==================== imem_loader
imem_loader/pdn.png
Pins as bars on the die edge.
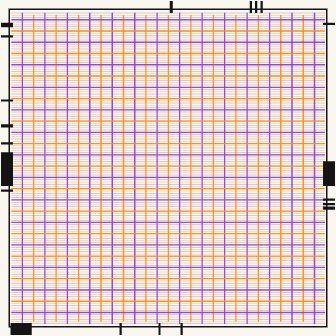
<file path="src/rtl/imem_loader.sv">
// Purpose: boot-time instruction memory filled from a length-prefixed byte stream; holds the core in reset until loaded.
// Latency: a word is readable on instr the cycle after its 4th byte is accepted; instr is combinational from PC.
// Backpressure: in_ready depends only on state; high while loading, low once DONE/ERROR until reload.
//
// Ports: clk/reset_n (async active-low), in_data/in_valid/in_ready byte stream, reload (restart from DONE/ERROR),
//   PC -> instr fetch, core_reset_n/done completion, len_err/chk_err sticky errors, words_loaded word count.
// Optional feature: define IMEM_LOAD_CHECKSUM_EN for a trailing XOR checksum byte with CSUM/ERROR states.
module imem_loader #(
  parameter int depth = 64,
  parameter int aw    = 6
) (
  input  logic        clk,
  input  logic        reset_n,
  input  logic [7:0]  in_data,
  input  logic        in_valid,
  output logic        in_ready,
  input  logic        reload,
  input  logic [31:0] PC,
  output logic [31:0] instr,
  output logic        core_reset_n,
  output logic        done,
  output logic        len_err,
  output logic        chk_err,
  output logic [15:0] words_loaded
);

`ifdef IMEM_LOAD_CHECKSUM_EN
  typedef enum logic [2:0] {ST_LEN_LO, ST_LEN_HI, ST_DATA, ST_CSUM, ST_DONE, ST_ERROR} state_t;
  // Where the stream goes once the data words are exhausted.
  localparam state_t ST_AFTER_DATA = ST_CSUM;
`else
  typedef enum logic [1:0] {ST_LEN_LO, ST_LEN_HI, ST_DATA, ST_DONE} state_t;
  localparam state_t ST_AFTER_DATA = ST_DONE;
`endif

  state_t      state, state_nx;
  logic [15:0] len_q;
  logic [15:0] word_cnt;
  logic [1:0]  byte_cnt;
  logic [23:0] shift;
  logic [31:0] mem [depth];

  logic [15:0] len_hdr;
  logic        take;
  logic        restart;
  logic        last_word;
  logic        word_done;
  logic        in_range;
  logic        unused_pc;

  assign len_hdr   = {in_data, len_q[7:0]};
  assign take      = in_valid && in_ready;
  assign last_word = ({1'b0, word_cnt} + 17'd1) == {1'b0, len_q};
  assign word_done = (state == ST_DATA) && take && (byte_cnt == 2'd3);
  // Overflow words (len > depth) are consumed and counted but never written.
  assign in_range  = {1'b0, word_cnt} < 17'(depth);

`ifdef IMEM_LOAD_CHECKSUM_EN
  logic [7:0] xor_acc;
  assign restart = ((state == ST_DONE) || (state == ST_ERROR)) && reload;
`else
  assign restart = (state == ST_DONE) && reload;
  assign chk_err = 1'b0;
`endif

  always_comb begin
    state_nx = state;
    in_ready = 1'b0;
    case (state)
      ST_LEN_LO: begin
        in_ready = 1'b1;
        if (in_valid) state_nx = ST_LEN_HI;
      end
      ST_LEN_HI: begin
        in_ready = 1'b1;
        if (in_valid) state_nx = (len_hdr == 16'd0) ? ST_AFTER_DATA : ST_DATA;
      end
      ST_DATA: begin
        in_ready = 1'b1;
        if (in_valid && (byte_cnt == 2'd3) && last_word) state_nx = ST_AFTER_DATA;
      end
`ifdef IMEM_LOAD_CHECKSUM_EN
      ST_CSUM: begin
        in_ready = 1'b1;
        if (in_valid) state_nx = (in_data == xor_acc) ? ST_DONE : ST_ERROR;
      end
      ST_ERROR: begin
        if (reload) state_nx = ST_LEN_LO;
      end
`endif
      ST_DONE: begin
        if (reload) state_nx = ST_LEN_LO;
      end
      default: state_nx = ST_LEN_LO;
    endcase
  end

  always_ff @(posedge clk or negedge reset_n) begin
    if (!reset_n) begin
      state        <= ST_LEN_LO;
      core_reset_n <= 1'b0;
      done         <= 1'b0;
      len_err      <= 1'b0;
      len_q        <= 16'd0;
      word_cnt     <= 16'd0;
      byte_cnt     <= 2'd0;
      shift        <= 24'd0;
`ifdef IMEM_LOAD_CHECKSUM_EN
      chk_err      <= 1'b0;
      xor_acc      <= 8'd0;
`endif
    end else begin
      state <= state_nx;
      // Both completion outputs are registered views of "entering DONE".
      core_reset_n <= (state_nx == ST_DONE);
      done         <= (state_nx == ST_DONE);
      if (restart) begin
        len_err  <= 1'b0;
        word_cnt <= 16'd0;
        byte_cnt <= 2'd0;
`ifdef IMEM_LOAD_CHECKSUM_EN
        chk_err  <= 1'b0;
        xor_acc  <= 8'd0;
`endif
      end else if (take) begin
        case (state)
          ST_LEN_LO: len_q[7:0] <= in_data;
          ST_LEN_HI: begin
            len_q[15:8] <= in_data;
            if ({1'b0, len_hdr} > 17'(depth)) len_err <= 1'b1;
          end
          ST_DATA: begin
            byte_cnt <= byte_cnt + 2'd1;
            shift    <= {in_data, shift[23:8]};
            if (byte_cnt == 2'd3) word_cnt <= word_cnt + 16'd1;
`ifdef IMEM_LOAD_CHECKSUM_EN
            xor_acc  <= xor_acc ^ in_data;
`endif
          end
`ifdef IMEM_LOAD_CHECKSUM_EN
          ST_CSUM: if (in_data != xor_acc) chk_err <= 1'b1;
`endif
          default: ;
        endcase
      end
    end
  end

  // Array has no reset so its contents survive reset_n and reload.
  always_ff @(posedge clk) begin
    if (word_done && in_range) mem[word_cnt[aw-1:0]] <= {in_data, shift};
  end

  assign instr        = mem[PC[aw+1:2]];
  assign words_loaded = word_cnt;
  assign unused_pc    = ^{PC[31:aw+2], PC[1:0]};

endmodule

</file>
<file path="config.mk">
export PLATFORM = sky130hd
export DESIGN_NAME = imem_loader
export DESIGN_NICKNAME = d
export VERILOG_FILES = /design/src/rtl/imem_loader.sv
export SDC_FILE = /design/constraint.sdc
export NUM_CORES = 2
export LEC_CHECK = 0
export CORE_UTILIZATION = 56
export CTS_CLUSTER_SIZE = 40
export DETAILED_ROUTE_END_ITERATION = 16
export HOLD_SLACK_MARGIN = 0.03
export PLACE_DENSITY_LB_ADDON = 0.1
export SYNTH_ARGS = -nofsm -noshare
export SYNTH_HDL_FRONTEND = slang
export SYNTH_SLANG_ARGS = --single-unit
export TNS_END_PERCENT = 30
</file>
<file path="constraint.sdc">
create_clock -name clk -period 3.72 [get_ports clk]
set_clock_uncertainty 0.15 [all_clocks]
set_input_delay 0.744 -clock clk [delete_from_list [all_inputs] [get_ports clk]]
set_output_delay 0.744 -clock clk [all_outputs]
set_load 0.01 [all_outputs]
</file>
==> flow_summary.ini <==
; generated from flow reports
[synth]
edf_count = 2048
synth.comb.largest_family = multiplexers
ys_sh_simple = 0.0119
async_flop_share = 0.0294
ff_type = edfxtp_1

[worst_setup_path]
cp-startpoint = PC[2]

[power]
finalPower_mw = 55.9

[placed_design]
placed_area_um2 = 87600

[status]
violations = setup timing
outcome = complete, but fails checks

[worst_hold_path]
holdPathStages = 1
min_to = len_q[14]$_DFFE_PN0P_

[finish]
seqCellArea_um2 = 63100
inverters_excl_clock = 6
nets = 3891

[sta]
setup_slack_ps = -341
rsz0062_at_grt = true
period_needed_ps = 4060
setup_violations = 32
setup_tns_ps = -7140

[route]
remaining_drc_errors = 0
drtAntennaViolNets = 0

[clock_tree]
clockBufferDepth = 3
## Picture notes: imem_loader/pdn.png
colour	net
purple	VSS
orange	VDD
signal pins	97
met4 straps	27
met1 rails	139
rows	138
met5 straps	27
maximum vdd drop: 706 uV
Die Y: 382 um
Die Wd: 382 um

[cells in the mapped netlist (2+ instances only)]
master	n	area share
edfxtp_1	2048	0.76
buf_4	23	0.0021
buf_1	19	0.00088
mux2i_1	2	0.00025
mux2_2	40	0.0056
xor2_1	9	0.00098
nand4_1	5	0.00039
inv_1	6	0.00028
xnor2_1	16	0.0017
o21ai_0	23	0.0014
a21oi_1	4	0.00025
nor4_1	7	0.00054
o31ai_1	7	0.00065
nor2_1	98	0.0046
or3_1	3	0.00023
nand3_1	18	0.0011
clkbuf_1	82	0.0038
or3b_2	2	0.00022
dfrtp_1	62	0.019
buf_6	6	0.00084
buf_2	48	0.0030
ha_1	2	0.00031
o22ai_1	12	0.00093
nand2_1	54	0.0025
a22oi_1	52	0.0048
nor2b_1	8	0.00062
nand3b_1	3	0.00028
nor3_1	8	0.00050
mux4_2	640	0.18
or2_2	2	0.00015
nand2b_1	4	0.00031
[power by group through the flow]
stage                     clock network (mW)  logic, mW  registers (mW)
after floorplan                            0       1.79            30.9
after global placement                     0       3.79            31.6
after detailed placement                   0       3.95            31.9
after CTS                               20.5       4.19            31.4
after global routing                    21.4       4.42            31.5
final                                   20.3       4.21            31.4

==================== mem_arbiter
mem_arbiter/pdn.png
Pins as bars on the die edge.
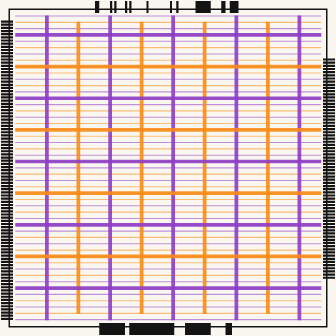
mem_arbiter/cell_classes.png
Scale bar: 50 um.
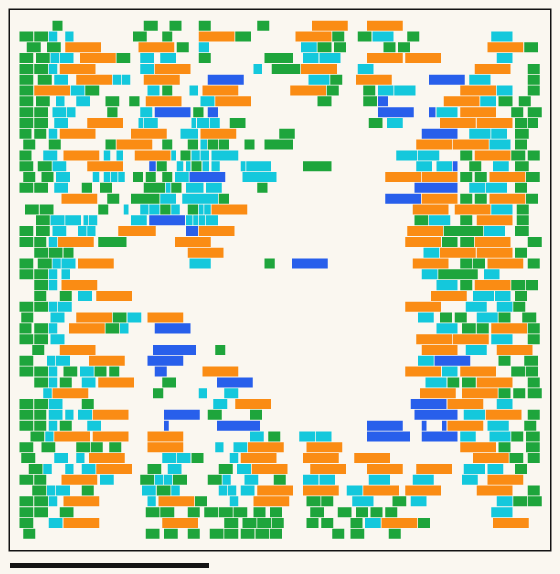
mem_arbiter/clock_map.png
Scale bar: 50 um.
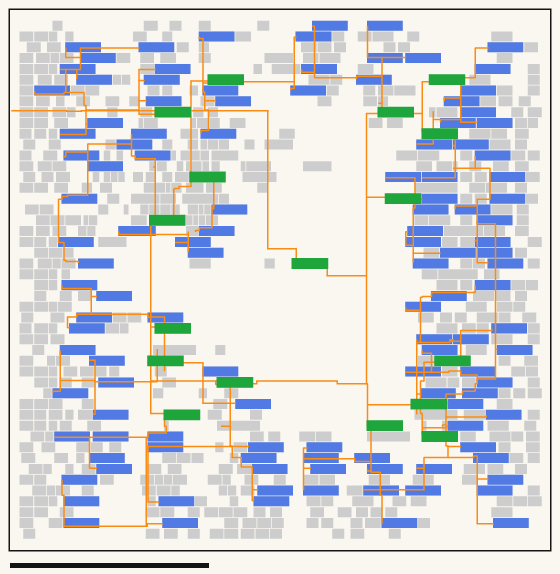
File: src/rtl/mem_arbiter.sv
// -----------------------------------------------------------------------------
// mem_arbiter
//
// Arbitrates and sequences accesses to the single unified memory of the
// multicycle CPU. It has two requesters:
//   C - the CPU side (merged fetch/data path after address selection)
//   D - a secondary master (program loader, debug or DMA engine)
// One request is accepted at a time. The memory is driven for a fixed window
// of LAT cycles. The winner then gets a one-cycle ack and, for reads, a
// registered read word.
//
// Ports
//   clk_i, rst_ni                  clock, asynchronous active-low reset
//   c_req_i/c_wr_i/c_addr_i/c_wdata_i   CPU request (req held until ack)
//   c_gnt_o, c_ack_o, c_rdata_o    CPU accept pulse, done pulse, read data
//   d_*                            secondary master, same meaning as c_*
//   m_en_o/m_wr_o/m_addr_o/m_wdata_o    memory access controls
//   m_rdata_i                      memory read data, valid in last ACCESS cycle
//   busy_o                         arbiter not idle
//
// Configuration macro
//   MEM_ARB_FIXED_PRI_EN  when defined, C always wins a tie and D can starve.
//                         When undefined, ties are resolved round-robin.
//
// Every output comes from a register or from registered state only.
// -----------------------------------------------------------------------------
module mem_arbiter #(
   parameter int AW  = 10,
   parameter int LAT = 1
) (
   input  logic          clk_i,
   input  logic          rst_ni,
   input  logic          c_req_i,
   input  logic          c_wr_i,
   input  logic [AW-1:0] c_addr_i,
   input  logic [31:0]   c_wdata_i,
   output logic          c_gnt_o,
   output logic          c_ack_o,
   output logic [31:0]   c_rdata_o,
   input  logic          d_req_i,
   input  logic          d_wr_i,
   input  logic [AW-1:0] d_addr_i,
   input  logic [31:0]   d_wdata_i,
   output logic          d_gnt_o,
   output logic          d_ack_o,
   output logic [31:0]   d_rdata_o,
   output logic          m_en_o,
   output logic          m_wr_o,
   output logic [AW-1:0] m_addr_o,
   output logic [31:0]   m_wdata_o,
   input  logic [31:0]   m_rdata_i,
   output logic          busy_o
);

   typedef enum logic [1:0] {
      IDLE   = 2'd0,
      ACCESS = 2'd1,
      RESP   = 2'd2
   } state_t;

   localparam logic       OWN_C    = 1'b0;
   localparam logic       OWN_D    = 1'b1;
   localparam logic [3:0] CNT_INIT = 4'(LAT - 1);

`ifdef MEM_ARB_FIXED_PRI_EN
   localparam bit FIXED_PRI = 1'b1;
`else
   localparam bit FIXED_PRI = 1'b0;
`endif

   state_t        state_q;
   logic [3:0]    cnt_q;
   logic          owner_q;
   logic          last_owner_q;
   logic          wr_q;
   logic [AW-1:0] addr_q;
   logic [31:0]   wdata_q;
   logic [31:0]   c_rdata_q;
   logic [31:0]   d_rdata_q;
   logic          c_gnt_q;
   logic          d_gnt_q;
   logic          c_ack_q;
   logic          d_ack_q;
   logic          m_en_q;
   logic          d_wins;

   // D wins when it is the only requester. On a tie it wins only when C
   // owned the previous transaction, unless fixed priority is configured.
   always_comb begin
      d_wins = d_req_i & (~c_req_i | (~FIXED_PRI & (last_owner_q == OWN_C)));
   end

   always_ff @(posedge clk_i or negedge rst_ni) begin
      if (!rst_ni) begin
         state_q      <= IDLE;
         cnt_q        <= 4'd0;
         owner_q      <= OWN_C;
         last_owner_q <= OWN_D;   // so that C wins the first tie
         wr_q         <= 1'b0;
         addr_q       <= '0;
         wdata_q      <= 32'd0;
         c_rdata_q    <= 32'd0;
         d_rdata_q    <= 32'd0;
         c_gnt_q      <= 1'b0;
         d_gnt_q      <= 1'b0;
         c_ack_q      <= 1'b0;
         d_ack_q      <= 1'b0;
         m_en_q       <= 1'b0;
      end else begin
         case (state_q)
            IDLE: begin
               c_ack_q <= 1'b0;
               d_ack_q <= 1'b0;
               if (c_req_i || d_req_i) begin
                  owner_q <= d_wins;
                  wr_q    <= d_wins ? d_wr_i    : c_wr_i;
                  addr_q  <= d_wins ? d_addr_i  : c_addr_i;
                  wdata_q <= d_wins ? d_wdata_i : c_wdata_i;
                  cnt_q   <= CNT_INIT;
                  c_gnt_q <= ~d_wins;
                  d_gnt_q <= d_wins;
                  m_en_q  <= 1'b1;
                  state_q <= ACCESS;
               end
            end
            ACCESS: begin
               // The grant pulse covers only the first ACCESS cycle.
               c_gnt_q <= 1'b0;
               d_gnt_q <= 1'b0;
               if (cnt_q == 4'd0) begin
                  // A write leaves the owner's read register unchanged.
                  if (!wr_q) begin
                     if (owner_q == OWN_C) c_rdata_q <= m_rdata_i;
                     else                  d_rdata_q <= m_rdata_i;
                  end
                  m_en_q  <= 1'b0;
                  c_ack_q <= (owner_q == OWN_C);
                  d_ack_q <= (owner_q == OWN_D);
                  state_q <= RESP;
               end else begin
                  cnt_q <= cnt_q - 4'd1;
               end
            end
            RESP: begin
               c_ack_q      <= 1'b0;
               d_ack_q      <= 1'b0;
               last_owner_q <= owner_q;
               state_q      <= IDLE;
            end
            default: begin
               state_q <= IDLE;
            end
         endcase
      end
   end

   assign c_gnt_o   = c_gnt_q;
   assign d_gnt_o   = d_gnt_q;
   assign c_ack_o   = c_ack_q;
   assign d_ack_o   = d_ack_q;
   assign c_rdata_o = c_rdata_q;
   assign d_rdata_o = d_rdata_q;
   assign m_en_o    = m_en_q;
   assign m_wr_o    = m_en_q & wr_q;
   assign m_addr_o  = addr_q;
   assign m_wdata_o = wdata_q;
   assign busy_o    = (state_q != IDLE);

endmodule

File: config.mk
export PLATFORM = sky130hd
export DESIGN_NAME = mem_arbiter
export DESIGN_NICKNAME = d
export VERILOG_FILES = /design/src/rtl/mem_arbiter.sv
export SDC_FILE = /design/constraint.sdc
export NUM_CORES = 1
export LEC_CHECK = 0
export ABC_CLOCK_PERIOD_IN_PS = 1700
export CELL_PAD_IN_SITES_DETAIL_PLACEMENT = 0
export CELL_PAD_IN_SITES_GLOBAL_PLACEMENT = 1
export CORE_MARGIN = 2
export CORE_UTILIZATION = 29
export CTS_BUF_LIST = sky130_fd_sc_hd__clkbuf_16
export CTS_CLUSTER_SIZE = 20
export DETAILED_ROUTE_END_ITERATION = 12
export PLACE_DENSITY = 0.84
export SYNTH_ARGS = -nofsm -noshare
export SYNTH_HDL_FRONTEND = slang
export SYNTH_SLANG_ARGS = --single-unit
File: constraint.sdc
create_clock -name clk_i -period 1.7 [get_ports clk_i]
set_clock_uncertainty 0.1 [all_clocks]
set_input_delay 0.34 -clock clk_i [delete_from_list [all_inputs] [get_ports clk_i]]
set_output_delay 0.34 -clock clk_i [all_outputs]
set_load 0.03 [all_outputs]
==> flow_summary.ini <==
; generated from flow reports
[synth]
top_cells_by_area = dfrtp_1, mux2_4, a221o_1
syn_inst = 345
yosys_area_um2 = 5040
synth_flops = 120

[clock_tree]
clock-sinks = 120
cts_resized = 128
clockBufferDepth = 2

[worst_setup_path]
cpPeakStageDelay_ps = 400
crit_arrival_ps = 2080
crit_buf_inv = 3
crit_path_end_kind = flip-flop
critPathKind = reg -> reg
crit_family = buffers and inverters

[power]
powerDensity_nw_per_um2 = 2160
finalPower_mw = 18.3

[placed_design]
gp_congestion = 0.828
dp.cells = 803
placed_area_um2 = 7770
dp_hpwl_um = 10400
preCtsSetupSlack_ps = -254

[route]
remaining_drc_errors = 0
drtAntennaViolNets = 0
vias_per_cell = 4.82

[global_route]
grt_first_pass_wirelength_um = 23700
grt_max_degree = 57

[sta]
rsz0062_at_grt = true
hold_viol = 0
drv_slew = 0
period_needed_ps = 1890
setup_slack_ps = -187
setup_violations = 64

[finish]
inverters_excl_clock = 5

[status]
violations = setup timing
outcome = complete, but fails checks

[floorplan]
fp_util = 0.294
io_pins = 235
About mem_arbiter/pdn.png:
colour	net
orange	VDD
purple	VSS
rows	48
met5 straps	9
signal pins	235
Die Wd: 136 um
Core ar.: 17200 um^2
maximum vdd drop: 1010 uV
Die Y: 136 um

About mem_arbiter/cell_classes.png:
colour	class	cells
orange	flops	120
green	other buffers and delay cells	274
blue	clock drivers and dummy loads	32
cyan	all other logic	201
row count: 48
flop share of the area: 0.353
final instance area: 8500 um^2
final core utilization: 0.495

About mem_arbiter/clock_map.png:
[green] cells driving clock nets | count: 17
[blue] flip-flops | count: 120
[orange] clock wires | length: 1690 um
routed clock nets	18
clock network power share: 0.211
Clock net power: 3.86 mW

-- report_power, final --
part | internal (mW) | total (mW) | leakage (nW) | switching [mW]
clock network | 2.58 | 3.86 | 0.303 | 1.29
registers | 4.31 | 5.20 | 1.44 | 0.885
logic | 4.10 | 9.27 | 2.35 | 5.17
-- worst paths after layout --
check | endpoint | from | depth (start not counted)
max | d_rdata_o[3]$_DFFE_PN0P_ | cnt_q[0]$_DFFE_PN0P_ | 7
min | c_rdata_o[18]$_DFFE_PN0P_ | rst_ni | 2
max reg2reg | d_rdata_o[3]$_DFFE_PN0P_ | cnt_q[0]$_DFFE_PN0P_ | 7
min reg2reg | c_gnt_o$_DFFE_PN0P_ | c_gnt_o$_DFFE_PN0P_ | 1
max in group asynchronous | d_rdata_o[31]$_DFFE_PN0P_ | rst_ni | 3
min in group clk_i | c_gnt_o$_DFFE_PN0P_ | c_gnt_o$_DFFE_PN0P_ | 1
-- layer usage --
metal / part of all wire / wire length, um / GRT usage / vias to the layer above
met1: 0.40 / 6050 / 0.196 / 2034
met3: 0.083 / 1250 / 0.0515 / 19
li1: - / - / - / 1853
met5: 0 / 0 / 0 / -
met4: 0.015 / 224 / 0.0613 / 0
met2: 0.50 / 7470 / 0.292 / 200

==================== ahb_slave_regbank
<file path="src/rtl/ahb_pkg.sv">
// Shared AHB-Lite encodings and responder state type.
// Imported by the register bank and its helpers.
package ahb_pkg;

    localparam logic [1:0] HTRANS_IDLE   = 2'd0;
    localparam logic [1:0] HTRANS_BUSY   = 2'd1;
    localparam logic [1:0] HTRANS_NONSEQ = 2'd2;
    localparam logic [1:0] HTRANS_SEQ    = 2'd3;

    localparam logic [2:0] HSIZE_BYTE = 3'd0;
    localparam logic [2:0] HSIZE_HALF = 3'd1;
    localparam logic [2:0] HSIZE_WORD = 3'd2;

    localparam logic HRESP_OKAY  = 1'b0;
    localparam logic HRESP_ERROR = 1'b1;

    typedef enum logic [2:0] {
        IDLE,
        WAIT,
        ACCESS,
        ERR1,
        ERR2
    } state_t;

endpackage

</file>
<file path="src/rtl/ahb_wstrb_gen.sv">
// Byte-lane strobe and alignment check for one AHB transfer.
// Unsupported sizes give no strobes; the caller flags them.
module ahb_wstrb_gen
    import ahb_pkg::*;
(
    input  logic [2:0] size,
    input  logic [1:0] addr_lo,
    output logic [3:0] strb,
    output logic       misalign
);

    // Decode size and low address bits into byte lanes
    always_comb begin
        strb     = 4'b0000;
        misalign = 1'b0;
        case (size)
            HSIZE_BYTE: strb = 4'b0001 << addr_lo;
            HSIZE_HALF: begin
                strb     = addr_lo[1] ? 4'b1100 : 4'b0011;
                misalign = addr_lo[0];
            end
            HSIZE_WORD: begin
                strb     = 4'b1111;
                misalign = |addr_lo;
            end
            default: ;
        endcase
    end

endmodule

</file>
<file path="src/rtl/ahb_slave_regbank.sv">
// AHB-Lite register bank responder with wait states
// and a two-cycle ERROR response.
module ahb_slave_regbank
    import ahb_pkg::*;
#(
    parameter int ADDR_WIDTH  = 32,
    parameter int DEPTH       = 64,
    parameter int WAIT_STATES = 0
) (
    input  logic                  HCLK,
    input  logic                  HRESET,
    input  logic                  HSEL,
    input  logic [ADDR_WIDTH-1:0] HADDR,
    input  logic                  HWRITE,
    input  logic [2:0]            HSIZE,
    input  logic [2:0]            HBURST,
    input  logic [3:0]            HPROT,
    input  logic                  HMASTLOCK,
    input  logic [1:0]            HTRANS,
    input  logic [31:0]           HWDATA,
    input  logic                  HREADY,
    output logic                  HREADYOUT,
    output logic                  HRESP,
    output logic [31:0]           HRDATA
);

    localparam int IW = $clog2(DEPTH);
    localparam logic [ADDR_WIDTH-3:0] DEPTH_W = (ADDR_WIDTH-2)'(DEPTH);

    state_t        state;
    logic [IW-1:0] idx_q;
    logic [3:0]    strb_q;
    logic          write_q;
    logic [3:0]    cnt;
    logic [31:0]   mem [DEPTH];

    logic       accept;
    logic       err_a;
    logic       misalign;
    logic [3:0] strb_a;
    logic       unused_ok;

    assign unused_ok = ^{HBURST, HPROT, HMASTLOCK, HTRANS[0]};

    ahb_wstrb_gen u_wstrb (
        .size     (HSIZE),
        .addr_lo  (HADDR[1:0]),
        .strb     (strb_a),
        .misalign (misalign)
    );

    // Only IDLE, ACCESS and ERR2 can take a new address phase
    assign accept = HSEL & HREADY & HTRANS[1]
                  & (state == IDLE || state == ACCESS || state == ERR2);

    assign err_a = (HADDR[ADDR_WIDTH-1:2] >= DEPTH_W)
                 | (HSIZE > HSIZE_WORD)
                 | misalign;

    // Transfer FSM with registered ready/response
    always_ff @(posedge HCLK or posedge HRESET) begin
        if (HRESET) begin
            state     <= IDLE;
            HREADYOUT <= 1'b1;
            HRESP     <= HRESP_OKAY;
            cnt       <= 4'd0;
            idx_q     <= '0;
            strb_q    <= 4'b0000;
            write_q   <= 1'b0;
        end else if (accept) begin
            idx_q   <= HADDR[IW+1:2];
            strb_q  <= strb_a;
            write_q <= HWRITE;
            cnt     <= 4'(WAIT_STATES - 1);
            if (err_a) begin
                state     <= ERR1;
                HREADYOUT <= 1'b0;
                HRESP     <= HRESP_ERROR;
            end else if (WAIT_STATES == 0) begin
                state     <= ACCESS;
                HREADYOUT <= 1'b1;
                HRESP     <= HRESP_OKAY;
            end else begin
                state     <= WAIT;
                HREADYOUT <= 1'b0;
                HRESP     <= HRESP_OKAY;
            end
        end else begin
            case (state)
                WAIT: begin
                    if (cnt == 4'd0) begin
                        state     <= ACCESS;
                        HREADYOUT <= 1'b1;
                    end else begin
                        cnt <= cnt - 4'd1;
                    end
                end
                ERR1: begin
                    state     <= ERR2;
                    HREADYOUT <= 1'b1;
                    HRESP     <= HRESP_ERROR;
                end
                default: begin
                    state     <= IDLE;
                    HREADYOUT <= 1'b1;
                    HRESP     <= HRESP_OKAY;
                end
            endcase
        end
    end

    // Strobed write commits on the closing edge of ACCESS
    always_ff @(posedge HCLK or posedge HRESET) begin
        if (HRESET) begin
            for (int i = 0; i < DEPTH; i++) begin
                mem[i] <= 32'h0;
            end
        end else if (state == ACCESS && write_q) begin
            for (int b = 0; b < 4; b++) begin
                if (strb_q[b]) begin
                    mem[idx_q][8*b +: 8] <= HWDATA[8*b +: 8];
                end
            end
        end
    end

    assign HRDATA = (state == ACCESS) ? mem[idx_q] : 32'h0;

endmodule
</file>
<file path="config.mk">
export PLATFORM = sky130hd
export DESIGN_NAME = ahb_slave_regbank
export DESIGN_NICKNAME = d
export VERILOG_FILES = /design/src/rtl/ahb_pkg.sv /design/src/rtl/ahb_wstrb_gen.sv /design/src/rtl/ahb_slave_regbank.sv
export SDC_FILE = /design/constraint.sdc
export NUM_CORES = 2
export LEC_CHECK = 0
export ABC_AREA = 1
export CAP_MARGIN = 20
export CORE_AREA = 5 5 514 516
export CTS_CLUSTER_SIZE = 16
export DETAILED_ROUTE_END_ITERATION = 8
export DIE_AREA = 0 0 519 521
export DONT_BUFFER_PORTS = 1
export SYNTH_ARGS = -nofsm -noshare
export SYNTH_HDL_FRONTEND = slang
export SYNTH_SLANG_ARGS = --single-unit
</file>
<file path="constraint.sdc">
create_clock -name HCLK -period 180.1 [get_ports HCLK]
set_input_delay 36.02 -clock HCLK [delete_from_list [all_inputs] [get_ports HCLK]]
set_output_delay 36.02 -clock HCLK [all_outputs]
set_load 0.05 [all_outputs]
</file>
ahb_slave_regbank/pdn.png
Pins as bars on the die edge.
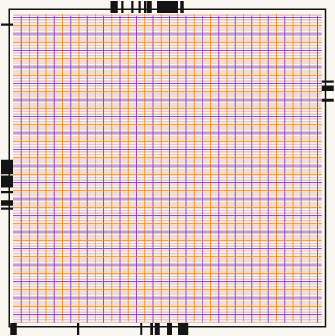
colour	net
purple	VSS
orange	VDD
met4 straps	37
rows	187
maximum vdd drop: 17.9 uV
Core ar.: 259000 um^2
Die Wd: 519 um
Die Y: 521 um

ahb_slave_regbank/cell_classes.png
Scale bar: 200 um.
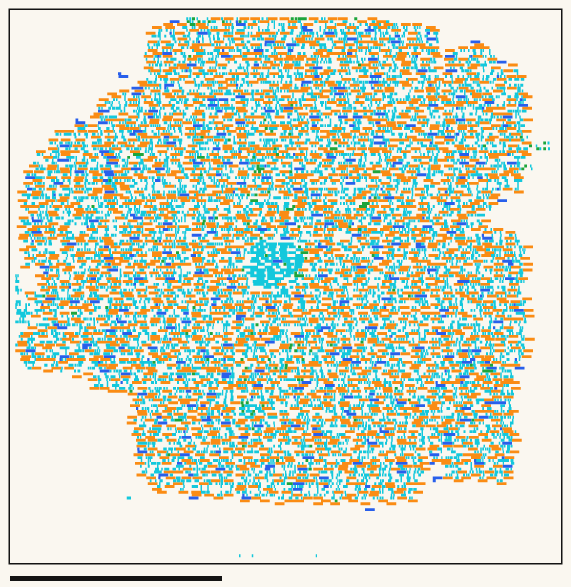
colour	class	cells
orange	flops	2068
blue	clock drivers and dummy loads	403
green	other buffers and delay cells	134
cyan	all other logic	10225
final core utilization: 0.431
final instance area: 112000 um^2

ahb_slave_regbank/clock_map.png
Scale bar: 200 um.
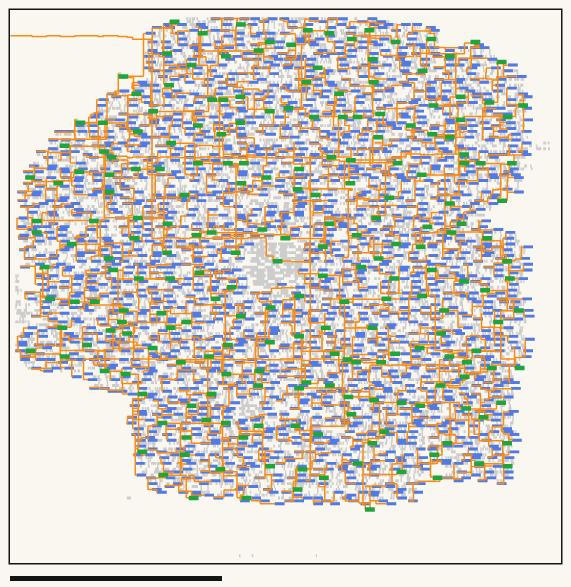
[green] cells driving clock nets | count: 219
[blue] flip-flops | count: 2068
[orange] clock wires | length: 27.4 mm
flops lie	spread over the die
clock skew: 46.6 ps
clock network power share: 0.321

==> flow_summary.ini <==
; generated from flow reports
[status]
outcome = finished, final reports clean

[finish]
buf_share = 0.0107
inverters_excl_clock = 1666
synthToLayoutAreaGrowth_pct = 8.48
ff_count = 2068

[global_route]
grt_pass1_vias = 74323
grt-busiest-layer = met2

[worst_setup_path]
crit_arrival_ps = 5990
r2r-start = idx_q[2]$_DFFE_PP0P_
r2r.worst_path.cells = 9

[synth]
top_cells_by_area = dfrtp_1, nand2_1, o21ai_1
fa_ha_area_frac = 0.000122
edf_count = 0
top_area_cell = dfrtp_1

[sta]
setup_slack_ps = 138090

[route]
firstDrtPassIters = 6

[power]
powerDensity_nw_per_um2 = 13.1
[power by group through the flow]
stage | combinational [mW] | clock [mW] | sequential, mW
floorplan | 0.301 | 0 | 0.537
global placement | 0.457 | 0 | 0.540
detailed placement | 0.459 | 0 | 0.540
CTS | 0.460 | 0.478 | 0.533
global route | 0.503 | 0.499 | 0.538
finish | 0.460 | 0.469 | 0.533
[cell usage in the layout (no fill, tap or decap), types with 3 or more instances in the layout]
cell type,instances
buf_12,10
inv_1,1616
buf_4,121
or2_2,227
nor2_1,274
nand2_1,4355
clkinv_8,3
o211ai_1,64
o21ai_0,834
nand4_1,3
a21oi_1,17
inv_2,31
clkinvlp_4,7
o21ai_1,1253
nand2_8,7
nor3_1,5
nor2_8,61
dfrtp_1,2066
diode_2,13
nand2_4,76
inv_4,3
nand3_1,871
clkbuf_8,55
o21ai_2,302
inv_6,11
a21oi_2,20
nand2_2,169
nor2_4,9
clkinv_2,49
bufinv_16,17
clkbuf_1,47
clkbuf_16,223
nor3_4,8
[cell families after synthesis]
| group | count (synthesis) |
|---|---|
| flip-flops | 2068 |
| buffers and inverters | 2506 |
| AND/OR/NAND/NOR | 6068 |
| adder cells (fa/ha/maj) | 1 |
| AND-OR/OR-AND | 2490 |

==================== geofence_sched
geofence_sched/pdn.png
Pins as bars on the die edge.
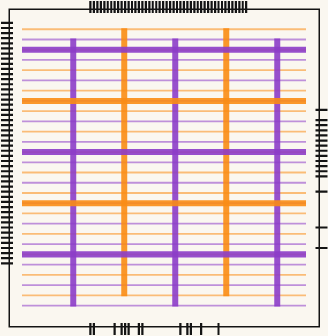
geofence_sched/cell_classes.png
Scale bar: 20 um.
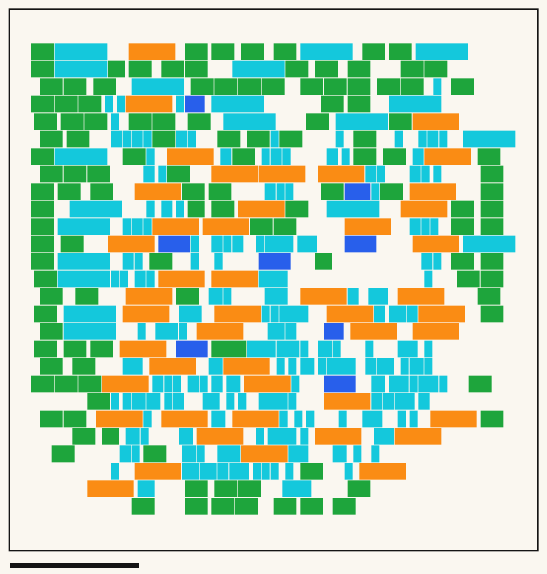
geofence_sched/clock_map.png
Scale bar: 20 um.
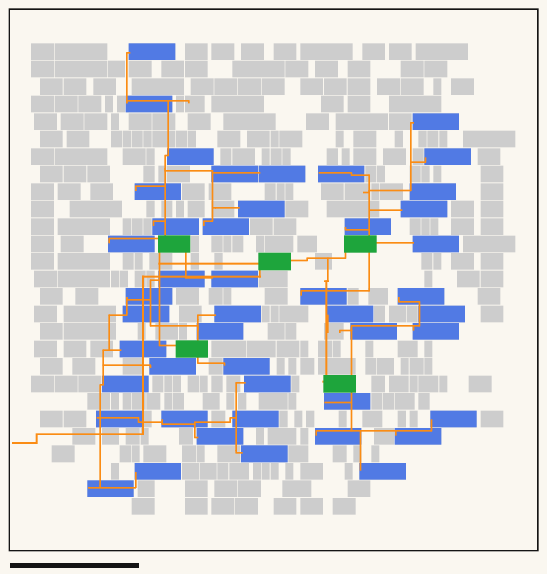
<file path="src/rtl/geofence_sched.sv">
// geofence_sched: round-robin share of one geofence engine among NREQ clients.
// Fetches 7 points per job, streams them to the engine, returns is_inside.
//
// Ports:
//   clk, reset            clock, synchronous active-high reset
//   req, gnt              per-client level request / one-hot job grant
//   req_x, req_y          client point bus, slice i = client i, indexed by pt_idx
//   pt_req, pt_idx        point fetch strobe and point index 0..6
//   eng_reset             engine reset, high whenever no job is running
//   eng_x, eng_y          registered point to the engine
//   eng_valid             engine result strobe
//   eng_is_inside         engine result
//   resp_valid            one-cycle response pulse
//   resp_id               client the response belongs to
//   resp_inside           object point is inside the fence
//   resp_err              job timed out
//   busy                  any state but IDLE
module geofence_sched #(
  parameter int NREQ    = 4,
  parameter int TIMEOUT = 63,
  localparam int IDW    = (NREQ <= 2) ? 1 : $clog2(NREQ)
) (
  input  logic             clk,
  input  logic             reset,
  input  logic [NREQ-1:0]  req,
  input  logic [NREQ*10-1:0] req_x,
  input  logic [NREQ*10-1:0] req_y,
  output logic [NREQ-1:0]  gnt,
  output logic             pt_req,
  output logic [2:0]       pt_idx,
  output logic             eng_reset,
  output logic [9:0]       eng_x,
  output logic [9:0]       eng_y,
  input  logic             eng_valid,
  input  logic             eng_is_inside,
  output logic             resp_valid,
  output logic [IDW-1:0]   resp_id,
  output logic             resp_inside,
  output logic             resp_err,
  output logic             busy
);

  typedef enum logic [1:0] {
    S_IDLE,
    S_PRIME,
    S_FEED,
    S_WAIT
  } state_t;

  state_t state, state_nx;

  logic [IDW-1:0] rr_ptr;
  logic [IDW-1:0] gnt_id;
  logic [2:0]     jcnt;
  logic [7:0]     wcnt;

  logic           win_found;
  logic [IDW-1:0] win_id;
  logic [IDW:0]   cand;

  logic load_gnt;
  logic done_ok;
  logic done_to;

  // first requester at or after rr_ptr+1, wrapping mod NREQ
  always_comb begin
    win_found = 1'b0;
    win_id    = '0;
    cand      = '0;
    for (int k = 1; k <= NREQ; k++) begin
      cand = {1'b0, rr_ptr} + (IDW+1)'(k);
      if (cand >= (IDW+1)'(NREQ))
        cand = cand - (IDW+1)'(NREQ);
      if (!win_found && req[cand[IDW-1:0]]) begin
        win_found = 1'b1;
        win_id    = cand[IDW-1:0];
      end
    end
  end

  always_ff @(posedge clk) begin
    if (reset) state <= S_IDLE;
    else       state <= state_nx;
  end

  always_comb begin
    state_nx  = state;
    pt_req    = 1'b0;
    pt_idx    = 3'd0;
    eng_reset = 1'b0;
    busy      = 1'b1;
    load_gnt  = 1'b0;
    done_ok   = 1'b0;
    done_to   = 1'b0;
    unique case (state)
      S_IDLE: begin
        eng_reset = 1'b1;
        busy      = 1'b0;
        if (win_found) begin
          load_gnt = 1'b1;
          state_nx = S_PRIME;
        end
      end
      S_PRIME: begin
        pt_req   = 1'b1;
        state_nx = S_FEED;
      end
      S_FEED: begin
        if (jcnt != 3'd6) begin
          pt_req = 1'b1;
          pt_idx = jcnt + 3'd1;
        end else begin
          state_nx = S_WAIT;
        end
      end
      S_WAIT: begin
        // a result in the timeout cycle still counts as a result
        if (eng_valid) begin
          done_ok  = 1'b1;
          state_nx = S_IDLE;
        end else if (wcnt == 8'(TIMEOUT)) begin
          done_to  = 1'b1;
          state_nx = S_IDLE;
        end
      end
      default: state_nx = S_IDLE;
    endcase
  end

  always_ff @(posedge clk) begin
    if (reset) begin
      gnt         <= '0;
      gnt_id      <= '0;
      rr_ptr      <= IDW'(NREQ-1);
      jcnt        <= '0;
      wcnt        <= '0;
      eng_x       <= '0;
      eng_y       <= '0;
      resp_valid  <= 1'b0;
      resp_id     <= '0;
      resp_inside <= 1'b0;
      resp_err    <= 1'b0;
    end else begin
      resp_valid <= 1'b0;
      if (load_gnt) begin
        gnt    <= {{(NREQ-1){1'b0}}, 1'b1} << win_id;
        gnt_id <= win_id;
        rr_ptr <= win_id;
      end
      if (pt_req) begin
        eng_x <= req_x[gnt_id*10 +: 10];
        eng_y <= req_y[gnt_id*10 +: 10];
      end
      if (state == S_FEED) jcnt <= jcnt + 3'd1;
      else                 jcnt <= '0;
      // WAIT cycle count starts at 1
      if (state == S_WAIT) wcnt <= wcnt + 8'd1;
      else                 wcnt <= 8'd1;
      if (done_ok || done_to) begin
        gnt         <= '0;
        resp_valid  <= 1'b1;
        resp_id     <= gnt_id;
        resp_inside <= done_ok & eng_is_inside;
        resp_err    <= done_to;
      end
    end
  end

endmodule

</file>
<file path="config.mk">
export PLATFORM = sky130hd
export DESIGN_NAME = geofence_sched
export DESIGN_NICKNAME = d
export VERILOG_FILES = /design/src/rtl/geofence_sched.sv
export SDC_FILE = /design/constraint.sdc
export NUM_CORES = 1
export LEC_CHECK = 0
export CAP_MARGIN = 30
export CORE_AREA = 3 3 79 81
export DETAILED_ROUTE_END_ITERATION = 8
export DIE_AREA = 0 0 82 84
export PLACE_DENSITY = 0.83
export SKIP_LAST_GASP = 1
export SLEW_MARGIN = 20
export SYNTH_ARGS = -nofsm -noshare
export SYNTH_HDL_FRONTEND = slang
export SYNTH_SLANG_ARGS = --single-unit
</file>
<file path="constraint.sdc">
create_clock -name clk -period 4.1 [get_ports clk]
set_input_delay 0.82 -clock clk [delete_from_list [all_inputs] [get_ports clk]]
set_output_delay 0.82 -clock clk [all_outputs]
set_load 0.03 [all_outputs]
</file>
==> flow_summary.ini <==
; generated from flow reports
[sta]
slew_headroom = 0.631
period_used_share = 0.755
worst_slew_pin_slew_ps = 553
fmax_mhz = 323
setup_slack_ps = 1000

[worst_setup_path]
crit_family = buffers and inverters
crit_arrival_ps = 2280
critPathMaxFanout = 21
crit_path_end_kind = output pin
cpPeakStageDelay_ps = 680
crit_buf_inv = 4

[route]
drt-met1-wl_um = 2420
firstDrtPassIters = 4
met2_wirelength_um = 3440
drtAntennaViolNets = 0
wl_met3_um = 487

[clock_tree]
htreeDepth = 2

[power]
p_comb_frac = 0.526
pwr-share-seq = 0.325
seq_power_mw = 0.645

[finish]
buffers = 127
comb_share = 0.352
buf_share = 0.341
clkCellAreaFrac = 0.0263
combGateArea_um2 = 1300
fillers = 471
layout-drive-gt1-share = 0.0954
mostFrequentLayoutCell = clkdlybuf4s50_1
synthToLayoutAreaGrowth_pct = 60.7

[synth]
synth.avg_cell_area_um2 = 9.46
synth.distinct_cells = 33
fa_ha_area_frac = 0.0434

[status]
outcome = finished, final reports clean

[placed_design]
preCtsSetupSlack_ps = 1350
gp_congestion = 0.798

[floorplan]
die_area_um2 = 6890
fp_util = 0.416

[worst_hold_path]
min_from = eng_y[8]$_SDFFE_PP0P_

[global_route]
use_met2 = 0.337

[flow_run]
drv_cap = 0
## Picture notes: geofence_sched/pdn.png
colour	net
orange	VDD
purple	VSS
met4 straps	5
rows	27
met5 straps	5
signal pins	123
met1 rails	28
Die Wd: 82 um
Core ar.: 5540 um^2
Die Y: 84 um
maximum vdd drop: 309 uV

## Picture notes: geofence_sched/cell_classes.png
colour	class	cells
orange	flops	46
blue	clock drivers and dummy loads	8
cyan	all other logic	186
green	other buffers and delay cells	127
final core utilization: 0.669
row count: 27

## Picture notes: geofence_sched/clock_map.png
[green] cells driving clock nets | count: 5
[blue] flip-flops | count: 46
[orange] clock wires | length: 511 um
routed clock nets	6
Insertion Delay late pin: 300 ps
clock network power share: 0.149

## cell usage after synthesis
master / count / area share
nand2_1: 51 / 0.083
dfxtp_1: 46 / 0.40
nor2_1: 28 / 0.046
a21oi_1: 25 / 0.054
mux4_2: 20 / 0.20
ha_1: 8 / 0.043
inv_1: 8 / 0.013
clkbuf_1: 5 / 0.0081
nand2b_1: 5 / 0.014
mux2i_1: 4 / 0.017
nand3_1: 4 / 0.0087
o21ai_1: 4 / 0.0087
xnor2_1: 4 / 0.015
buf_2: 3 / 0.0065
xor2_1: 3 / 0.011
a211oi_1: 2 / 0.0065
a31oi_1: 2 / 0.0054
and2_1: 2 / 0.0054
and3_1: 2 / 0.0054
buf_1: 2 / 0.0033
buf_4: 2 / 0.0065
nor3_1: 2 / 0.0043
nor4_1: 2 / 0.0054
a21boi_0: 1 / 0.0033
a21o_1: 1 / 0.0033
a221o_1: 1 / 0.0043
a22oi_1: 1 / 0.0033
a2bb2oi_1: 1 / 0.0038
a41oi_1: 1 / 0.0038
and3_2: 1 / 0.0033
nand3b_1: 1 / 0.0033
o22a_1: 1 / 0.0038
o22ai_1: 1 / 0.0027

==================== stopwatch
### src/rtl/stopwatch.sv
// Stopwatch: counts elapsed beats of BEAT_PERIOD clocks between start and stop.
// A result handshake holds the stopped value until the consumer acknowledges it.
// Optional lap capture is built only when STOPWATCH_LAP_EN is defined.
module stopwatch #(
  parameter int BEAT_PERIOD = 32
) (
  input  logic       clk,
  input  logic       rst,
  input  logic       start,
  input  logic       stop,
  input  logic       clear,
  input  logic       lap,
  input  logic       result_ack,
  output logic [7:0] elapsed,
  output logic       running,
  output logic [7:0] result,
  output logic       result_valid,
  output logic       overflow,
  output logic [7:0] lap_val
);

  typedef enum logic [1:0] {
    IDLE    = 2'd0,
    RUNNING = 2'd1,
    STOPPED = 2'd2
  } state_t;

  localparam logic [7:0] DIV_LAST = 8'(BEAT_PERIOD - 1);

  state_t     state, state_nxt;
  logic [7:0] div;
  logic       go, halt, tick, in_run;
  logic [7:0] elapsed_nxt;
  logic       sat_hit;

  assign in_run = (state == RUNNING);
  assign tick   = in_run && (div == DIV_LAST);

  // Elapsed value as it stands after this cycle's tick; stop and lap capture this.
  assign sat_hit     = tick && (elapsed == 8'hFF);
  assign elapsed_nxt = (tick && !sat_hit) ? elapsed + 8'd1 : elapsed;

  // Next-state decode: clear beats stop, stop only in RUNNING, start only when not RUNNING.
  always_comb begin
    state_nxt = state;
    go        = 1'b0;
    halt      = 1'b0;
    case (state)
      IDLE, STOPPED: if (start) begin
        state_nxt = RUNNING;
        go        = 1'b1;
      end
      RUNNING: if (stop) begin
        state_nxt = STOPPED;
        halt      = 1'b1;
      end
      default: state_nxt = IDLE;
    endcase
    if (clear) begin
      state_nxt = IDLE;
      go        = 1'b0;
      halt      = 1'b0;
    end
  end

  // State register.
  always_ff @(posedge clk) begin
    if (rst) state <= IDLE;
    else     state <= state_nxt;
  end

  // Running flag registered from next state so it tracks the state register exactly.
  always_ff @(posedge clk) begin
    if (rst) running <= 1'b0;
    else     running <= (state_nxt == RUNNING);
  end

  // Beat divider: free-runs only while RUNNING, parked at zero otherwise.
  always_ff @(posedge clk) begin
    if (rst || clear || go || halt || !in_run) div <= 8'd0;
    else if (tick)                             div <= 8'd0;
    else                                       div <= div + 8'd1;
  end

  // Elapsed count and sticky saturation flag for the current measurement.
  always_ff @(posedge clk) begin
    if (rst || clear || go) begin
      elapsed  <= 8'd0;
      overflow <= 1'b0;
    end else if (in_run) begin
      elapsed  <= elapsed_nxt;
      overflow <= overflow | sat_hit;
    end
  end

  // Result capture; a stop wins over an acknowledge in the same cycle.
  always_ff @(posedge clk) begin
    if (rst || clear) begin
      result       <= 8'd0;
      result_valid <= 1'b0;
    end else if (halt) begin
      result       <= elapsed_nxt;
      result_valid <= 1'b1;
    end else if (result_ack && result_valid) begin
      result_valid <= 1'b0;
    end
  end

`ifdef STOPWATCH_LAP_EN
  // Lap capture of the live count while RUNNING; does not disturb the measurement.
  always_ff @(posedge clk) begin
    if (rst || clear)        lap_val <= 8'd0;
    else if (in_run && lap)  lap_val <= elapsed_nxt;
  end
`else
  logic unused_lap;
  assign unused_lap = lap;
  assign lap_val    = 8'd0;
`endif

endmodule

### config.mk
export PLATFORM = sky130hd
export DESIGN_NAME = stopwatch
export DESIGN_NICKNAME = d
export VERILOG_FILES = /design/src/rtl/stopwatch.sv
export SDC_FILE = /design/constraint.sdc
export NUM_CORES = 1
export LEC_CHECK = 0
export CORE_MARGIN = 3
export CORE_UTILIZATION = 45
export CTS_BUF_LIST = sky130_fd_sc_hd__clkbuf_4 sky130_fd_sc_hd__clkbuf_8
export CTS_CLUSTER_DIAMETER = 50
export DETAILED_ROUTE_END_ITERATION = 8
export DONT_BUFFER_PORTS = 1
export PLACE_DENSITY = 0.67
export SLEW_MARGIN = 20
export SYNTH_ARGS = -nofsm -noshare
export SYNTH_HDL_FRONTEND = slang
export SYNTH_SLANG_ARGS = --single-unit
### constraint.sdc
create_clock -name clk -period 1.7 [get_ports clk]
set_input_delay 0.255 -clock clk [delete_from_list [all_inputs] [get_ports clk]]
set_output_delay 0.255 -clock clk [all_outputs]
set_load 0.01 [all_outputs]
stopwatch/pdn.png
Pins as bars on the die edge.
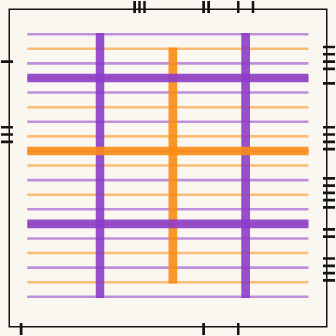
colour	net
orange	VDD
purple	VSS
met4 straps	3
rows	18
met5 straps	3
signal pins	34
Die Wd: 58.9 um
maximum vdd drop: 659 uV
Die Y: 58.9 um

stopwatch/cell_classes.png
Scale bar: 20 um.
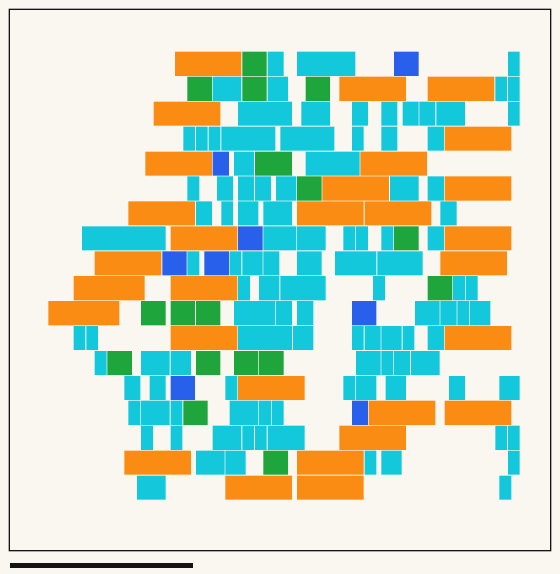
colour	class	cells
green	other buffers and delay cells	17
blue	clock drivers and dummy loads	8
cyan	all other logic	109
orange	flops	29
final core utilization: 0.588
flop share of the area: 0.386

metal layers:
layer / vias to the layer above / share of wire / track usage
met3: 7 / 0.11 / 0.0746
li1: 504 / - / -
met1: 457 / 0.42 / 0.175
met4: 0 / 0.017 / 0.0680
met5: - / 0 / 0
met2: 45 / 0.46 / 0.240
flip-flops by register name, indices dropped and copies added, names as in the netlist:
register / cells
result: 8
div: 8
result_valid: 1
overflow: 1
elapsed: 8
state: 2
running: 1
cell families after synthesis:
| kind of cell | synth area share |
|---|---|
| multiplexers | 0.0159 |
| AND-OR/OR-AND | 0.105 |
| other | 0.00298 |
| XOR/XNOR | 0.0765 |
| buffers and inverters | 0.0655 |
| adder cells (fa/ha/maj) | 0.0199 |
| flip-flops | 0.461 |
| AND/OR/NAND/NOR | 0.253 |
worst max-delay path: cells and delay by family (launching register included):
family | cells | cell delay, ps
fa+ha+maj | 1 | 410
compound gates | 1 | 90
xor+xnor | 1 | 280
flops | 1 | 460
simple gates | 2 | 340
area by class of cell:
cell class | count | area, um^2
clock buffer | 6 | 45.0
sequential | 29 | 583
tap | 30 | 37.5
timing repair buffer | 17 | 131
fill | 216 | 1060
inverter | 3 | 11.3
clock inverter | 2 | 10.0
multi-input combinational | 106 | 691
==> flow_summary.ini <==
; generated from flow reports
[status]
outcome = finished, final reports clean

[floorplan]
die_area_um2 = 3470
core-area_um2 = 2570

[power]
p_clk_mw = 0.400
finalPower_mw = 1.13
p_comb_frac = 0.033
power_leakage_nw = 0.553
p_sw_frac = 0.230

[clock_tree]
clock-sinks = 29
clkTransAtPathRegs_ps = 90
cts_made_buffers = 5
cts_tree = yes
cts_root_buffer = clkbuf_4
cts_resized = 2

[worst_hold_path]
min_from = start
min_to = state[1]$_SDFF_PP0_
holdPathStages = 3
hold_class = in -> reg

[synth]
ff_type = dfxtp_1
synth.cell_area_um2 = 1260
most_common_cell = dfxtp_1
edf_count = 0
top_cell_area_share = 0.461
async_flop_share = 0
synthTopCellsByCount = dfxtp_1, nor2_1, nand3_1, buf_4

[worst_setup_path]
crit_arrival_ps = 1890
r2r.worst_path.cells = 5
crit_path_end_kind = flip-flop
slowest_stage = dfxtp_1
startpoint_type = flip-flop

[sta]
fmax_mhz = 590
setup_slack_ps = 6.50
period_used_share = 0.996
hold_viol = 0
period_needed_ps = 1690

[route]
vias = 1013
wl_per_cell_um = 13.4
wl_um = 2590
drt-initial-drc-count = 27

[global_route]
grt.total_usage = 0.153

[finish]
synthToLayoutAreaGrowth_pct = 19.8
mostFrequentLayoutCell = dfxtp_1

[placed_design]
preCtsSetupSlack_ps = -33.0

==================== bus_term_fifo_bank
bus_term_fifo_bank/pdn.png
Pins as bars on the die edge.
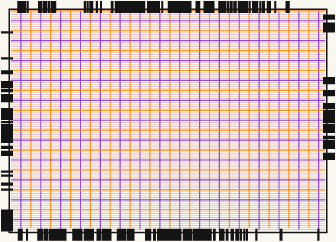
<file path="src/rtl/bus_term_fifo_bank.sv">
`default_nettype none
// +----------------------------------------------------------------------------+
// | bus_term_fifo_bank : per-terminal TX/RX FWFT queues with error policing.   |
// | Optional statistics counters enabled by the macro BUS_FIFO_STATS_EN.       |
// | Revision: 1.0                                                              |
// +----------------------------------------------------------------------------+

module bus_term_fifo #(
  parameter int W     = 16,
  parameter int DEPTH = 8
) (
  input  logic                       clk,
  input  logic                       reset,
  input  logic                       wr_i,
  input  logic [W-1:0]               wdata_i,
  input  logic                       rd_i,
  output logic [W-1:0]               rdata_o,
  output logic [$clog2(DEPTH):0]     level_o,
  output logic                       wr_acc_o,
  output logic                       rd_acc_o
);
  localparam int PW = $clog2(DEPTH);
  localparam int LW = PW + 1;

  logic [W-1:0]  mem_q [DEPTH];
  logic [PW-1:0] wptr_q, wptr_d, rptr_q, rptr_d;
  logic [LW-1:0] level_q, level_d;
  logic          empty, full, wr_acc, rd_acc;

  assign empty  = (level_q == '0);
  assign full   = (level_q == LW'(DEPTH));
  assign rd_acc = rd_i & ~empty;
  // A read on a full queue frees the slot the same-edge write lands in.
  assign wr_acc = wr_i & (~full | rd_acc);

  always_comb begin
    wptr_d  = wptr_q;
    rptr_d  = rptr_q;
    level_d = level_q;
    if (wr_acc) wptr_d = wptr_q + PW'(1);
    if (rd_acc) rptr_d = rptr_q + PW'(1);
    if (wr_acc && !rd_acc)      level_d = level_q + LW'(1);
    else if (rd_acc && !wr_acc) level_d = level_q - LW'(1);
  end

  always_ff @(posedge clk) begin
    if (reset) begin
      wptr_q  <= '0;
      rptr_q  <= '0;
      level_q <= '0;
    end else begin
      wptr_q  <= wptr_d;
      rptr_q  <= rptr_d;
      level_q <= level_d;
    end
  end

  always_ff @(posedge clk) begin
    if (wr_acc) mem_q[wptr_q] <= wdata_i;
  end

  assign rdata_o  = mem_q[rptr_q];
  assign level_o  = level_q;
  assign wr_acc_o = wr_acc;
  assign rd_acc_o = rd_acc;
endmodule

module bus_term_fifo_bank #(
  parameter int           pckg_sz   = 16,
  parameter int           drvrs     = 4,
  parameter int           deep_fifo = 8,
  parameter logic [7:0]   broadcast = 8'hFF
) (
  input  logic                                   clk,
  input  logic                                   reset,
  input  logic [drvrs-1:0]                       wr_en,
  input  logic [drvrs*pckg_sz-1:0]               wr_data,
  output logic [drvrs-1:0]                       wr_full,
  output logic [drvrs-1:0]                       pndng,
  output logic [drvrs*pckg_sz-1:0]               D_pop,
  input  logic [drvrs-1:0]                       pop,
  input  logic [drvrs-1:0]                       push,
  input  logic [drvrs*pckg_sz-1:0]               D_push,
  input  logic [drvrs-1:0]                       rd_en,
  output logic [drvrs-1:0]                       rx_valid,
  output logic [drvrs*pckg_sz-1:0]               rx_data,
  output logic [drvrs*($clog2(deep_fifo)+1)-1:0] tx_level,
  output logic [drvrs*($clog2(deep_fifo)+1)-1:0] rx_level,
  output logic [drvrs-1:0]                       err_ovf,
  output logic [drvrs-1:0]                       err_unf,
  output logic [drvrs-1:0]                       err_misroute,
  output logic [drvrs*16-1:0]                    tx_cnt,
  output logic [drvrs*16-1:0]                    rx_cnt
);
  localparam int LW = $clog2(deep_fifo) + 1;

  for (genvar i = 0; i < drvrs; i++) begin : g_term
    logic [LW-1:0] tx_lvl, rx_lvl;
    logic          tx_wr_acc, tx_rd_acc, rx_wr_acc, rx_rd_acc;
    logic [7:0]    rx_id;
    logic          ovf_q, unf_q, mis_q;

    bus_term_fifo #(.W(pckg_sz), .DEPTH(deep_fifo)) u_tx (
      .clk      (clk),
      .reset    (reset),
      .wr_i     (wr_en[i]),
      .wdata_i  (wr_data[i*pckg_sz +: pckg_sz]),
      .rd_i     (pop[i]),
      .rdata_o  (D_pop[i*pckg_sz +: pckg_sz]),
      .level_o  (tx_lvl),
      .wr_acc_o (tx_wr_acc),
      .rd_acc_o (tx_rd_acc)
    );

    bus_term_fifo #(.W(pckg_sz), .DEPTH(deep_fifo)) u_rx (
      .clk      (clk),
      .reset    (reset),
      .wr_i     (push[i]),
      .wdata_i  (D_push[i*pckg_sz +: pckg_sz]),
      .rd_i     (rd_en[i]),
      .rdata_o  (rx_data[i*pckg_sz +: pckg_sz]),
      .level_o  (rx_lvl),
      .wr_acc_o (rx_wr_acc),
      .rd_acc_o (rx_rd_acc)
    );

    assign rx_id = D_push[i*pckg_sz + pckg_sz - 8 +: 8];

    always_ff @(posedge clk) begin
      if (reset) begin
        ovf_q <= 1'b0;
        unf_q <= 1'b0;
        mis_q <= 1'b0;
      end else begin
        if ((wr_en[i] && !tx_wr_acc) || (push[i] && !rx_wr_acc)) ovf_q <= 1'b1;
        if ((pop[i] && !tx_rd_acc) || (rd_en[i] && !rx_rd_acc))  unf_q <= 1'b1;
        if (rx_wr_acc && rx_id != 8'(i) && rx_id != broadcast)    mis_q <= 1'b1;
      end
    end

    assign tx_level[i*LW +: LW] = tx_lvl;
    assign rx_level[i*LW +: LW] = rx_lvl;
    assign wr_full[i]      = (tx_lvl == LW'(deep_fifo));
    assign pndng[i]        = (tx_lvl != '0);
    assign rx_valid[i]     = (rx_lvl != '0);
    assign err_ovf[i]      = ovf_q;
    assign err_unf[i]      = unf_q;
    assign err_misroute[i] = mis_q;

`ifdef BUS_FIFO_STATS_EN
    logic [15:0] tx_cnt_q, rx_cnt_q;

    always_ff @(posedge clk) begin
      if (reset) begin
        tx_cnt_q <= '0;
        rx_cnt_q <= '0;
      end else begin
        if (tx_rd_acc && tx_cnt_q != 16'hFFFF) tx_cnt_q <= tx_cnt_q + 16'd1;
        if (rx_wr_acc && rx_cnt_q != 16'hFFFF) rx_cnt_q <= rx_cnt_q + 16'd1;
      end
    end

    assign tx_cnt[i*16 +: 16] = tx_cnt_q;
    assign rx_cnt[i*16 +: 16] = rx_cnt_q;
`else
    assign tx_cnt[i*16 +: 16] = '0;
    assign rx_cnt[i*16 +: 16] = '0;
`endif
  end
endmodule
`default_nettype wire

</file>
<file path="config.mk">
export PLATFORM = sky130hd
export DESIGN_NAME = bus_term_fifo_bank
export DESIGN_NICKNAME = d
export VERILOG_FILES = /design/src/rtl/bus_term_fifo_bank.sv
export SDC_FILE = /design/constraint.sdc
export NUM_CORES = 1
export LEC_CHECK = 0
export CAP_MARGIN = 25
export CORE_ASPECT_RATIO = 0.7
export CORE_UTILIZATION = 35
export CTS_CLUSTER_SIZE = 28
export DETAILED_ROUTE_END_ITERATION = 6
export GPL_ROUTABILITY_DRIVEN = 1
export PLACE_DENSITY = 0.55
export SKIP_LAST_GASP = 1
export SYNTH_ARGS = -nofsm -noshare
export SYNTH_HDL_FRONTEND = slang
export SYNTH_SLANG_ARGS = --single-unit
</file>
<file path="constraint.sdc">
create_clock -name clk -period 4.16 [get_ports clk]
set_input_delay 1.04 -clock clk [delete_from_list [all_inputs] [get_ports clk]]
set_output_delay 1.04 -clock clk [all_outputs]
set_load 0.01 [all_outputs]
</file>
==> flow_summary.ini <==
; generated from flow reports
[worst_setup_path]
slowest_stage = dfxtp_2

[synth]
most_common_cell = edfxtp_1
ys_seq_frac = 0.730
async_flop_share = 0
ys_cells = 2297
fa_ha_area_frac = 0.0146
synth.comb.largest_family = multiplexers

[route]
vias = 21896

[floorplan]
tap_cells = 1736

[clock_tree]
cts_made_buffers = 113
clkTransAtPathRegs_ps = 60

[sta]
period_needed_ps = 3960

[power]
p_sw_frac = 0.263
finalPower_mw = 32.6

[status]
outcome = finished, final reports clean

[global_route]
grt_overflow = 0

[finish]
antenna_cells = 3
nClkBuffers = 149
About bus_term_fifo_bank/pdn.png:
colour	net
orange	VDD
purple	VSS
met5 straps	22
signal pins	458
met1 rails	111
maximum vdd drop: 358 uV
Core ar.: 129000 um^2

[repair_timing]
action	4_1_cts	5_1_grt
buffers inserted	0	0
gates resized	2	1
setup endpoints to repair	3	6
hold endpoints to repair	0	0
[cells in the final DEF (no fill, tap or decap), drive strengths merged, types with 5 or more instances in the layout]
cell type	count
a21oi	35
clkbuf	149
inv	31
nand2b	34
fa	8
xor2	32
edfxtp	1024
bufinv	19
nor2b	8
mux4	256
or4	8
nand2	42
nand3	26
nor3	18
nor2	157
clkinvlp	7
mux2	136
clkinv	34
nor4	5
mux2i	14
o211ai	9
a211oi	8
clkdlybuf4s50	328
a31oi	9
o21a	6
dfxtp	116
xnor2	8
nand4	5
buf	97
ha	40
conb	128
[flip-flops by register name (all words and copies together) (netlist names), named ones only]
signal and cells:
g_term.mis_q 4, g_term.ovf_q 4, g_term.u_rx.level_o 16, g_term.u_rx.mem_q 512
g_term.u_rx.rptr_q 12, g_term.u_rx.wptr_q 12, g_term.u_tx.level_o 16, g_term.u_tx.mem_q 512
g_term.u_tx.rptr_q 12, g_term.u_tx.wptr_q 12, g_term.unf_q 4

==================== amba3_apb_slave
[config.mk]
export PLATFORM = sky130hd
export DESIGN_NAME = amba3_apb_slave
export DESIGN_NICKNAME = d
export VERILOG_FILES = /design/src/rtl/amba3_apb_slave.sv
export SDC_FILE = /design/constraint.sdc
export NUM_CORES = 2
export LEC_CHECK = 0
export CAP_MARGIN = 20
export CORE_ASPECT_RATIO = 1.1
export CORE_MARGIN = 10
export CORE_UTILIZATION = 64
export DETAILED_ROUTE_END_ITERATION = 8
export GPL_TIMING_DRIVEN = 0
export HOLD_SLACK_MARGIN = 0.05
export PLACE_DENSITY = 0.84
export SYNTH_ARGS = -nofsm -noshare
export SYNTH_HDL_FRONTEND = slang
export SYNTH_SLANG_ARGS = --single-unit
[constraint.sdc]
create_clock -name pclk -period 92.4 [get_ports pclk]
set_clock_uncertainty 0.1 [all_clocks]
set_input_delay 13.86 -clock pclk [delete_from_list [all_inputs] [get_ports pclk]]
set_output_delay 13.86 -clock pclk [all_outputs]
set_load 0.01 [all_outputs]
[src/rtl/amba3_apb_slave.sv]
// amba3_apb_slave: APB3 completer over a DEPTH x DATA_W register bank with run-time wait states; optional APB_PROTOCOL_CHECK_EN flags mid-ACCESS changes of paddr/pwrite/pwdata
module amba3_apb_slave #(
  parameter int ADDR_W = 8,
  parameter int DATA_W = 8,
  parameter int DEPTH  = 256
) (
  input  logic              pclk,
  input  logic              preset,
  input  logic [ADDR_W-1:0] paddr,
  input  logic              pwrite,
  input  logic              psel,
  input  logic              penable,
  input  logic [DATA_W-1:0] pwdata,
  output logic [DATA_W-1:0] prdata,
  output logic              pready,
  output logic              pslverr,
  input  logic [7:0]        wait_count,
  output logic [1:0]        out_state,
  output logic [7:0]        wait_left
);
  typedef enum logic [1:0] {IDLE = 2'b00, SETUP = 2'b01, ACCESS = 2'b10} state_t;
  state_t state, next;
  logic [ADDR_W-1:0] addr_q;
  logic              write_q;
  logic [DATA_W-1:0] wdata_q;
  logic [DATA_W-1:0] mem [DEPTH];
  logic              addr_err, proto_err, commit;
  assign addr_err = 32'(addr_q) >= 32'(DEPTH);
`ifdef APB_PROTOCOL_CHECK_EN
  logic err_q, mismatch;
  assign mismatch  = state == ACCESS && (paddr != addr_q || pwrite != write_q || pwdata != wdata_q);
  assign proto_err = err_q | mismatch;
  always_ff @(posedge pclk or posedge preset)
    if (preset) err_q <= 1'b0;
    else        err_q <= next == ACCESS && proto_err;
`else
  assign proto_err = 1'b0;
`endif
  assign out_state = state;
  assign pready    = state == ACCESS && wait_left == 8'd0 && psel;
  assign pslverr   = pready && (addr_err || proto_err);
  assign commit    = pready && write_q && !pslverr;
  assign prdata    = (state == ACCESS && !write_q && !addr_err && !proto_err) ? mem[addr_q] : '0;
  always_comb begin
    next = state == IDLE   ? ((psel && !penable) ? SETUP : IDLE) :
           state == SETUP  ? (!psel ? IDLE : penable ? ACCESS : SETUP) :
           state == ACCESS ? ((!psel || wait_left == 8'd0) ? IDLE : ACCESS) : IDLE;
  end
  always_ff @(posedge pclk or posedge preset)
    if (preset) begin
      state     <= IDLE;
      wait_left <= 8'd0;
    end else begin
      state     <= next;
      wait_left <= (state == SETUP && next == ACCESS)  ? wait_count :
                   (state == ACCESS && next == ACCESS) ? wait_left - 8'd1 : 8'd0;
    end
  always_ff @(posedge pclk or posedge preset)
    if (preset) begin
      addr_q  <= '0;
      write_q <= 1'b0;
      wdata_q <= '0;
    end else if (state == SETUP) begin
      addr_q  <= paddr;
      write_q <= pwrite;
      wdata_q <= pwdata;
    end
  always_ff @(posedge pclk or posedge preset)
    if (preset) begin
      for (int i = 0; i < DEPTH; i++) mem[i] <= '0;
    end else if (commit) begin
      mem[addr_q] <= wdata_q;
    end
endmodule

amba3_apb_slave/pdn.png
Pins as bars on the die edge.
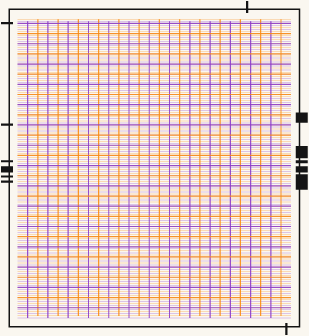
colour	net
orange	VDD
purple	VSS
met4 straps	26
rows	147
signal pins	49
met1 rails	148
maximum vdd drop: 17.6 uV
Core ar.: 146000 um^2
Die Wd: 387 um
Die Y: 423 um

amba3_apb_slave/final_clocks.png
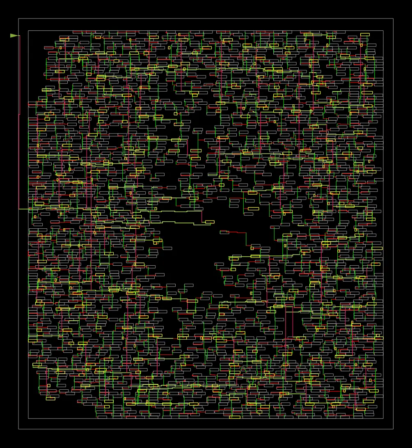
clock sinks: 2075
Seq cells: 2075

==> flow_summary.ini <==
; generated from flow reports
[status]
outcome = finished, final reports clean

[sta]
fmax_mhz = 33.8
whs_ps = 391
setup_slack_ps = 62840

[synth]
synth.avg_cell_area_um2 = 15.3
fp_nets = 6222
synthXorXnorAreaFrac = 0.000555
ys_cells = 6192
edf_count = 0
synth.cell_area_um2 = 94600
synth.comb.largest_family = multiplexers

[route]
dr.max_layer_used = met5
remaining_drc_errors = 0
vias = 62480
wl_per_cell_um = 40.6
drt-initial-drc-count = 7968

[worst_setup_path]
r2r_slack_ps = 86430
critical_path_cell_count = 4
crit_top_cell = clkdlybuf4s50_1
startpoint_type = input port
crit_buf_inv = 2
critical_path_required_ps = 78440

[floorplan]
io_pins = 49

[power]
pwr-share-seq = 0.428
power.switching_mw = 0.665
finalPower_mw = 2.14

[clock_tree]
htreeDepth = 4
cts_tree = yes

[global_route]
use_met2 = 0.602

[placed_design]
preCtsSetupSlack_ps = 62930

[finish]
comb_share = 0.384
mostFrequentLayoutCell = dfrtp_1

[worst_hold_path]
min_from = mem[1962]$_DFFE_PP0P_
-- worst min path at each step --
stage,to,slack [ps]
finish,mem[1962]$_DFFE_PP0P_,390
global route,mem[75]$_DFFE_PP0P_,410
CTS,mem[1948]$_DFFE_PP0P_,390
detailed placement,mem[1983]$_DFFE_PP0P_,380
global placement,mem[1962]$_DFFE_PP0P_,370
floorplan,mem[1960]$_DFFE_PP0P_,360
-- synth_stat cells, types with 4 or more instances --
library cell,n
dfrtp_1,2075
mux2_2,2056
mux4_2,447
clkbuf_1,317
nand2_1,237
mux2i_1,229
nor2_1,118
buf_2,98
a22oi_1,69
nand3_1,61
buf_1,44
a221oi_1,41
nor2_2,39
o21ai_0,31
o22ai_1,28
mux2_1,27
nand2_2,25
nor2b_1,24
a31oi_1,21
a21oi_1,20
nand4_1,20
a211oi_1,16
nor3_1,15
buf_4,10
nor2_4,10
nor4_1,9
a211o_1,8
inv_1,8
or3_1,8
o2111ai_1,7
a22o_1,6
o311ai_0,6
o32ai_1,6
nand2b_1,5
and3_1,4
o221ai_1,4
-- registers in the layout (all words and copies together) (netlist names) --
signal / count
write_q: 1
out_state: 2
mem: 2048
wdata_q: 8
wait_left: 8
addr_q: 8

==================== computer_core
computer_core/pdn.png
Pins as bars on the die edge.
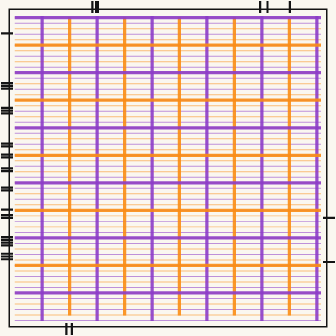
computer_core/cell_classes.png
Scale bar: 50 um.
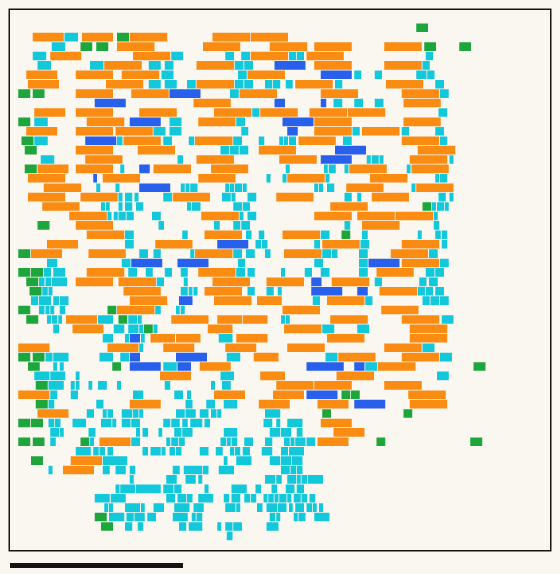
## src/rtl/computer_pkg.sv

```systemverilog
// Shared definitions for the 8-bit accumulator computer: widths, opcodes
// and the instruction phase encoding seen on icycle.
package computer_pkg;

    localparam int DATA_W    = 8;
    localparam int ADDR_W    = 4;
    localparam int MEM_DEPTH = 1 << ADDR_W;

    localparam logic [3:0] OP_NOP = 4'h0;
    localparam logic [3:0] OP_LDA = 4'h1;
    localparam logic [3:0] OP_ADD = 4'h2;
    localparam logic [3:0] OP_SUB = 4'h3;
    localparam logic [3:0] OP_STA = 4'h4;
    localparam logic [3:0] OP_LDI = 4'h5;
    localparam logic [3:0] OP_JMP = 4'h6;
    localparam logic [3:0] OP_JZ  = 4'h7;
    localparam logic [3:0] OP_JC  = 4'h8;
    localparam logic [3:0] OP_OUT = 4'hE;
    localparam logic [3:0] OP_HLT = 4'hF;

    typedef enum logic [1:0] {
        PH_FETCH   = 2'd0,
        PH_DECODE  = 2'd1,
        PH_EXECUTE = 2'd2,
        PH_HALT    = 2'd3
    } phase_t;

endpackage

```

## src/rtl/computer_mem.sv

```systemverilog
// 16x8 unified program/data RAM with synchronous read and write, cleared to
// zero at time zero.
module computer_mem #(
    parameter INIT_FILE = ""
) (
    input  logic       clk,
    input  logic       we,
    input  logic [3:0] waddr,
    input  logic [7:0] wdata,
    input  logic [3:0] raddr,
    output logic [7:0] rdata
);
    import computer_pkg::*;

    logic [DATA_W-1:0] mem [MEM_DEPTH];

    initial begin
        for (int i = 0; i < MEM_DEPTH; i++) mem[i] = '0;
    end

    always_ff @(posedge clk) begin
        if (we) mem[waddr] <= wdata;
        rdata <= mem[raddr];
    end

endmodule

```

## src/rtl/computer_core.sv

```systemverilog
// Three-phase accumulator CPU: FETCH / DECODE / EXECUTE with an absorbing
// HALT, driving all architectural state onto ports.
//
//   state     | meaning
//   ----------+---------------------------------------------------------
//   S_FETCH   | memory address = pc
//   S_DECODE  | ir <- mem data, pc <- pc+1, operand address = new ir[3:0]
//   S_EXECUTE | commit result to acc/flags/pc/mem/out_port
//   S_HALT    | all registers hold until reset
module computer_core #(
    parameter INIT_FILE = "program.hex"
) (
    input  logic       clk,
    input  logic       reset,
    output logic [1:0] icycle,
    output logic [3:0] pc,
    output logic [7:0] acc,
    output logic [7:0] ir,
    output logic [7:0] out_port,
    output logic       zero,
    output logic       carry,
    output logic       halted
);
    import computer_pkg::*;

    localparam logic [1:0] S_FETCH   = PH_FETCH;
    localparam logic [1:0] S_DECODE  = PH_DECODE;
    localparam logic [1:0] S_EXECUTE = PH_EXECUTE;
    localparam logic [1:0] S_HALT    = PH_HALT;

    logic [1:0] state;
    logic [3:0] raddr;
    logic [7:0] rdata;
    logic       we;
    logic [3:0] opcode;
    logic [8:0] sum;
    logic [8:0] diff;

    assign opcode = ir[7:4];
    assign sum    = {1'b0, acc} + {1'b0, rdata};
    assign diff   = {1'b0, acc} - {1'b0, rdata};

    // In DECODE ir is still loading, so the operand address comes straight
    // from the word just fetched.
    always_comb begin
        raddr = ir[3:0];
        case (state)
            S_FETCH:  raddr = pc;
            S_DECODE: raddr = rdata[3:0];
            default:  raddr = ir[3:0];
        endcase
    end

    assign we = (state == S_EXECUTE) && (opcode == OP_STA) && !reset;

    computer_mem #(
        .INIT_FILE(INIT_FILE)
    ) u_mem (
        .clk  (clk),
        .we   (we),
        .waddr(ir[3:0]),
        .wdata(acc),
        .raddr(raddr),
        .rdata(rdata)
    );

    always_ff @(posedge clk or posedge reset) begin
        if (reset) begin
            state    <= S_FETCH;
            pc       <= '0;
            acc      <= '0;
            ir       <= '0;
            out_port <= '0;
            zero     <= 1'b0;
            carry    <= 1'b0;
        end else begin
            case (state)
                S_FETCH: state <= S_DECODE;
                S_DECODE: begin
                    ir    <= rdata;
                    pc    <= pc + 4'd1;
                    state <= S_EXECUTE;
                end
                S_EXECUTE: begin
                    state <= (opcode == OP_HLT) ? S_HALT : S_FETCH;
                    case (opcode)
                        OP_LDA: begin
                            acc  <= rdata;
                            zero <= (rdata == 8'd0);
                        end
                        OP_ADD: begin
                            acc   <= sum[7:0];
                            carry <= sum[8];
                            zero  <= (sum[7:0] == 8'd0);
                        end
                        OP_SUB: begin
                            acc   <= diff[7:0];
                            carry <= diff[8];
                            zero  <= (diff[7:0] == 8'd0);
                        end
                        OP_LDI: begin
                            acc  <= {4'b0, ir[3:0]};
                            zero <= (ir[3:0] == 4'd0);
                        end
                        OP_JMP: pc <= ir[3:0];
                        OP_JZ:  if (zero)  pc <= ir[3:0];
                        OP_JC:  if (carry) pc <= ir[3:0];
                        OP_OUT: out_port <= acc;
                        default: ;
                    endcase
                end
                default: state <= S_HALT;
            endcase
        end
    end

    assign icycle = state;
    assign halted = (state == S_HALT);

endmodule

```

## config.mk

```make
export PLATFORM = sky130hd
export DESIGN_NAME = computer_core
export DESIGN_NICKNAME = d
export VERILOG_FILES = /design/src/rtl/computer_pkg.sv /design/src/rtl/computer_mem.sv /design/src/rtl/computer_core.sv
export SDC_FILE = /design/constraint.sdc
export NUM_CORES = 1
export LEC_CHECK = 0
export ABC_AREA = 0
export CORE_MARGIN = 2
export CORE_UTILIZATION = 34
export CTS_CLUSTER_DIAMETER = 60
export CTS_CLUSTER_SIZE = 25
export DETAILED_ROUTE_END_ITERATION = 16
export PLACE_DENSITY_LB_ADDON = 0.15
export SETUP_SLACK_MARGIN = 0.5
export SYNTH_ARGS = -nofsm -noshare
export SYNTH_HDL_FRONTEND = slang
export SYNTH_SLANG_ARGS = --single-unit
```

## constraint.sdc

```tcl
create_clock -name clk -period 7.9 [get_ports clk]
set_input_delay 1.58 -clock clk [delete_from_list [all_inputs] [get_ports clk]]
set_output_delay 1.58 -clock clk [all_outputs]
set_load 0.01 [all_outputs]
```

==> flow_summary.ini <==
; generated from flow reports
[synth]
ff_type = edfxtp_1
ys_cells = 640
synth.distinct_cells = 59
yosys_area_um2 = 7870
yosysWarnings = 0
fp_nets = 666

[clock_tree]
cts_tree = yes
clk_latency_ps = 430
cts_made_buffers = 17
cts.hold.buffers_added = 0

[route]
firstDrtPassIters = 5
drt-initial-drc-count = 325
wl_per_cell_um = 21.6
drtAntennaViolNets = 0
vias_per_cell = 5.52
remaining_drc_errors = 0

[sta]
hold_viol = 0
fin_skew_ps = 12.3
worst_slew_pin_slew_ps = 1160
setup_violations = 0

[flow_run]
warnings = 38
drv_cap = 0

[global_route]
grt_first_pass_wirelength_um = 31900
grt_pass1_vias = 5371
grt_overflow = 0
grt.total_usage = 0.176

[floorplan]
die_area_um2 = 24400
io_pins = 35
fp_util = 0.347

[finish]
fin_cells = 962
final_area_um2 = 9060
fillers = 2111
lay_top_cells = edfxtp_1, a211oi_1, nand2_1
layout-drive-gt1-share = 0.102

[worst_hold_path]
holdPathStages = 1

[status]
outcome = finished, final reports clean

[worst_setup_path]
r2r-start = icycle[1]$_DFF_PP0_
critPathKind = in -> reg
startpoint_type = input port
Notes on computer_core/pdn.png above:
colour	net
orange	VDD
purple	VSS
met5 straps	11
met4 straps	11
met1 rails	56
Core ar.: 22600 um^2
Die Y: 156 um

Notes on computer_core/cell_classes.png above:
colour	class	cells
cyan	all other logic	431
orange	flops	168
green	other buffers and delay cells	46
blue	clock drivers and dummy loads	32
flop share of the area: 0.531
row count: 55
final core utilization: 0.400

==> routing by layer <==
metal,track usage,wire length (um)
met1,0.243,9910
met2,0.279,9600
met3,0.0292,750
met4,0.0660,482
met5,0,0
==> cell usage after synthesis (7+ instances only) <==
master,instances
buf_2,9
clkbuf_1,23
edfxtp_1,128
inv_1,21
nor3_1,11
a31oi_1,18
and3_1,33
mux2_2,15
nor2_1,30
a211oi_1,61
a21oi_1,37
nand2b_1,7
dfxtp_1,8
nand2_1,53
mux2i_1,19
o21ai_0,18
dfrtp_1,32
ha_1,22
==> area by class of cell <==
| class | count | area, um^2 | area share |
|---|---|---|---|
| well taps | 285 | 357 | 0.0394 |
| repair buffers | 46 | 430 | 0.0475 |
| multi-input cells | 409 | 2780 | 0.306 |
| inverters | 22 | 82.6 | 0.00912 |
| clock buffers | 20 | 479 | 0.0529 |
| flip-flops and latches | 168 | 4800 | 0.531 |
| clock inverters | 12 | 128 | 0.0141 |
==> flip-flops by register name, summed over array words and instances, names as in the netlist <==
| name | flops |
|---|---|
| acc | 8 |
| carry | 1 |
| icycle | 2 |
| ir | 8 |
| out_port | 8 |
| pc | 4 |
| u_mem.mem | 128 |
| u_mem.rdata | 8 |
| zero | 1 |

==================== controle_rega
File: src/rtl/controle_rega_pkg.sv
// Shared types for the irrigation controller: FSM states, level codes and the
// tank-sensor encoder.
package controle_rega_pkg;

    typedef enum logic [1:0] {
        OCIOSO  = 2'd0,
        REGA    = 2'd1,
        LIMPEZA = 2'd2,
        MISTURA = 2'd3
    } estado_t;

    localparam logic [1:0] NV_CHEIO = 2'b11;
    localparam logic [1:0] NV_MEDIO = 2'b10;
    localparam logic [1:0] NV_BAIXO = 2'b01;
    localparam logic [1:0] NV_VAZIO = 2'b00;

    typedef struct packed {
        logic [1:0] nv;
        logic       invalido;
    } nivel_t;

    // Sensors stack bottom-up, so a wet upper sensor over a dry lower one is a fault.
    function automatic nivel_t codifica_nivel(input logic [2:0] amb);
        nivel_t r;
        r.invalido = 1'b0;
        case (amb)
            3'b111:  r.nv = NV_CHEIO;
            3'b011:  r.nv = NV_MEDIO;
            3'b001:  r.nv = NV_BAIXO;
            3'b000:  r.nv = NV_VAZIO;
            default: begin
                r.nv       = NV_VAZIO;
                r.invalido = 1'b1;
            end
        endcase
        return r;
    endfunction

endpackage

File: src/rtl/controle_rega_detector_borda.sv
// Two-flop synchronizer for an asynchronous level input followed by a
// rising-edge detector that emits a single-Clk pulse.
module detector_borda (
    input  logic Clk,
    input  logic Reset_n,
    input  logic din,
    output logic pulso
);

    // sr[1:0] is the synchronizer, sr[2] holds the previous synchronized value.
    logic [2:0] sr;

    always_ff @(posedge Clk) begin
        if (!Reset_n) sr <= '0;
        else          sr <= {sr[1:0], din};
    end

    assign pulso = sr[1] & ~sr[2];

endmodule

File: src/rtl/controle_rega.sv
// Irrigation control FSM: tank-level encoding, timed watering / cleaning / mixing
// phases and the registered values consumed by the 7-segment display stage.
module controle_rega
    import controle_rega_pkg::*;
#(
    parameter logic [3:0] TEMPO_REGA = 4'd15,
    parameter logic [3:0] TEMPO_LIMP = 4'd8,
    parameter logic [3:0] TEMPO_MIST = 4'd5
) (
    input  logic       Clk,
    input  logic       Reset_n,
    input  logic       Tick,
    input  logic       Seco,
    input  logic       NivelAlto,
    input  logic       NivelMedio,
    input  logic       NivelBaixo,
    input  logic       Pedido,
    output logic [1:0] Nv,
    output logic [3:0] ContA,
    output logic [1:0] ContB,
    output logic       Limp,
    output logic       Mist,
    output logic       Valvula,
    output logic       Erro
);

    estado_t    estado;
    logic [2:0] sens_q;
    nivel_t     nivel;
    logic       req;
    logic       pendente;

    detector_borda u_pedido (
        .Clk     (Clk),
        .Reset_n (Reset_n),
        .din     (Pedido),
        .pulso   (req)
    );

    assign nivel = codifica_nivel(sens_q);

    always_ff @(posedge Clk) begin
        if (!Reset_n) begin
            estado   <= OCIOSO;
            sens_q   <= '0;
            pendente <= 1'b0;
            Nv       <= NV_VAZIO;
            ContA    <= '0;
            ContB    <= '0;
            Limp     <= 1'b0;
            Mist     <= 1'b0;
            Valvula  <= 1'b0;
            Erro     <= 1'b0;
        end else begin
            sens_q <= {NivelAlto, NivelMedio, NivelBaixo};
            Nv     <= nivel.nv;
            if (nivel.invalido) Erro <= 1'b1;
            if (req) pendente <= 1'b1;

            case (estado)
                OCIOSO: begin
                    if ((Seco || pendente) && Nv != NV_VAZIO) begin
                        estado   <= REGA;
                        ContA    <= TEMPO_REGA;
                        Valvula  <= 1'b1;
                        pendente <= 1'b0;
                    end
                end
                REGA: begin
                    // Running dry aborts at once and outranks any Tick.
                    if (Nv == NV_VAZIO) begin
                        estado  <= OCIOSO;
                        ContA   <= '0;
                        Valvula <= 1'b0;
                    end else if (Tick) begin
                        if (ContA != 4'd0) begin
                            ContA <= ContA - 4'd1;
                        end else begin
                            ContB   <= ContB + 2'd1;
                            Valvula <= 1'b0;
                            if (ContB == 2'd3) begin
                                estado <= LIMPEZA;
                                ContA  <= TEMPO_LIMP;
                                Limp   <= 1'b1;
                            end else begin
                                estado <= OCIOSO;
                            end
                        end
                    end
                end
                LIMPEZA: begin
                    if (Tick) begin
                        if (ContA != 4'd0) begin
                            ContA <= ContA - 4'd1;
                        end else begin
                            estado <= MISTURA;
                            ContA  <= TEMPO_MIST;
                            Limp   <= 1'b0;
                            Mist   <= 1'b1;
                        end
                    end
                end
                MISTURA: begin
                    if (Tick) begin
                        if (ContA != 4'd0) begin
                            ContA <= ContA - 4'd1;
                        end else begin
                            estado <= OCIOSO;
                            Mist   <= 1'b0;
                        end
                    end
                end
                default: estado <= OCIOSO;
            endcase
        end
    end

endmodule

File: config.mk
export PLATFORM = sky130hd
export DESIGN_NAME = controle_rega
export DESIGN_NICKNAME = d
export VERILOG_FILES = /design/src/rtl/controle_rega_pkg.sv /design/src/rtl/controle_rega_detector_borda.sv /design/src/rtl/controle_rega.sv
export SDC_FILE = /design/constraint.sdc
export NUM_CORES = 1
export LEC_CHECK = 0
export CAP_MARGIN = 20
export CORE_MARGIN = 2
export CORE_UTILIZATION = 50
export CTS_CLUSTER_SIZE = 24
export DETAILED_ROUTE_END_ITERATION = 8
export PLACE_DENSITY = 0.77
export SLEW_MARGIN = 20
export SYNTH_ARGS = -nofsm -noshare
export SYNTH_HDL_FRONTEND = slang
export SYNTH_SLANG_ARGS = --single-unit
File: constraint.sdc
create_clock -name Clk -period 3.1 [get_ports Clk]
set_input_delay 0.62 -clock Clk [delete_from_list [all_inputs] [get_ports Clk]]
set_output_delay 0.62 -clock Clk [all_outputs]
set_load 0.1 [all_outputs]
==> flow_summary.ini <==
; generated from flow reports
[status]
outcome = finished, final reports clean

[sta]
fin_skew_ps = 5.28
setup_tns_ps = 0
setup_violations = 0
slew_headroom = 0.523
worst_slew_pin_slew_ps = 713
hold_viol = 0

[finish]
nets = 140
antenna_cells = 0
largest_register_ffs = 4
layout-drive-gt1-share = 0.164
fin_cells = 155

[worst_setup_path]
r2r.worst_path.cells = 6
critPathMaxFanout = 9
startpoint_type = flip-flop
critical_path_required_ps = 3290
r2r-start = ContA[0]$_SDFFE_PN0P_
crit_end = ContA[2]$_SDFFE_PN0P_

[synth]
ys_sh_simple = 0.235
synthXorXnorAreaFrac = 0.0169
aoi_share = 0.209
fa_ha_area_frac = 0.0362
synthTopCellsByCount = dfxtp_1, nand2_1, and2_1, o21a_1, a21oi_1
fp_nets = 122
synth_flops = 21

[worst_hold_path]
min_from = u_pedido.sr[0]$_SDFF_PN0_
holdPathStages = 1

[global_route]
gr-usage-met3 = 0.0667
grt-busiest-layer = met2
use_met1 = 0.206
grt_first_pass_wirelength_um = 3340
grt_overflow = 0

[route]
firstDrtPassIters = 4
met2_wirelength_um = 1000
wl_per_cell_um = 12.7

[clock_tree]
cts_resized = 0
clkTransAtPathRegs_ps = 120
post_cts_buffers = 0

[floorplan]
placementRows = 16
io_pins = 20
-- power by group --
part / switching, mW / internal, mW / total (mW)
registers: 0.0162 / 0.283 / 0.299
logic: 0.102 / 0.0544 / 0.156
clock network: 0.0880 / 0.0492 / 0.137
-- cells by family after synthesis --
kind of cell    after synthesis
simple gates                 39
compound gates               31
flops                        21
buf+inv                      11
mux                           4
fa+ha+maj                     3
xor+xnor                      2
-- worst max-delay path: stages, from the launching register on --
cell and delay (ps):
dfxtp_1 390, inv_1 100, ha_1 250, nor3b_4 400
o21ai_1 120, a2111oi_0 420, o22ai_1 130
-- area by class of cell --
cell class / instances / area, um^2 / area share
timing repair buffer: 19 / 160 / 0.131
clock inverter: 1 / 7.51 / 0.00616
sequential: 21 / 420 / 0.345
inverter: 5 / 18.8 / 0.0154
multi-input combinational: 79 / 556 / 0.456
clock buffer: 3 / 22.5 / 0.0185
tap: 27 / 33.8 / 0.0277
-- per-stage QoR --
stage / utilization / setup WS, ps / hold WS (ps)
2_1_floorplan: - / 693 / 412
3_3_place_gp: 0.606 / 997 / 420
5_1_grt: 0.621 / 1010 / 475
6_report: 0.621 / 1170 / 457
3_5_place_dp: 0.606 / 944 / 436
4_1_cts: 0.621 / 1180 / 464
controle_rega/pdn.png
Pins as bars on the die edge.
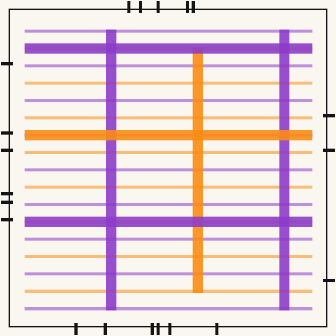
colour	net
purple	VSS
orange	VDD
met1 rails	17
signal pins	20
met4 straps	3
rows	16
maximum vdd drop: 427 uV
Die Y: 49.5 um
Die Wd: 49.5 um
Core ar.: 1960 um^2

controle_rega/cell_classes.png
Scale bar: 10 um.
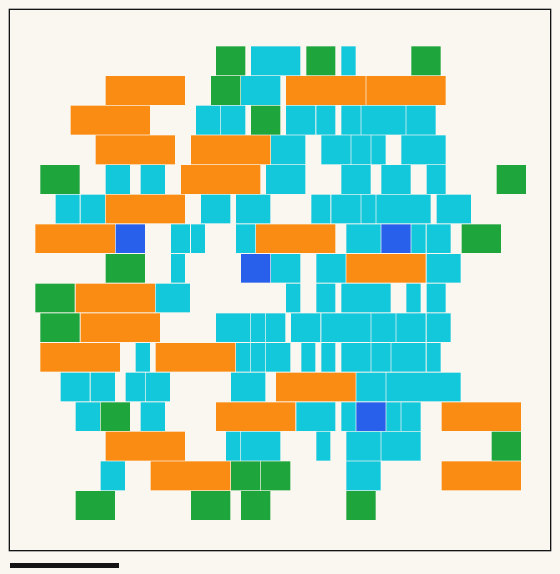
colour	class	cells
cyan	all other logic	84
blue	clock drivers and dummy loads	4
green	other buffers and delay cells	19
orange	flops	21
final core utilization: 0.621
final instance area: 1220 um^2
flop share of the area: 0.345


==================== mult_div
===== src/rtl/mult_div.sv =====
// mult_div -- multicycle multiply/divide unit producing the HI/LO pair.
//
// A one-cycle start in IDLE latches the operand magnitudes and sign info,
// then RUN performs 32 radix-2 iterations (shift-add for MULT, restoring
// for DIV) on a shared 64-bit accumulator. FINISH applies sign correction
// and the registered outputs update on the following edge together with a
// one-cycle done pulse. DIV by zero skips RUN and leaves hi/lo untouched.
//
// Ports:
//   clk       in   rising-edge clock
//   reset     in   synchronous, active-high; aborts and clears outputs
//   start     in   request pulse, honoured only when idle
//   op[1:0]   in   op[0]: 0=MULT 1=DIV; op[1]: 1=unsigned (optional build)
//   a, b      in   32-bit operands (multiplicand/dividend, multiplier/divisor)
//   busy      out  operation in progress
//   done      out  one-cycle pulse, hi/lo valid
//   div_zero  out  one-cycle pulse with done on DIV by zero
//   hi, lo    out  MULT: product words; DIV: remainder / quotient
//
// Build option: define MULT_DIV_UNSIGNED_EN to enable MULTU/DIVU via op[1].
// Without it op[1] is ignored and every operation is signed.

module mult_div (
  input  logic        clk,
  input  logic        reset,
  input  logic        start,
  input  logic [1:0]  op,
  input  logic [31:0] a,
  input  logic [31:0] b,
  output logic        busy,
  output logic        done,
  output logic        div_zero,
  output logic [31:0] hi,
  output logic [31:0] lo
);

  typedef enum logic [1:0] {
    S_IDLE,
    S_RUN,
    S_FINISH
  } state_t;

  state_t      state_q, state_d;
  logic [4:0]  cnt_q, cnt_d;
  logic        done_q, done_d;
  logic        dzo_q, dzo_d;
  logic        dz_flag_q, dz_flag_d;
  logic [31:0] hi_q, hi_d;
  logic [31:0] lo_q, lo_d;

  // Datapath state: not reset, always loaded before use.
  logic [63:0] acc_q, acc_d;
  logic [31:0] opnd_q, opnd_d;
  logic        is_div_q, is_div_d;
  logic        neg_q, neg_d;
  logic        rneg_q, rneg_d;

  logic signed [31:0] a_s;
  logic signed [31:0] b_s;
  logic               uns;
  logic               sa;
  logic               sb;

  function automatic logic [31:0] cneg32(input logic [31:0] v, input logic neg);
    return neg ? (~v + 32'd1) : v;
  endfunction

  function automatic logic [63:0] cneg64(input logic [63:0] v, input logic neg);
    return neg ? (~v + 64'd1) : v;
  endfunction

  // One shift-add step: low half holds the remaining multiplier bits,
  // high half accumulates; the carry is shifted back into the high half.
  function automatic logic [63:0] mul_step(input logic [63:0] acc,
                                           input logic [31:0] mc);
    logic [32:0] sum;
    sum = {1'b0, acc[63:32]} + (acc[0] ? {1'b0, mc} : 33'd0);
    return {sum, acc[31:1]};
  endfunction

  // One restoring-division step: high half is the partial remainder,
  // low half shifts dividend bits out and quotient bits in.
  function automatic logic [63:0] div_step(input logic [63:0] acc,
                                           input logic [31:0] dv);
    logic [32:0] sh;
    logic [33:0] diff;
    sh   = {acc[63:32], acc[31]};
    diff = {1'b0, sh} - {2'b0, dv};
    if (!diff[33]) begin
      return {diff[31:0], acc[30:0], 1'b1};
    end
    return {sh[31:0], acc[30:0], 1'b0};
  endfunction

`ifdef MULT_DIV_UNSIGNED_EN
  assign uns = op[1];
`else
  logic unused_op1;
  assign unused_op1 = op[1];
  assign uns        = 1'b0;
`endif

  assign a_s = a;
  assign b_s = b;
  assign sa  = (a_s < 0) && !uns;
  assign sb  = (b_s < 0) && !uns;

  always_comb begin
    state_d   = state_q;
    cnt_d     = cnt_q;
    done_d    = 1'b0;
    dzo_d     = 1'b0;
    dz_flag_d = dz_flag_q;
    hi_d      = hi_q;
    lo_d      = lo_q;
    acc_d     = acc_q;
    opnd_d    = opnd_q;
    is_div_d  = is_div_q;
    neg_d     = neg_q;
    rneg_d    = rneg_q;

    case (state_q)
      S_IDLE: begin
        // done_q high means this is the result cycle; a start here is dropped.
        if (start && !done_q) begin
          is_div_d = op[0];
          neg_d    = sa ^ sb;
          rneg_d   = sa;
          cnt_d    = 5'd0;
          if (op[0]) begin
            acc_d  = {32'd0, cneg32(a, sa)};
            opnd_d = cneg32(b, sb);
          end else begin
            acc_d  = {32'd0, cneg32(b, sb)};
            opnd_d = cneg32(a, sa);
          end
          if (op[0] && (b == 32'd0)) begin
            dz_flag_d = 1'b1;
            state_d   = S_FINISH;
          end else begin
            dz_flag_d = 1'b0;
            state_d   = S_RUN;
          end
        end
      end

      S_RUN: begin
        acc_d = is_div_q ? div_step(acc_q, opnd_q) : mul_step(acc_q, opnd_q);
        cnt_d = cnt_q + 5'd1;
        if (cnt_q == 5'd31) begin
          state_d = S_FINISH;
        end
      end

      S_FINISH: begin
        done_d = 1'b1;
        dzo_d  = dz_flag_q;
        if (!dz_flag_q) begin
          if (is_div_q) begin
            lo_d = cneg32(acc_q[31:0], neg_q);
            hi_d = cneg32(acc_q[63:32], rneg_q);
          end else begin
            {hi_d, lo_d} = cneg64(acc_q, neg_q);
          end
        end
        state_d = S_IDLE;
      end

      default: begin
        state_d = S_IDLE;
      end
    endcase
  end

  // Control and output registers
  always_ff @(posedge clk) begin
    if (reset) begin
      state_q   <= S_IDLE;
      cnt_q     <= 5'd0;
      done_q    <= 1'b0;
      dzo_q     <= 1'b0;
      dz_flag_q <= 1'b0;
      hi_q      <= 32'd0;
      lo_q      <= 32'd0;
    end else begin
      state_q   <= state_d;
      cnt_q     <= cnt_d;
      done_q    <= done_d;
      dzo_q     <= dzo_d;
      dz_flag_q <= dz_flag_d;
      hi_q      <= hi_d;
      lo_q      <= lo_d;
    end
  end

  // Datapath registers
  always_ff @(posedge clk) begin
    acc_q    <= acc_d;
    opnd_q   <= opnd_d;
    is_div_q <= is_div_d;
    neg_q    <= neg_d;
    rneg_q   <= rneg_d;
  end

  assign busy     = (state_q != S_IDLE);
  assign done     = done_q;
  assign div_zero = dzo_q;
  assign hi       = hi_q;
  assign lo       = lo_q;

endmodule

===== config.mk =====
export PLATFORM = sky130hd
export DESIGN_NAME = mult_div
export DESIGN_NICKNAME = d
export VERILOG_FILES = /design/src/rtl/mult_div.sv
export SDC_FILE = /design/constraint.sdc
export NUM_CORES = 1
export LEC_CHECK = 0
export CAP_MARGIN = 20
export CORE_AREA = 2 2 178 180
export DETAILED_ROUTE_END_ITERATION = 8
export DIE_AREA = 0 0 180 182
export PLACE_DENSITY = 0.71
export SYNTH_ARGS = -nofsm -noshare
export SYNTH_HDL_FRONTEND = slang
export SYNTH_SLANG_ARGS = --single-unit
export TNS_END_PERCENT = 50

===== constraint.sdc =====
create_clock -name clk -period 3.5 [get_ports clk]
set_input_delay 0.525 -clock clk [delete_from_list [all_inputs] [get_ports clk]]
set_output_delay 0.525 -clock clk [all_outputs]
set_load 0.005 [all_outputs]

==> flow_summary.ini <==
; generated from flow reports
[sta]
period_needed_ps = 3550
setup_violations = 1
setup_slack_ps = -49.4

[route]
wl_um = 42900
vias_per_cell = 5.82
wl_per_cell_um = 18.9

[floorplan]
tap_cells = 402
core-area_um2 = 31000
fp_util = 0.442

[status]
outcome = complete, but fails checks
violations = setup timing

[finish]
buf_share = 0.153
synthToLayoutAreaGrowth_pct = 26.6
comb_cells = 1300
layout-drive-gt1-share = 0.143
dominant_cells = combinational gates
seqCellArea_um2 = 4450

[synth]
yosysWarnings = 0
ys_cells = 1619
edf_count = 99
ff_type = edfxtp_1
fa_ha_area_frac = 0.0668

[worst_hold_path]
min_from = hi[13]$_SDFFE_PP0P_
holdPathStages = 2

[placed_design]
gp_congestion = 0.955

[clock_tree]
clockBufferDepth = 2
cts_made_buffers = 17
cts_root_buffer = clkbuf_16

[power]
seq_power_mw = 2.51
pwr-share-seq = 0.333

[worst_setup_path]
crit_top_cell = or4_4
critPathMaxFanout = 2
cp-startpoint = acc_q[16]$_DFFE_PP_

[global_route]
grt_max_degree = 63
==> synthesized netlist by cell type (63+ instances only) <==
library cell  count
a21oi_1         140
nand2_1         127
a211oi_1         63
xnor2_1          66
xor2_1          104
o21ai_0         101
mux2i_1          88
dfxtp_1          74
ha_1             70
clkbuf_1         72
edfxtp_1         99
nor2_1          170
==> flip-flops by register name, summed over array words and instances (netlist names) <==
name       flops
acc_q         64
cnt_q          5
div_zero       1
done           1
dz_flag_q      1
hi            32
is_div_q       1
lo            32
neg_q          1
opnd_q        32
rneg_q         1
state_q        2
==> metal layers <==
layer / vias to the layer above / routed length [um] / track usage
met4: 0 / 1020 / 0.0764
met2: 458 / 19800 / 0.419
met5: - / 0 / 0
met1: 6258 / 19000 / 0.346
li1: 6418 / - / -
met3: 66 / 3030 / 0.0359
==> worst min-delay path, stage by stage, from the launching register on <==
cell	delay [ps]
dfxtp_1	310
nand2_1	50
a21oi_1	50
==> timing repair <==
item	CTS	global route
pin swaps	0	15
gates resized	3	34
setup endpoints to repair	7	44
setup buffers	0	8
mult_div/pdn.png
Pins as bars on the die edge.
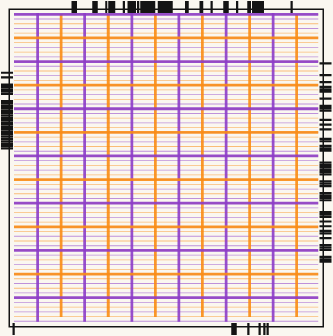
colour	net
orange	VDD
purple	VSS
met1 rails	66
met5 straps	13
met4 straps	12
signal pins	136
Die Wd: 180 um
maximum vdd drop: 377 uV

mult_div/cell_classes.png
Scale bar: 50 um.
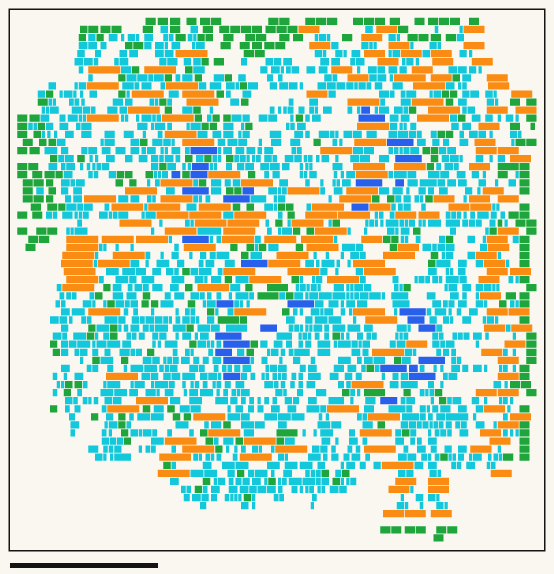
colour	class	cells
orange	flops	173
cyan	all other logic	1360
blue	clock drivers and dummy loads	32
green	other buffers and delay cells	301
final instance area: 17400 um^2
row count: 65
flop share of the area: 0.257


==================== isqrt_seq_flat
isqrt_seq_flat/pdn.png
Pins as bars on the die edge.
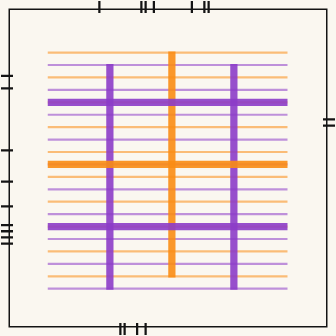
isqrt_seq_flat/cell_classes.png
Scale bar: 20 um.
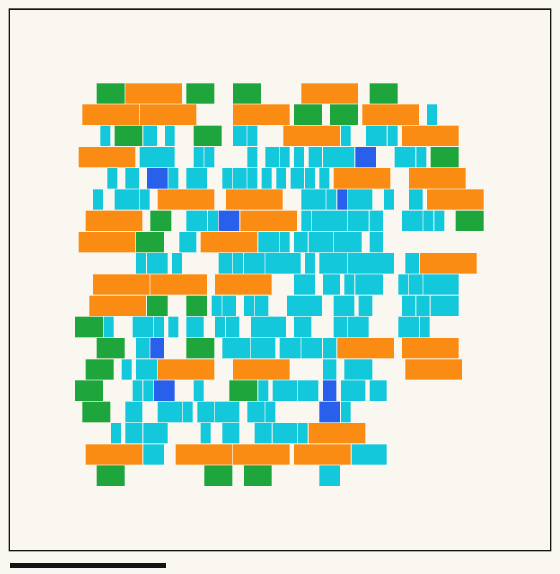
### src/rtl/isqrt_pkg.sv
// Shared types and constants for the sequential integer square root unit.
package isqrt_pkg;

  localparam int unsigned DEFAULT_WIDTH = 8;

  typedef enum logic [1:0] {
    IDLE = 2'd0,
    CALC = 2'd1,
    DONE = 2'd2
  } state_t;

  // Root width and iteration count for a given radicand width.
  function automatic int unsigned iter_of(input int unsigned width);
    return width / 2;
  endfunction

endpackage

### src/rtl/isqrt_if.sv
// Request/result bundle between a radicand source and the square root unit.
interface isqrt_if
  import isqrt_pkg::*;
#(
  parameter int unsigned WIDTH = DEFAULT_WIDTH
);

  localparam int unsigned ITER = iter_of(WIDTH);

  logic              start;
  logic [WIDTH-1:0]  radicand;
  logic              busy;
  logic              done;
  logic [ITER-1:0]   root;
  logic [ITER:0]     remainder;

  modport master (
    output start, radicand,
    input  busy, done, root, remainder
  );

  modport slave (
    input  start, radicand,
    output busy, done, root, remainder
  );

endinterface

### src/rtl/isqrt_step.sv
// One restoring square-root iteration: consume two radicand bits, emit one root bit.
module isqrt_step #(
  parameter int unsigned ITER = 4
) (
  input  logic [ITER+1:0] rem,
  input  logic [ITER-1:0] proot,
  input  logic [1:0]      bits,
  output logic [ITER+1:0] rem_next,
  output logic [ITER-1:0] proot_next
);

  localparam int unsigned EXT_W = ITER + 4;

  logic [EXT_W-1:0] r_ext;
  logic [EXT_W-1:0] t_ext;
  logic             ge;

  // Extended width keeps the trial comparison free of wraparound.
  always_comb begin
    r_ext      = {rem, bits};
    t_ext      = EXT_W'({proot, 2'b01});
    ge         = (r_ext >= t_ext);
    rem_next   = ge ? (ITER+2)'(r_ext - t_ext) : (ITER+2)'(r_ext);
    proot_next = ITER'({proot, ge});
  end

endmodule

### src/rtl/isqrt_seq.sv
// Sequential restoring integer square root, one root bit per clock.
// Optional rounding of the root output is enabled with `define ISQRT_ROUND_EN.
module isqrt_seq
  import isqrt_pkg::*;
#(
  parameter int unsigned WIDTH = DEFAULT_WIDTH
) (
  input  logic  clk,
  input  logic  rst,
  isqrt_if.slave bus
);

  localparam int unsigned ITER  = iter_of(WIDTH);
  localparam int unsigned CNT_W = (ITER > 1) ? $clog2(ITER) : 1;

  state_t           state;
  state_t           state_next;

  logic [WIDTH-1:0] shreg;
  logic [ITER-1:0]  proot;
  logic [ITER+1:0]  prem;
  logic [CNT_W-1:0] cnt;
  logic [ITER-1:0]  root_q;
  logic [ITER:0]    rem_q;
  logic             busy_q;
  logic             done_q;

  logic             last;
  logic             load;
  logic             step;
  logic             busy_nxt;
  logic             done_nxt;

  logic [ITER+1:0]  rem_next;
  logic [ITER-1:0]  proot_next;
  logic [ITER-1:0]  root_final;

  assign last = (cnt == '0);

  isqrt_step #(.ITER(ITER)) u_step (
    .rem        (prem),
    .proot      (proot),
    .bits       (shreg[WIDTH-1 -: 2]),
    .rem_next   (rem_next),
    .proot_next (proot_next)
  );

`ifdef ISQRT_ROUND_EN
  logic [ITER:0] root_inc;
  assign root_inc = {1'b0, proot_next} + (ITER+1)'(1);

  // Round up when the remainder passes the midpoint, saturating at all-ones.
  always_comb begin
    root_final = proot_next;
    if (rem_next[ITER:0] > {1'b0, proot_next}) begin
      root_final = root_inc[ITER] ? '1 : root_inc[ITER-1:0];
    end
  end
`else
  assign root_final = proot_next;
`endif

  always_ff @(posedge clk) begin
    if (rst) state <= IDLE;
    else     state <= state_next;
  end

  always_comb begin
    state_next = state;
    case (state)
      IDLE:    if (bus.start) state_next = CALC;
      CALC:    if (last)      state_next = DONE;
      DONE:    state_next = IDLE;
      default: state_next = IDLE;
    endcase
  end

  always_comb begin
    load     = 1'b0;
    step     = 1'b0;
    busy_nxt = (state_next != IDLE);
    done_nxt = (state_next == DONE);
    if (state == IDLE && bus.start) load = 1'b1;
    if (state == CALC)              step = 1'b1;
  end

  // Datapath and registered outputs; the result registers only move on the final iteration.
  always_ff @(posedge clk) begin
    if (rst) begin
      shreg  <= '0;
      proot  <= '0;
      prem   <= '0;
      cnt    <= '0;
      root_q <= '0;
      rem_q  <= '0;
      busy_q <= 1'b0;
      done_q <= 1'b0;
    end else begin
      busy_q <= busy_nxt;
      done_q <= done_nxt;
      if (load) begin
        shreg <= bus.radicand;
        proot <= '0;
        prem  <= '0;
        cnt   <= CNT_W'(ITER - 1);
      end else if (step) begin
        shreg <= shreg << 2;
        proot <= proot_next;
        prem  <= rem_next;
        cnt   <= cnt - CNT_W'(1);
        if (last) begin
          root_q <= root_final;
          rem_q  <= rem_next[ITER:0];
        end
      end
    end
  end

  assign bus.busy      = busy_q;
  assign bus.done      = done_q;
  assign bus.root      = root_q;
  assign bus.remainder = rem_q;

endmodule

### src/flat_wrapper.sv
// flat-port wrapper written by rule: the top's interface ports become plain ports
module isqrt_seq_flat import isqrt_pkg::*;
#(
  parameter int unsigned WIDTH = DEFAULT_WIDTH
)
  (clk, rst, bus_start, bus_radicand, bus_busy, bus_done, bus_root, bus_remainder);
  isqrt_if #(.WIDTH(WIDTH)) bus_i ();
  input  logic clk;
  input  logic rst;
  input wire logic [$bits(bus_i.start)-1:0] bus_start;
  input wire logic [$bits(bus_i.radicand)-1:0] bus_radicand;
  output wire logic [$bits(bus_i.busy)-1:0] bus_busy;
  output wire logic [$bits(bus_i.done)-1:0] bus_done;
  output wire logic [$bits(bus_i.root)-1:0] bus_root;
  output wire logic [$bits(bus_i.remainder)-1:0] bus_remainder;
  assign bus_i.start = bus_start;
  assign bus_i.radicand = bus_radicand;
  assign bus_busy = bus_i.busy;
  assign bus_done = bus_i.done;
  assign bus_root = bus_i.root;
  assign bus_remainder = bus_i.remainder;
  isqrt_seq #(.WIDTH(WIDTH)) u_core (.clk(clk), .rst(rst), .bus(bus_i));
endmodule
### config.mk
export PLATFORM = sky130hd
export DESIGN_NAME = isqrt_seq_flat
export DESIGN_NICKNAME = d
export VERILOG_FILES = /design/src/rtl/isqrt_pkg.sv /design/src/rtl/isqrt_if.sv /design/src/rtl/isqrt_step.sv /design/src/rtl/isqrt_seq.sv /design/src/flat_wrapper.sv
export SDC_FILE = /design/constraint.sdc
export NUM_CORES = 1
export LEC_CHECK = 0
export CAP_MARGIN = 40
export CORE_MARGIN = 8
export CORE_UTILIZATION = 53
export DETAILED_ROUTE_END_ITERATION = 12
export MAX_ROUTING_LAYER = met4
export PLACE_DENSITY = 0.78
export REMOVE_ABC_BUFFERS = 1
export SLEW_MARGIN = 5
export SYNTH_ARGS = -nofsm -noshare
export SYNTH_HDL_FRONTEND = slang
export SYNTH_SLANG_ARGS = --single-unit
### constraint.sdc
create_clock -name clk -period 2.5 [get_ports clk]
set_input_delay 0.25 -clock clk [delete_from_list [all_inputs] [get_ports clk]]
set_output_delay 0.25 -clock clk [all_outputs]
set_load 0.05 [all_outputs]
==> flow_summary.ini <==
; generated from flow reports
[global_route]
use_met1 = 0.162
grt_pass1_vias = 1318
grt_max_degree = 23

[placed_design]
dp_hpwl_um = 2620

[floorplan]
tap_cells = 31

[worst_setup_path]
critical_path_cell_count = 7
crit_chain = inv_1, ha_1, o21a_1, o21ai_1, o21ai_2, or4_1, nand3_1
r2r-start = u_core.proot[1]$_SDFFE_PP0N_
critical_path_required_ps = 2780
slowest_stage = or4_1
crit_family = AND-OR/OR-AND gates

[finish]
buffers = 24
combGateArea_um2 = 753

[sta]
fmax_mhz = 479

[power]
maxPowerGroup = sequential cells

[status]
outcome = finished, final reports clean

[clock_tree]
clkTransAtPathRegs_ps = 100
cts_resized = 0

[route]
drt-initial-drc-count = 84

[synth]
aoi_share = 0.237
Notes on isqrt_seq_flat/pdn.png above:
colour	net
orange	VDD
purple	VSS
signal pins	22
rows	19
met1 rails	20
met4 straps	3
Die Wd: 69.2 um
maximum vdd drop: 614 uV
Core ar.: 2710 um^2
Die Y: 69.2 um

Notes on isqrt_seq_flat/cell_classes.png above:
colour	class	cells
cyan	all other logic	134
blue	clock drivers and dummy loads	8
green	other buffers and delay cells	24
orange	flops	33
flop share of the area: 0.368
final instance area: 1790 um^2
row count: 19

[cells in the mapped netlist, drive strengths merged]
| cell type | n | area (um^2) |
|---|---|---|
| dfxtp | 33 | 661 |
| nor2 | 20 | 75.1 |
| nand2 | 18 | 67.6 |
| a21oi | 14 | 81.3 |
| inv | 14 | 52.6 |
| a211oi | 8 | 60.1 |
| a221oi | 7 | 61.3 |
| ha | 7 | 87.6 |
| o21ai | 7 | 38.8 |
| o22ai | 7 | 43.8 |
| clkbuf | 5 | 18.8 |
| mux2i | 4 | 40.0 |
| nand3 | 3 | 15.0 |
| nor3 | 3 | 20.0 |
| o211ai | 3 | 22.5 |
| o21a | 3 | 22.5 |
| a22oi | 2 | 15.0 |
| buf | 2 | 8.75 |
| nand2b | 2 | 12.5 |
| or4 | 2 | 15.0 |
| xnor2 | 2 | 17.5 |
| a21bo | 1 | 10.0 |
| and2 | 1 | 6.26 |
| clkinv | 1 | 3.75 |
| nand3b | 1 | 7.51 |
| nor3b | 1 | 7.51 |
| or2 | 1 | 6.26 |
| or3 | 1 | 11.3 |
| xor2 | 1 | 8.76 |

==================== seg7_scan_driver
seg7_scan_driver/pdn.png
Pins as bars on the die edge.
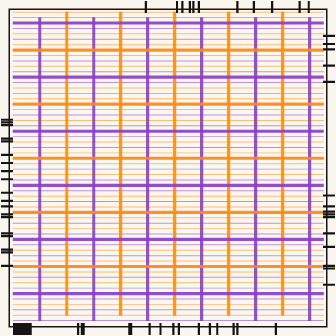
seg7_scan_driver/cell_classes.png
Scale bar: 50 um.
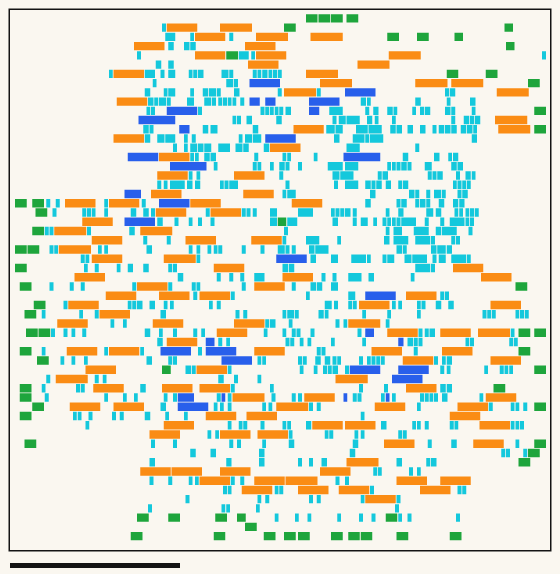
==> src/rtl/seg7_pkg.sv <==
// Shared types, constants and the ASCII to active-low 7-segment decode
// used by the scan driver.
package seg7_pkg;

   typedef enum logic {BLANK, SHOW} scan_state_t;

   localparam logic [7:0] SEG_BLANK   = 8'hFF;
   localparam logic [7:0] ASCII_SPACE = 8'h20;
   localparam logic [6:0] ASCII_DASH  = 7'h2D;
   localparam logic [6:0] ASCII_LC_A  = 7'h61;
   localparam logic [6:0] ASCII_LC_Z  = 7'h7A;

   // Returns {dp, g..a} active-low; dp is always off. The table is active-high gfedcba.
   function automatic logic [7:0] ascii_to_seg7(input logic [6:0] code);
      logic [6:0] c;
      logic [6:0] on;
      c = code;
      if (c >= ASCII_LC_A && c <= ASCII_LC_Z) c = c - 7'd32;
      case (c)
         7'h30: on = 7'h3F;
         7'h31: on = 7'h06;
         7'h32: on = 7'h5B;
         7'h33: on = 7'h4F;
         7'h34: on = 7'h66;
         7'h35: on = 7'h6D;
         7'h36: on = 7'h7D;
         7'h37: on = 7'h07;
         7'h38: on = 7'h7F;
         7'h39: on = 7'h6F;
         7'h41: on = 7'h77;
         7'h42: on = 7'h7C;
         7'h43: on = 7'h39;
         7'h44: on = 7'h5E;
         7'h45: on = 7'h79;
         7'h46: on = 7'h71;
         7'h47: on = 7'h3D;
         7'h48: on = 7'h76;
         7'h49: on = 7'h30;
         7'h4A: on = 7'h1E;
         7'h4B: on = 7'h75;
         7'h4C: on = 7'h38;
         7'h4D: on = 7'h37;
         7'h4E: on = 7'h54;
         7'h4F: on = 7'h3F;
         7'h50: on = 7'h73;
         7'h51: on = 7'h67;
         7'h52: on = 7'h50;
         7'h53: on = 7'h6D;
         7'h54: on = 7'h78;
         7'h55: on = 7'h3E;
         7'h56: on = 7'h1C;
         7'h57: on = 7'h2A;
         7'h58: on = 7'h76;
         7'h59: on = 7'h6E;
         7'h5A: on = 7'h5B;
         ASCII_DASH: on = 7'h40;
         default: on = 7'h00;
      endcase
      return {1'b1, ~on};
   endfunction

endpackage

==> src/rtl/seg7_ascii_decode.sv <==
// Combinational wrapper around ascii_to_seg7 for one character; only the
// low 7 bits of the character take part in the decode.
module seg7_ascii_decode
   import seg7_pkg::*;
#(
   parameter int CHAR_WIDTH = 8
) (
   input  logic [CHAR_WIDTH-1:0] ch,
   output logic [7:0]            seg_n
);

   assign seg_n = ascii_to_seg7(ch[6:0]);

   if (CHAR_WIDTH > 7) begin : g_hi
      logic unused_hi;
      assign unused_hi = ^ch[CHAR_WIDTH-1:7];
   end

endmodule

==> src/rtl/seg7_scan_driver.sv <==
// Time-multiplexed 7-segment scan with a double-buffered frame of characters.
// Optional SEG7_DIM_PWM_EN adds per-slot PWM dimming driven by brightness.
//
// state | meaning
// BLANK | all-off anti-ghosting gap at the start of a digit slot
// SHOW  | selected digit enabled with its decoded pattern
module seg7_scan_driver
   import seg7_pkg::*;
#(
   parameter int CHAR_WIDTH   = 8,
   parameter int NUM_DISPLAYS = 6,
   parameter int SCAN_DIV     = 50000,
   parameter int BLANK_CYCLES = 500
) (
   input  logic                                   clk,
   input  logic                                   rst_n,
   input  logic                                   load,
   input  logic [NUM_DISPLAYS-1:0][CHAR_WIDTH-1:0] chars_in,
   input  logic [3:0]                             brightness,
   output logic [7:0]                             seg_n,
   output logic [NUM_DISPLAYS-1:0]                dig_en_n,
   output logic                                   frame_done
);

   localparam int CNT_W = (SCAN_DIV > 1) ? $clog2(SCAN_DIV) : 1;
   localparam int DIG_W = (NUM_DISPLAYS > 1) ? $clog2(NUM_DISPLAYS) : 1;
   localparam logic [CNT_W-1:0] BLANK_LAST = CNT_W'(BLANK_CYCLES - 1);
   localparam logic [CNT_W-1:0] SHOW_LAST  = CNT_W'(SCAN_DIV - BLANK_CYCLES - 1);
   localparam logic [DIG_W-1:0] DIG_LAST   = DIG_W'(NUM_DISPLAYS - 1);

   scan_state_t                            state;
   logic [CNT_W-1:0]                       slot_cnt;
   logic [DIG_W-1:0]                       digit;
   logic [NUM_DISPLAYS-1:0][CHAR_WIDTH-1:0] active;
   logic [NUM_DISPLAYS-1:0][CHAR_WIDTH-1:0] pending;
   logic                                   pending_valid;
   logic [7:0]                             dec_seg;
   logic                                   frame_end;
   logic                                   show_entry;
   logic                                   lit;

   assign frame_end  = (state == SHOW) && (slot_cnt == SHOW_LAST) && (digit == DIG_LAST);
   assign show_entry = (state == BLANK) && (slot_cnt == BLANK_LAST);

   seg7_ascii_decode #(.CHAR_WIDTH(CHAR_WIDTH)) u_dec (
      .ch    (active[digit]),
      .seg_n (dec_seg)
   );

`ifdef SEG7_DIM_PWM_EN
   logic [3:0] pwm_cnt;
   logic [3:0] bright_q;

   always_ff @(posedge clk or negedge rst_n) begin
      if (!rst_n) begin
         pwm_cnt  <= 4'd0;
         bright_q <= 4'd0;
      end else if (show_entry) begin
         pwm_cnt  <= 4'd0;
         bright_q <= brightness;
      end else if (state == SHOW) begin
         pwm_cnt  <= pwm_cnt + 4'd1;
      end
   end

   assign lit = (pwm_cnt < bright_q);
`else
   logic unused_brightness;
   assign unused_brightness = ^brightness;
   assign lit = 1'b1;
`endif

   always_ff @(posedge clk or negedge rst_n) begin
      if (!rst_n) begin
         state      <= BLANK;
         slot_cnt   <= '0;
         digit      <= '0;
         seg_n      <= SEG_BLANK;
         dig_en_n   <= '1;
         frame_done <= 1'b0;
      end else begin
         frame_done <= frame_end;
         seg_n      <= SEG_BLANK;
         dig_en_n   <= '1;
         if (state == SHOW && lit) begin
            seg_n    <= dec_seg;
            dig_en_n <= ~(NUM_DISPLAYS'(1) << digit);
         end
         case (state)
            BLANK: begin
               if (show_entry) begin
                  state    <= SHOW;
                  slot_cnt <= '0;
               end else begin
                  slot_cnt <= slot_cnt + CNT_W'(1);
               end
            end
            SHOW: begin
               if (slot_cnt == SHOW_LAST) begin
                  state    <= BLANK;
                  slot_cnt <= '0;
                  digit    <= (digit == DIG_LAST) ? '0 : digit + DIG_W'(1);
               end else begin
                  slot_cnt <= slot_cnt + CNT_W'(1);
               end
            end
            default: state <= BLANK;
         endcase
      end
   end

   // A load coinciding with the frame boundary bypasses the pending buffer.
   always_ff @(posedge clk or negedge rst_n) begin
      if (!rst_n) begin
         active        <= {NUM_DISPLAYS{CHAR_WIDTH'(ASCII_SPACE)}};
         pending       <= {NUM_DISPLAYS{CHAR_WIDTH'(ASCII_SPACE)}};
         pending_valid <= 1'b0;
      end else begin
         if (load) pending <= chars_in;
         if (frame_end) begin
            if (load) active <= chars_in;
            else if (pending_valid) active <= pending;
            pending_valid <= 1'b0;
         end else if (load) begin
            pending_valid <= 1'b1;
         end
      end
   end

endmodule
==> config.mk <==
export PLATFORM = sky130hd
export DESIGN_NAME = seg7_scan_driver
export DESIGN_NICKNAME = d
export VERILOG_FILES = /design/src/rtl/seg7_pkg.sv /design/src/rtl/seg7_ascii_decode.sv /design/src/rtl/seg7_scan_driver.sv
export SDC_FILE = /design/constraint.sdc
export NUM_CORES = 1
export LEC_CHECK = 0
export ABC_AREA = 1
export CORE_UTILIZATION = 25
export DETAILED_ROUTE_END_ITERATION = 10
export PLACE_DENSITY_LB_ADDON = 0.1
export SYNTH_ARGS = -nofsm -noshare
export SYNTH_HDL_FRONTEND = slang
export SYNTH_SLANG_ARGS = --single-unit
==> constraint.sdc <==
create_clock -name clk -period 6.24 [get_ports clk]
set_input_delay 1.248 -clock clk [delete_from_list [all_inputs] [get_ports clk]]
set_output_delay 1.248 -clock clk [all_outputs]
set_load 0.02 [all_outputs]
==> flow_summary.ini <==
; generated from flow reports
[worst_hold_path]
holdPathStages = 1

[route]
vias_per_cell = 4.28
vias = 5082
wl_per_cell_um = 13.4

[synth]
ys_cells = 803
edf_count = 0
synth.cell_area_um2 = 6150
fp_nets = 871
yosys_area_um2 = 6150
aoi_share = 0.0329
async_flop_share = 1.00
synth_flops = 119

[global_route]
grt_overflow = 0
use_met1 = 0.185

[status]
outcome = finished, final reports clean

[flow_run]
drv_cap = 0

[power]
powerDensity_nw_per_um2 = 252
p_comb_mw = 0.0876
pwr-share-clk = 0.533
p_comb_frac = 0.046

[placed_design]
placed_area_um2 = 6980
portBuffers = 58

[worst_setup_path]
r2r_end = active[10]$_DFFE_PN0P_

[sta]
fmax_mhz = 277

[finish]
dominant_cells = sequential cells
lay_top_cells = nand2_1, dfrtp_1, nand3_1

[floorplan]
tap_cells = 324

[clock_tree]
cts_made_buffers = 17
clock-sinks = 119
About seg7_scan_driver/pdn.png:
colour	net
purple	VSS
orange	VDD
met5 straps	11
rows	57
met4 straps	11
signal pins	70
met1 rails	58
maximum vdd drop: 97.4 uV
Die Wd: 159 um

About seg7_scan_driver/cell_classes.png:
colour	class	cells
cyan	all other logic	648
orange	flops	119
green	other buffers and delay cells	63
blue	clock drivers and dummy loads	32
Core ar.: 24200 um^2
final instance area: 7590 um^2
flop share of the area: 0.397
final core utilization: 0.313
row count: 57

==> stage by stage <==
stage	cells	hold slack (ps)	util	setup slack, ps
after global placement	1154	455	0.288	2210
after global routing	1186	472	0.313	2110
after floorplan	803	433	-	3900
final	1186	457	0.313	2630
after CTS	1186	459	0.313	2410
after detailed placement	1154	450	0.288	2140
==> worst min-delay path by stage <==
stage,startpoint,to,slack (ps)
6_report,slot_cnt[0]$_DFF_PN0_,slot_cnt[0]$_DFF_PN0_,460
5_1_grt,slot_cnt[0]$_DFF_PN0_,slot_cnt[0]$_DFF_PN0_,470
4_1_cts,slot_cnt[0]$_DFF_PN0_,slot_cnt[0]$_DFF_PN0_,460
3_5_place_dp,slot_cnt[0]$_DFF_PN0_,slot_cnt[0]$_DFF_PN0_,450
3_3_place_gp,active[5]$_DFFE_PN1P_,active[5]$_DFFE_PN1P_,460
2_1_floorplan,slot_cnt[0]$_DFF_PN0_,slot_cnt[0]$_DFF_PN0_,430
==> flip-flops by register name, summed over array words and instances (netlist names) <==
signal	cells
pending	42
dig_en_n	6
slot_cnt	16
active	42
digit	3
pending_valid	1
seg_n	7
frame_done	1
state	1


## Gallery

Placement by cell class.
Scale bar: 100 um.
image #1
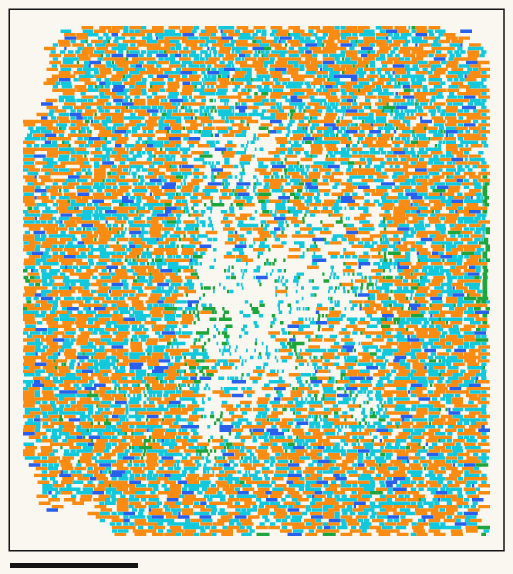
image #2
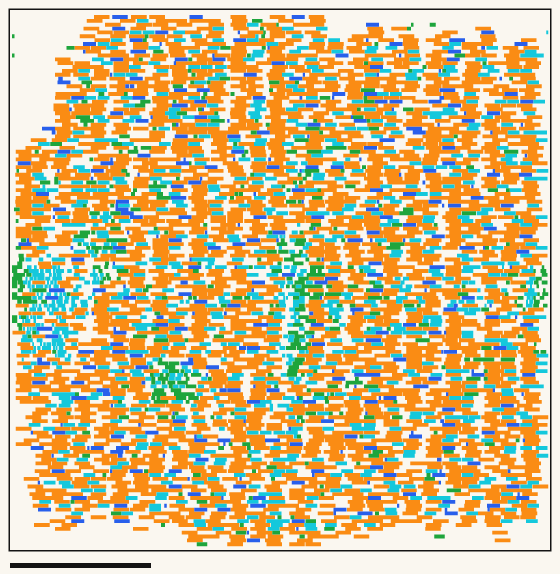
image #3
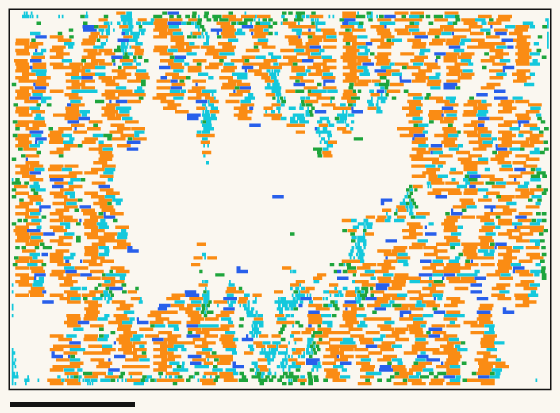
imem_loader is image #2.
bus_term_fifo_bank is image #3.
amba3_apb_slave is image #1.
Of these, fewest sequential cells: image #3
Of these, lowest utilization: image #3

Key to image #2:
colour	class	cells
blue	clock drivers and dummy loads	383
green	other buffers and delay cells	489
orange	flops	2110
cyan	all other logic	1037


==> notes/layouts.md <==
Pictures saved along the way, in no particular order.

Clock wiring as the flow saved it.
shot_01.png
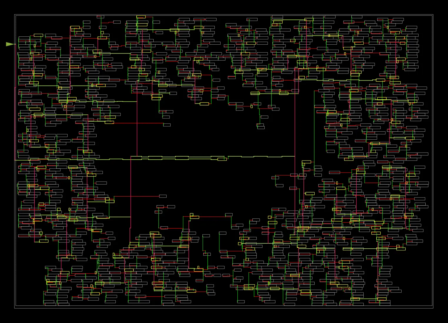
shot_02.png
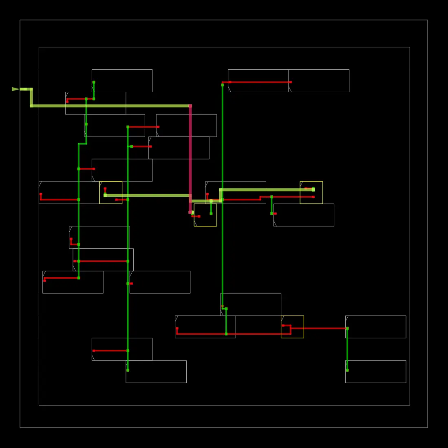
shot_03.png
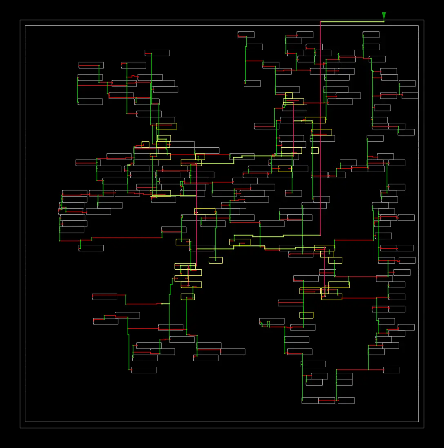
shot_04.png
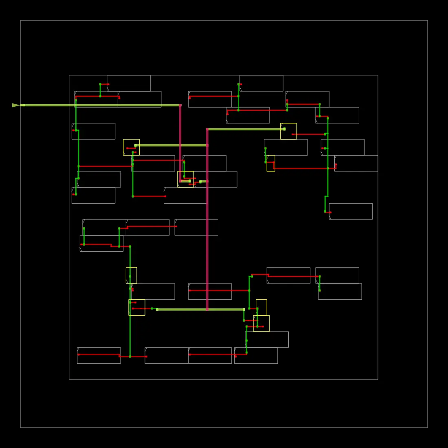
shot_05.png
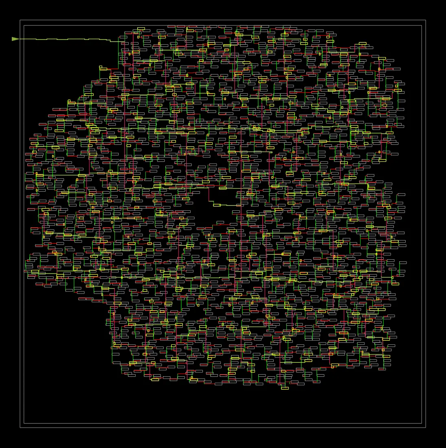
shot_06.png
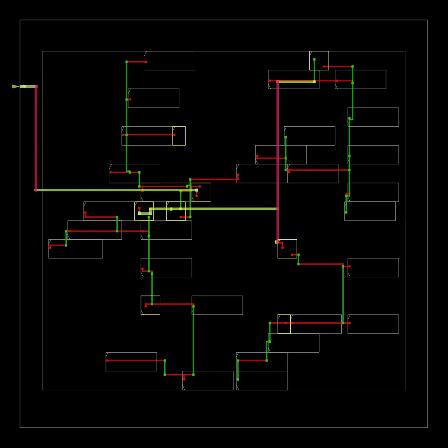
shot_02.png: controle_rega
shot_03.png: mult_div
shot_06.png: stopwatch
shot_05.png: ahb_slave_regbank
shot_01.png: bus_term_fifo_bank
shot_04.png: isqrt_seq_flat
The one with the most clock buffers is shot_05.png.

Power is estimated from default activity; no workload was simulated.
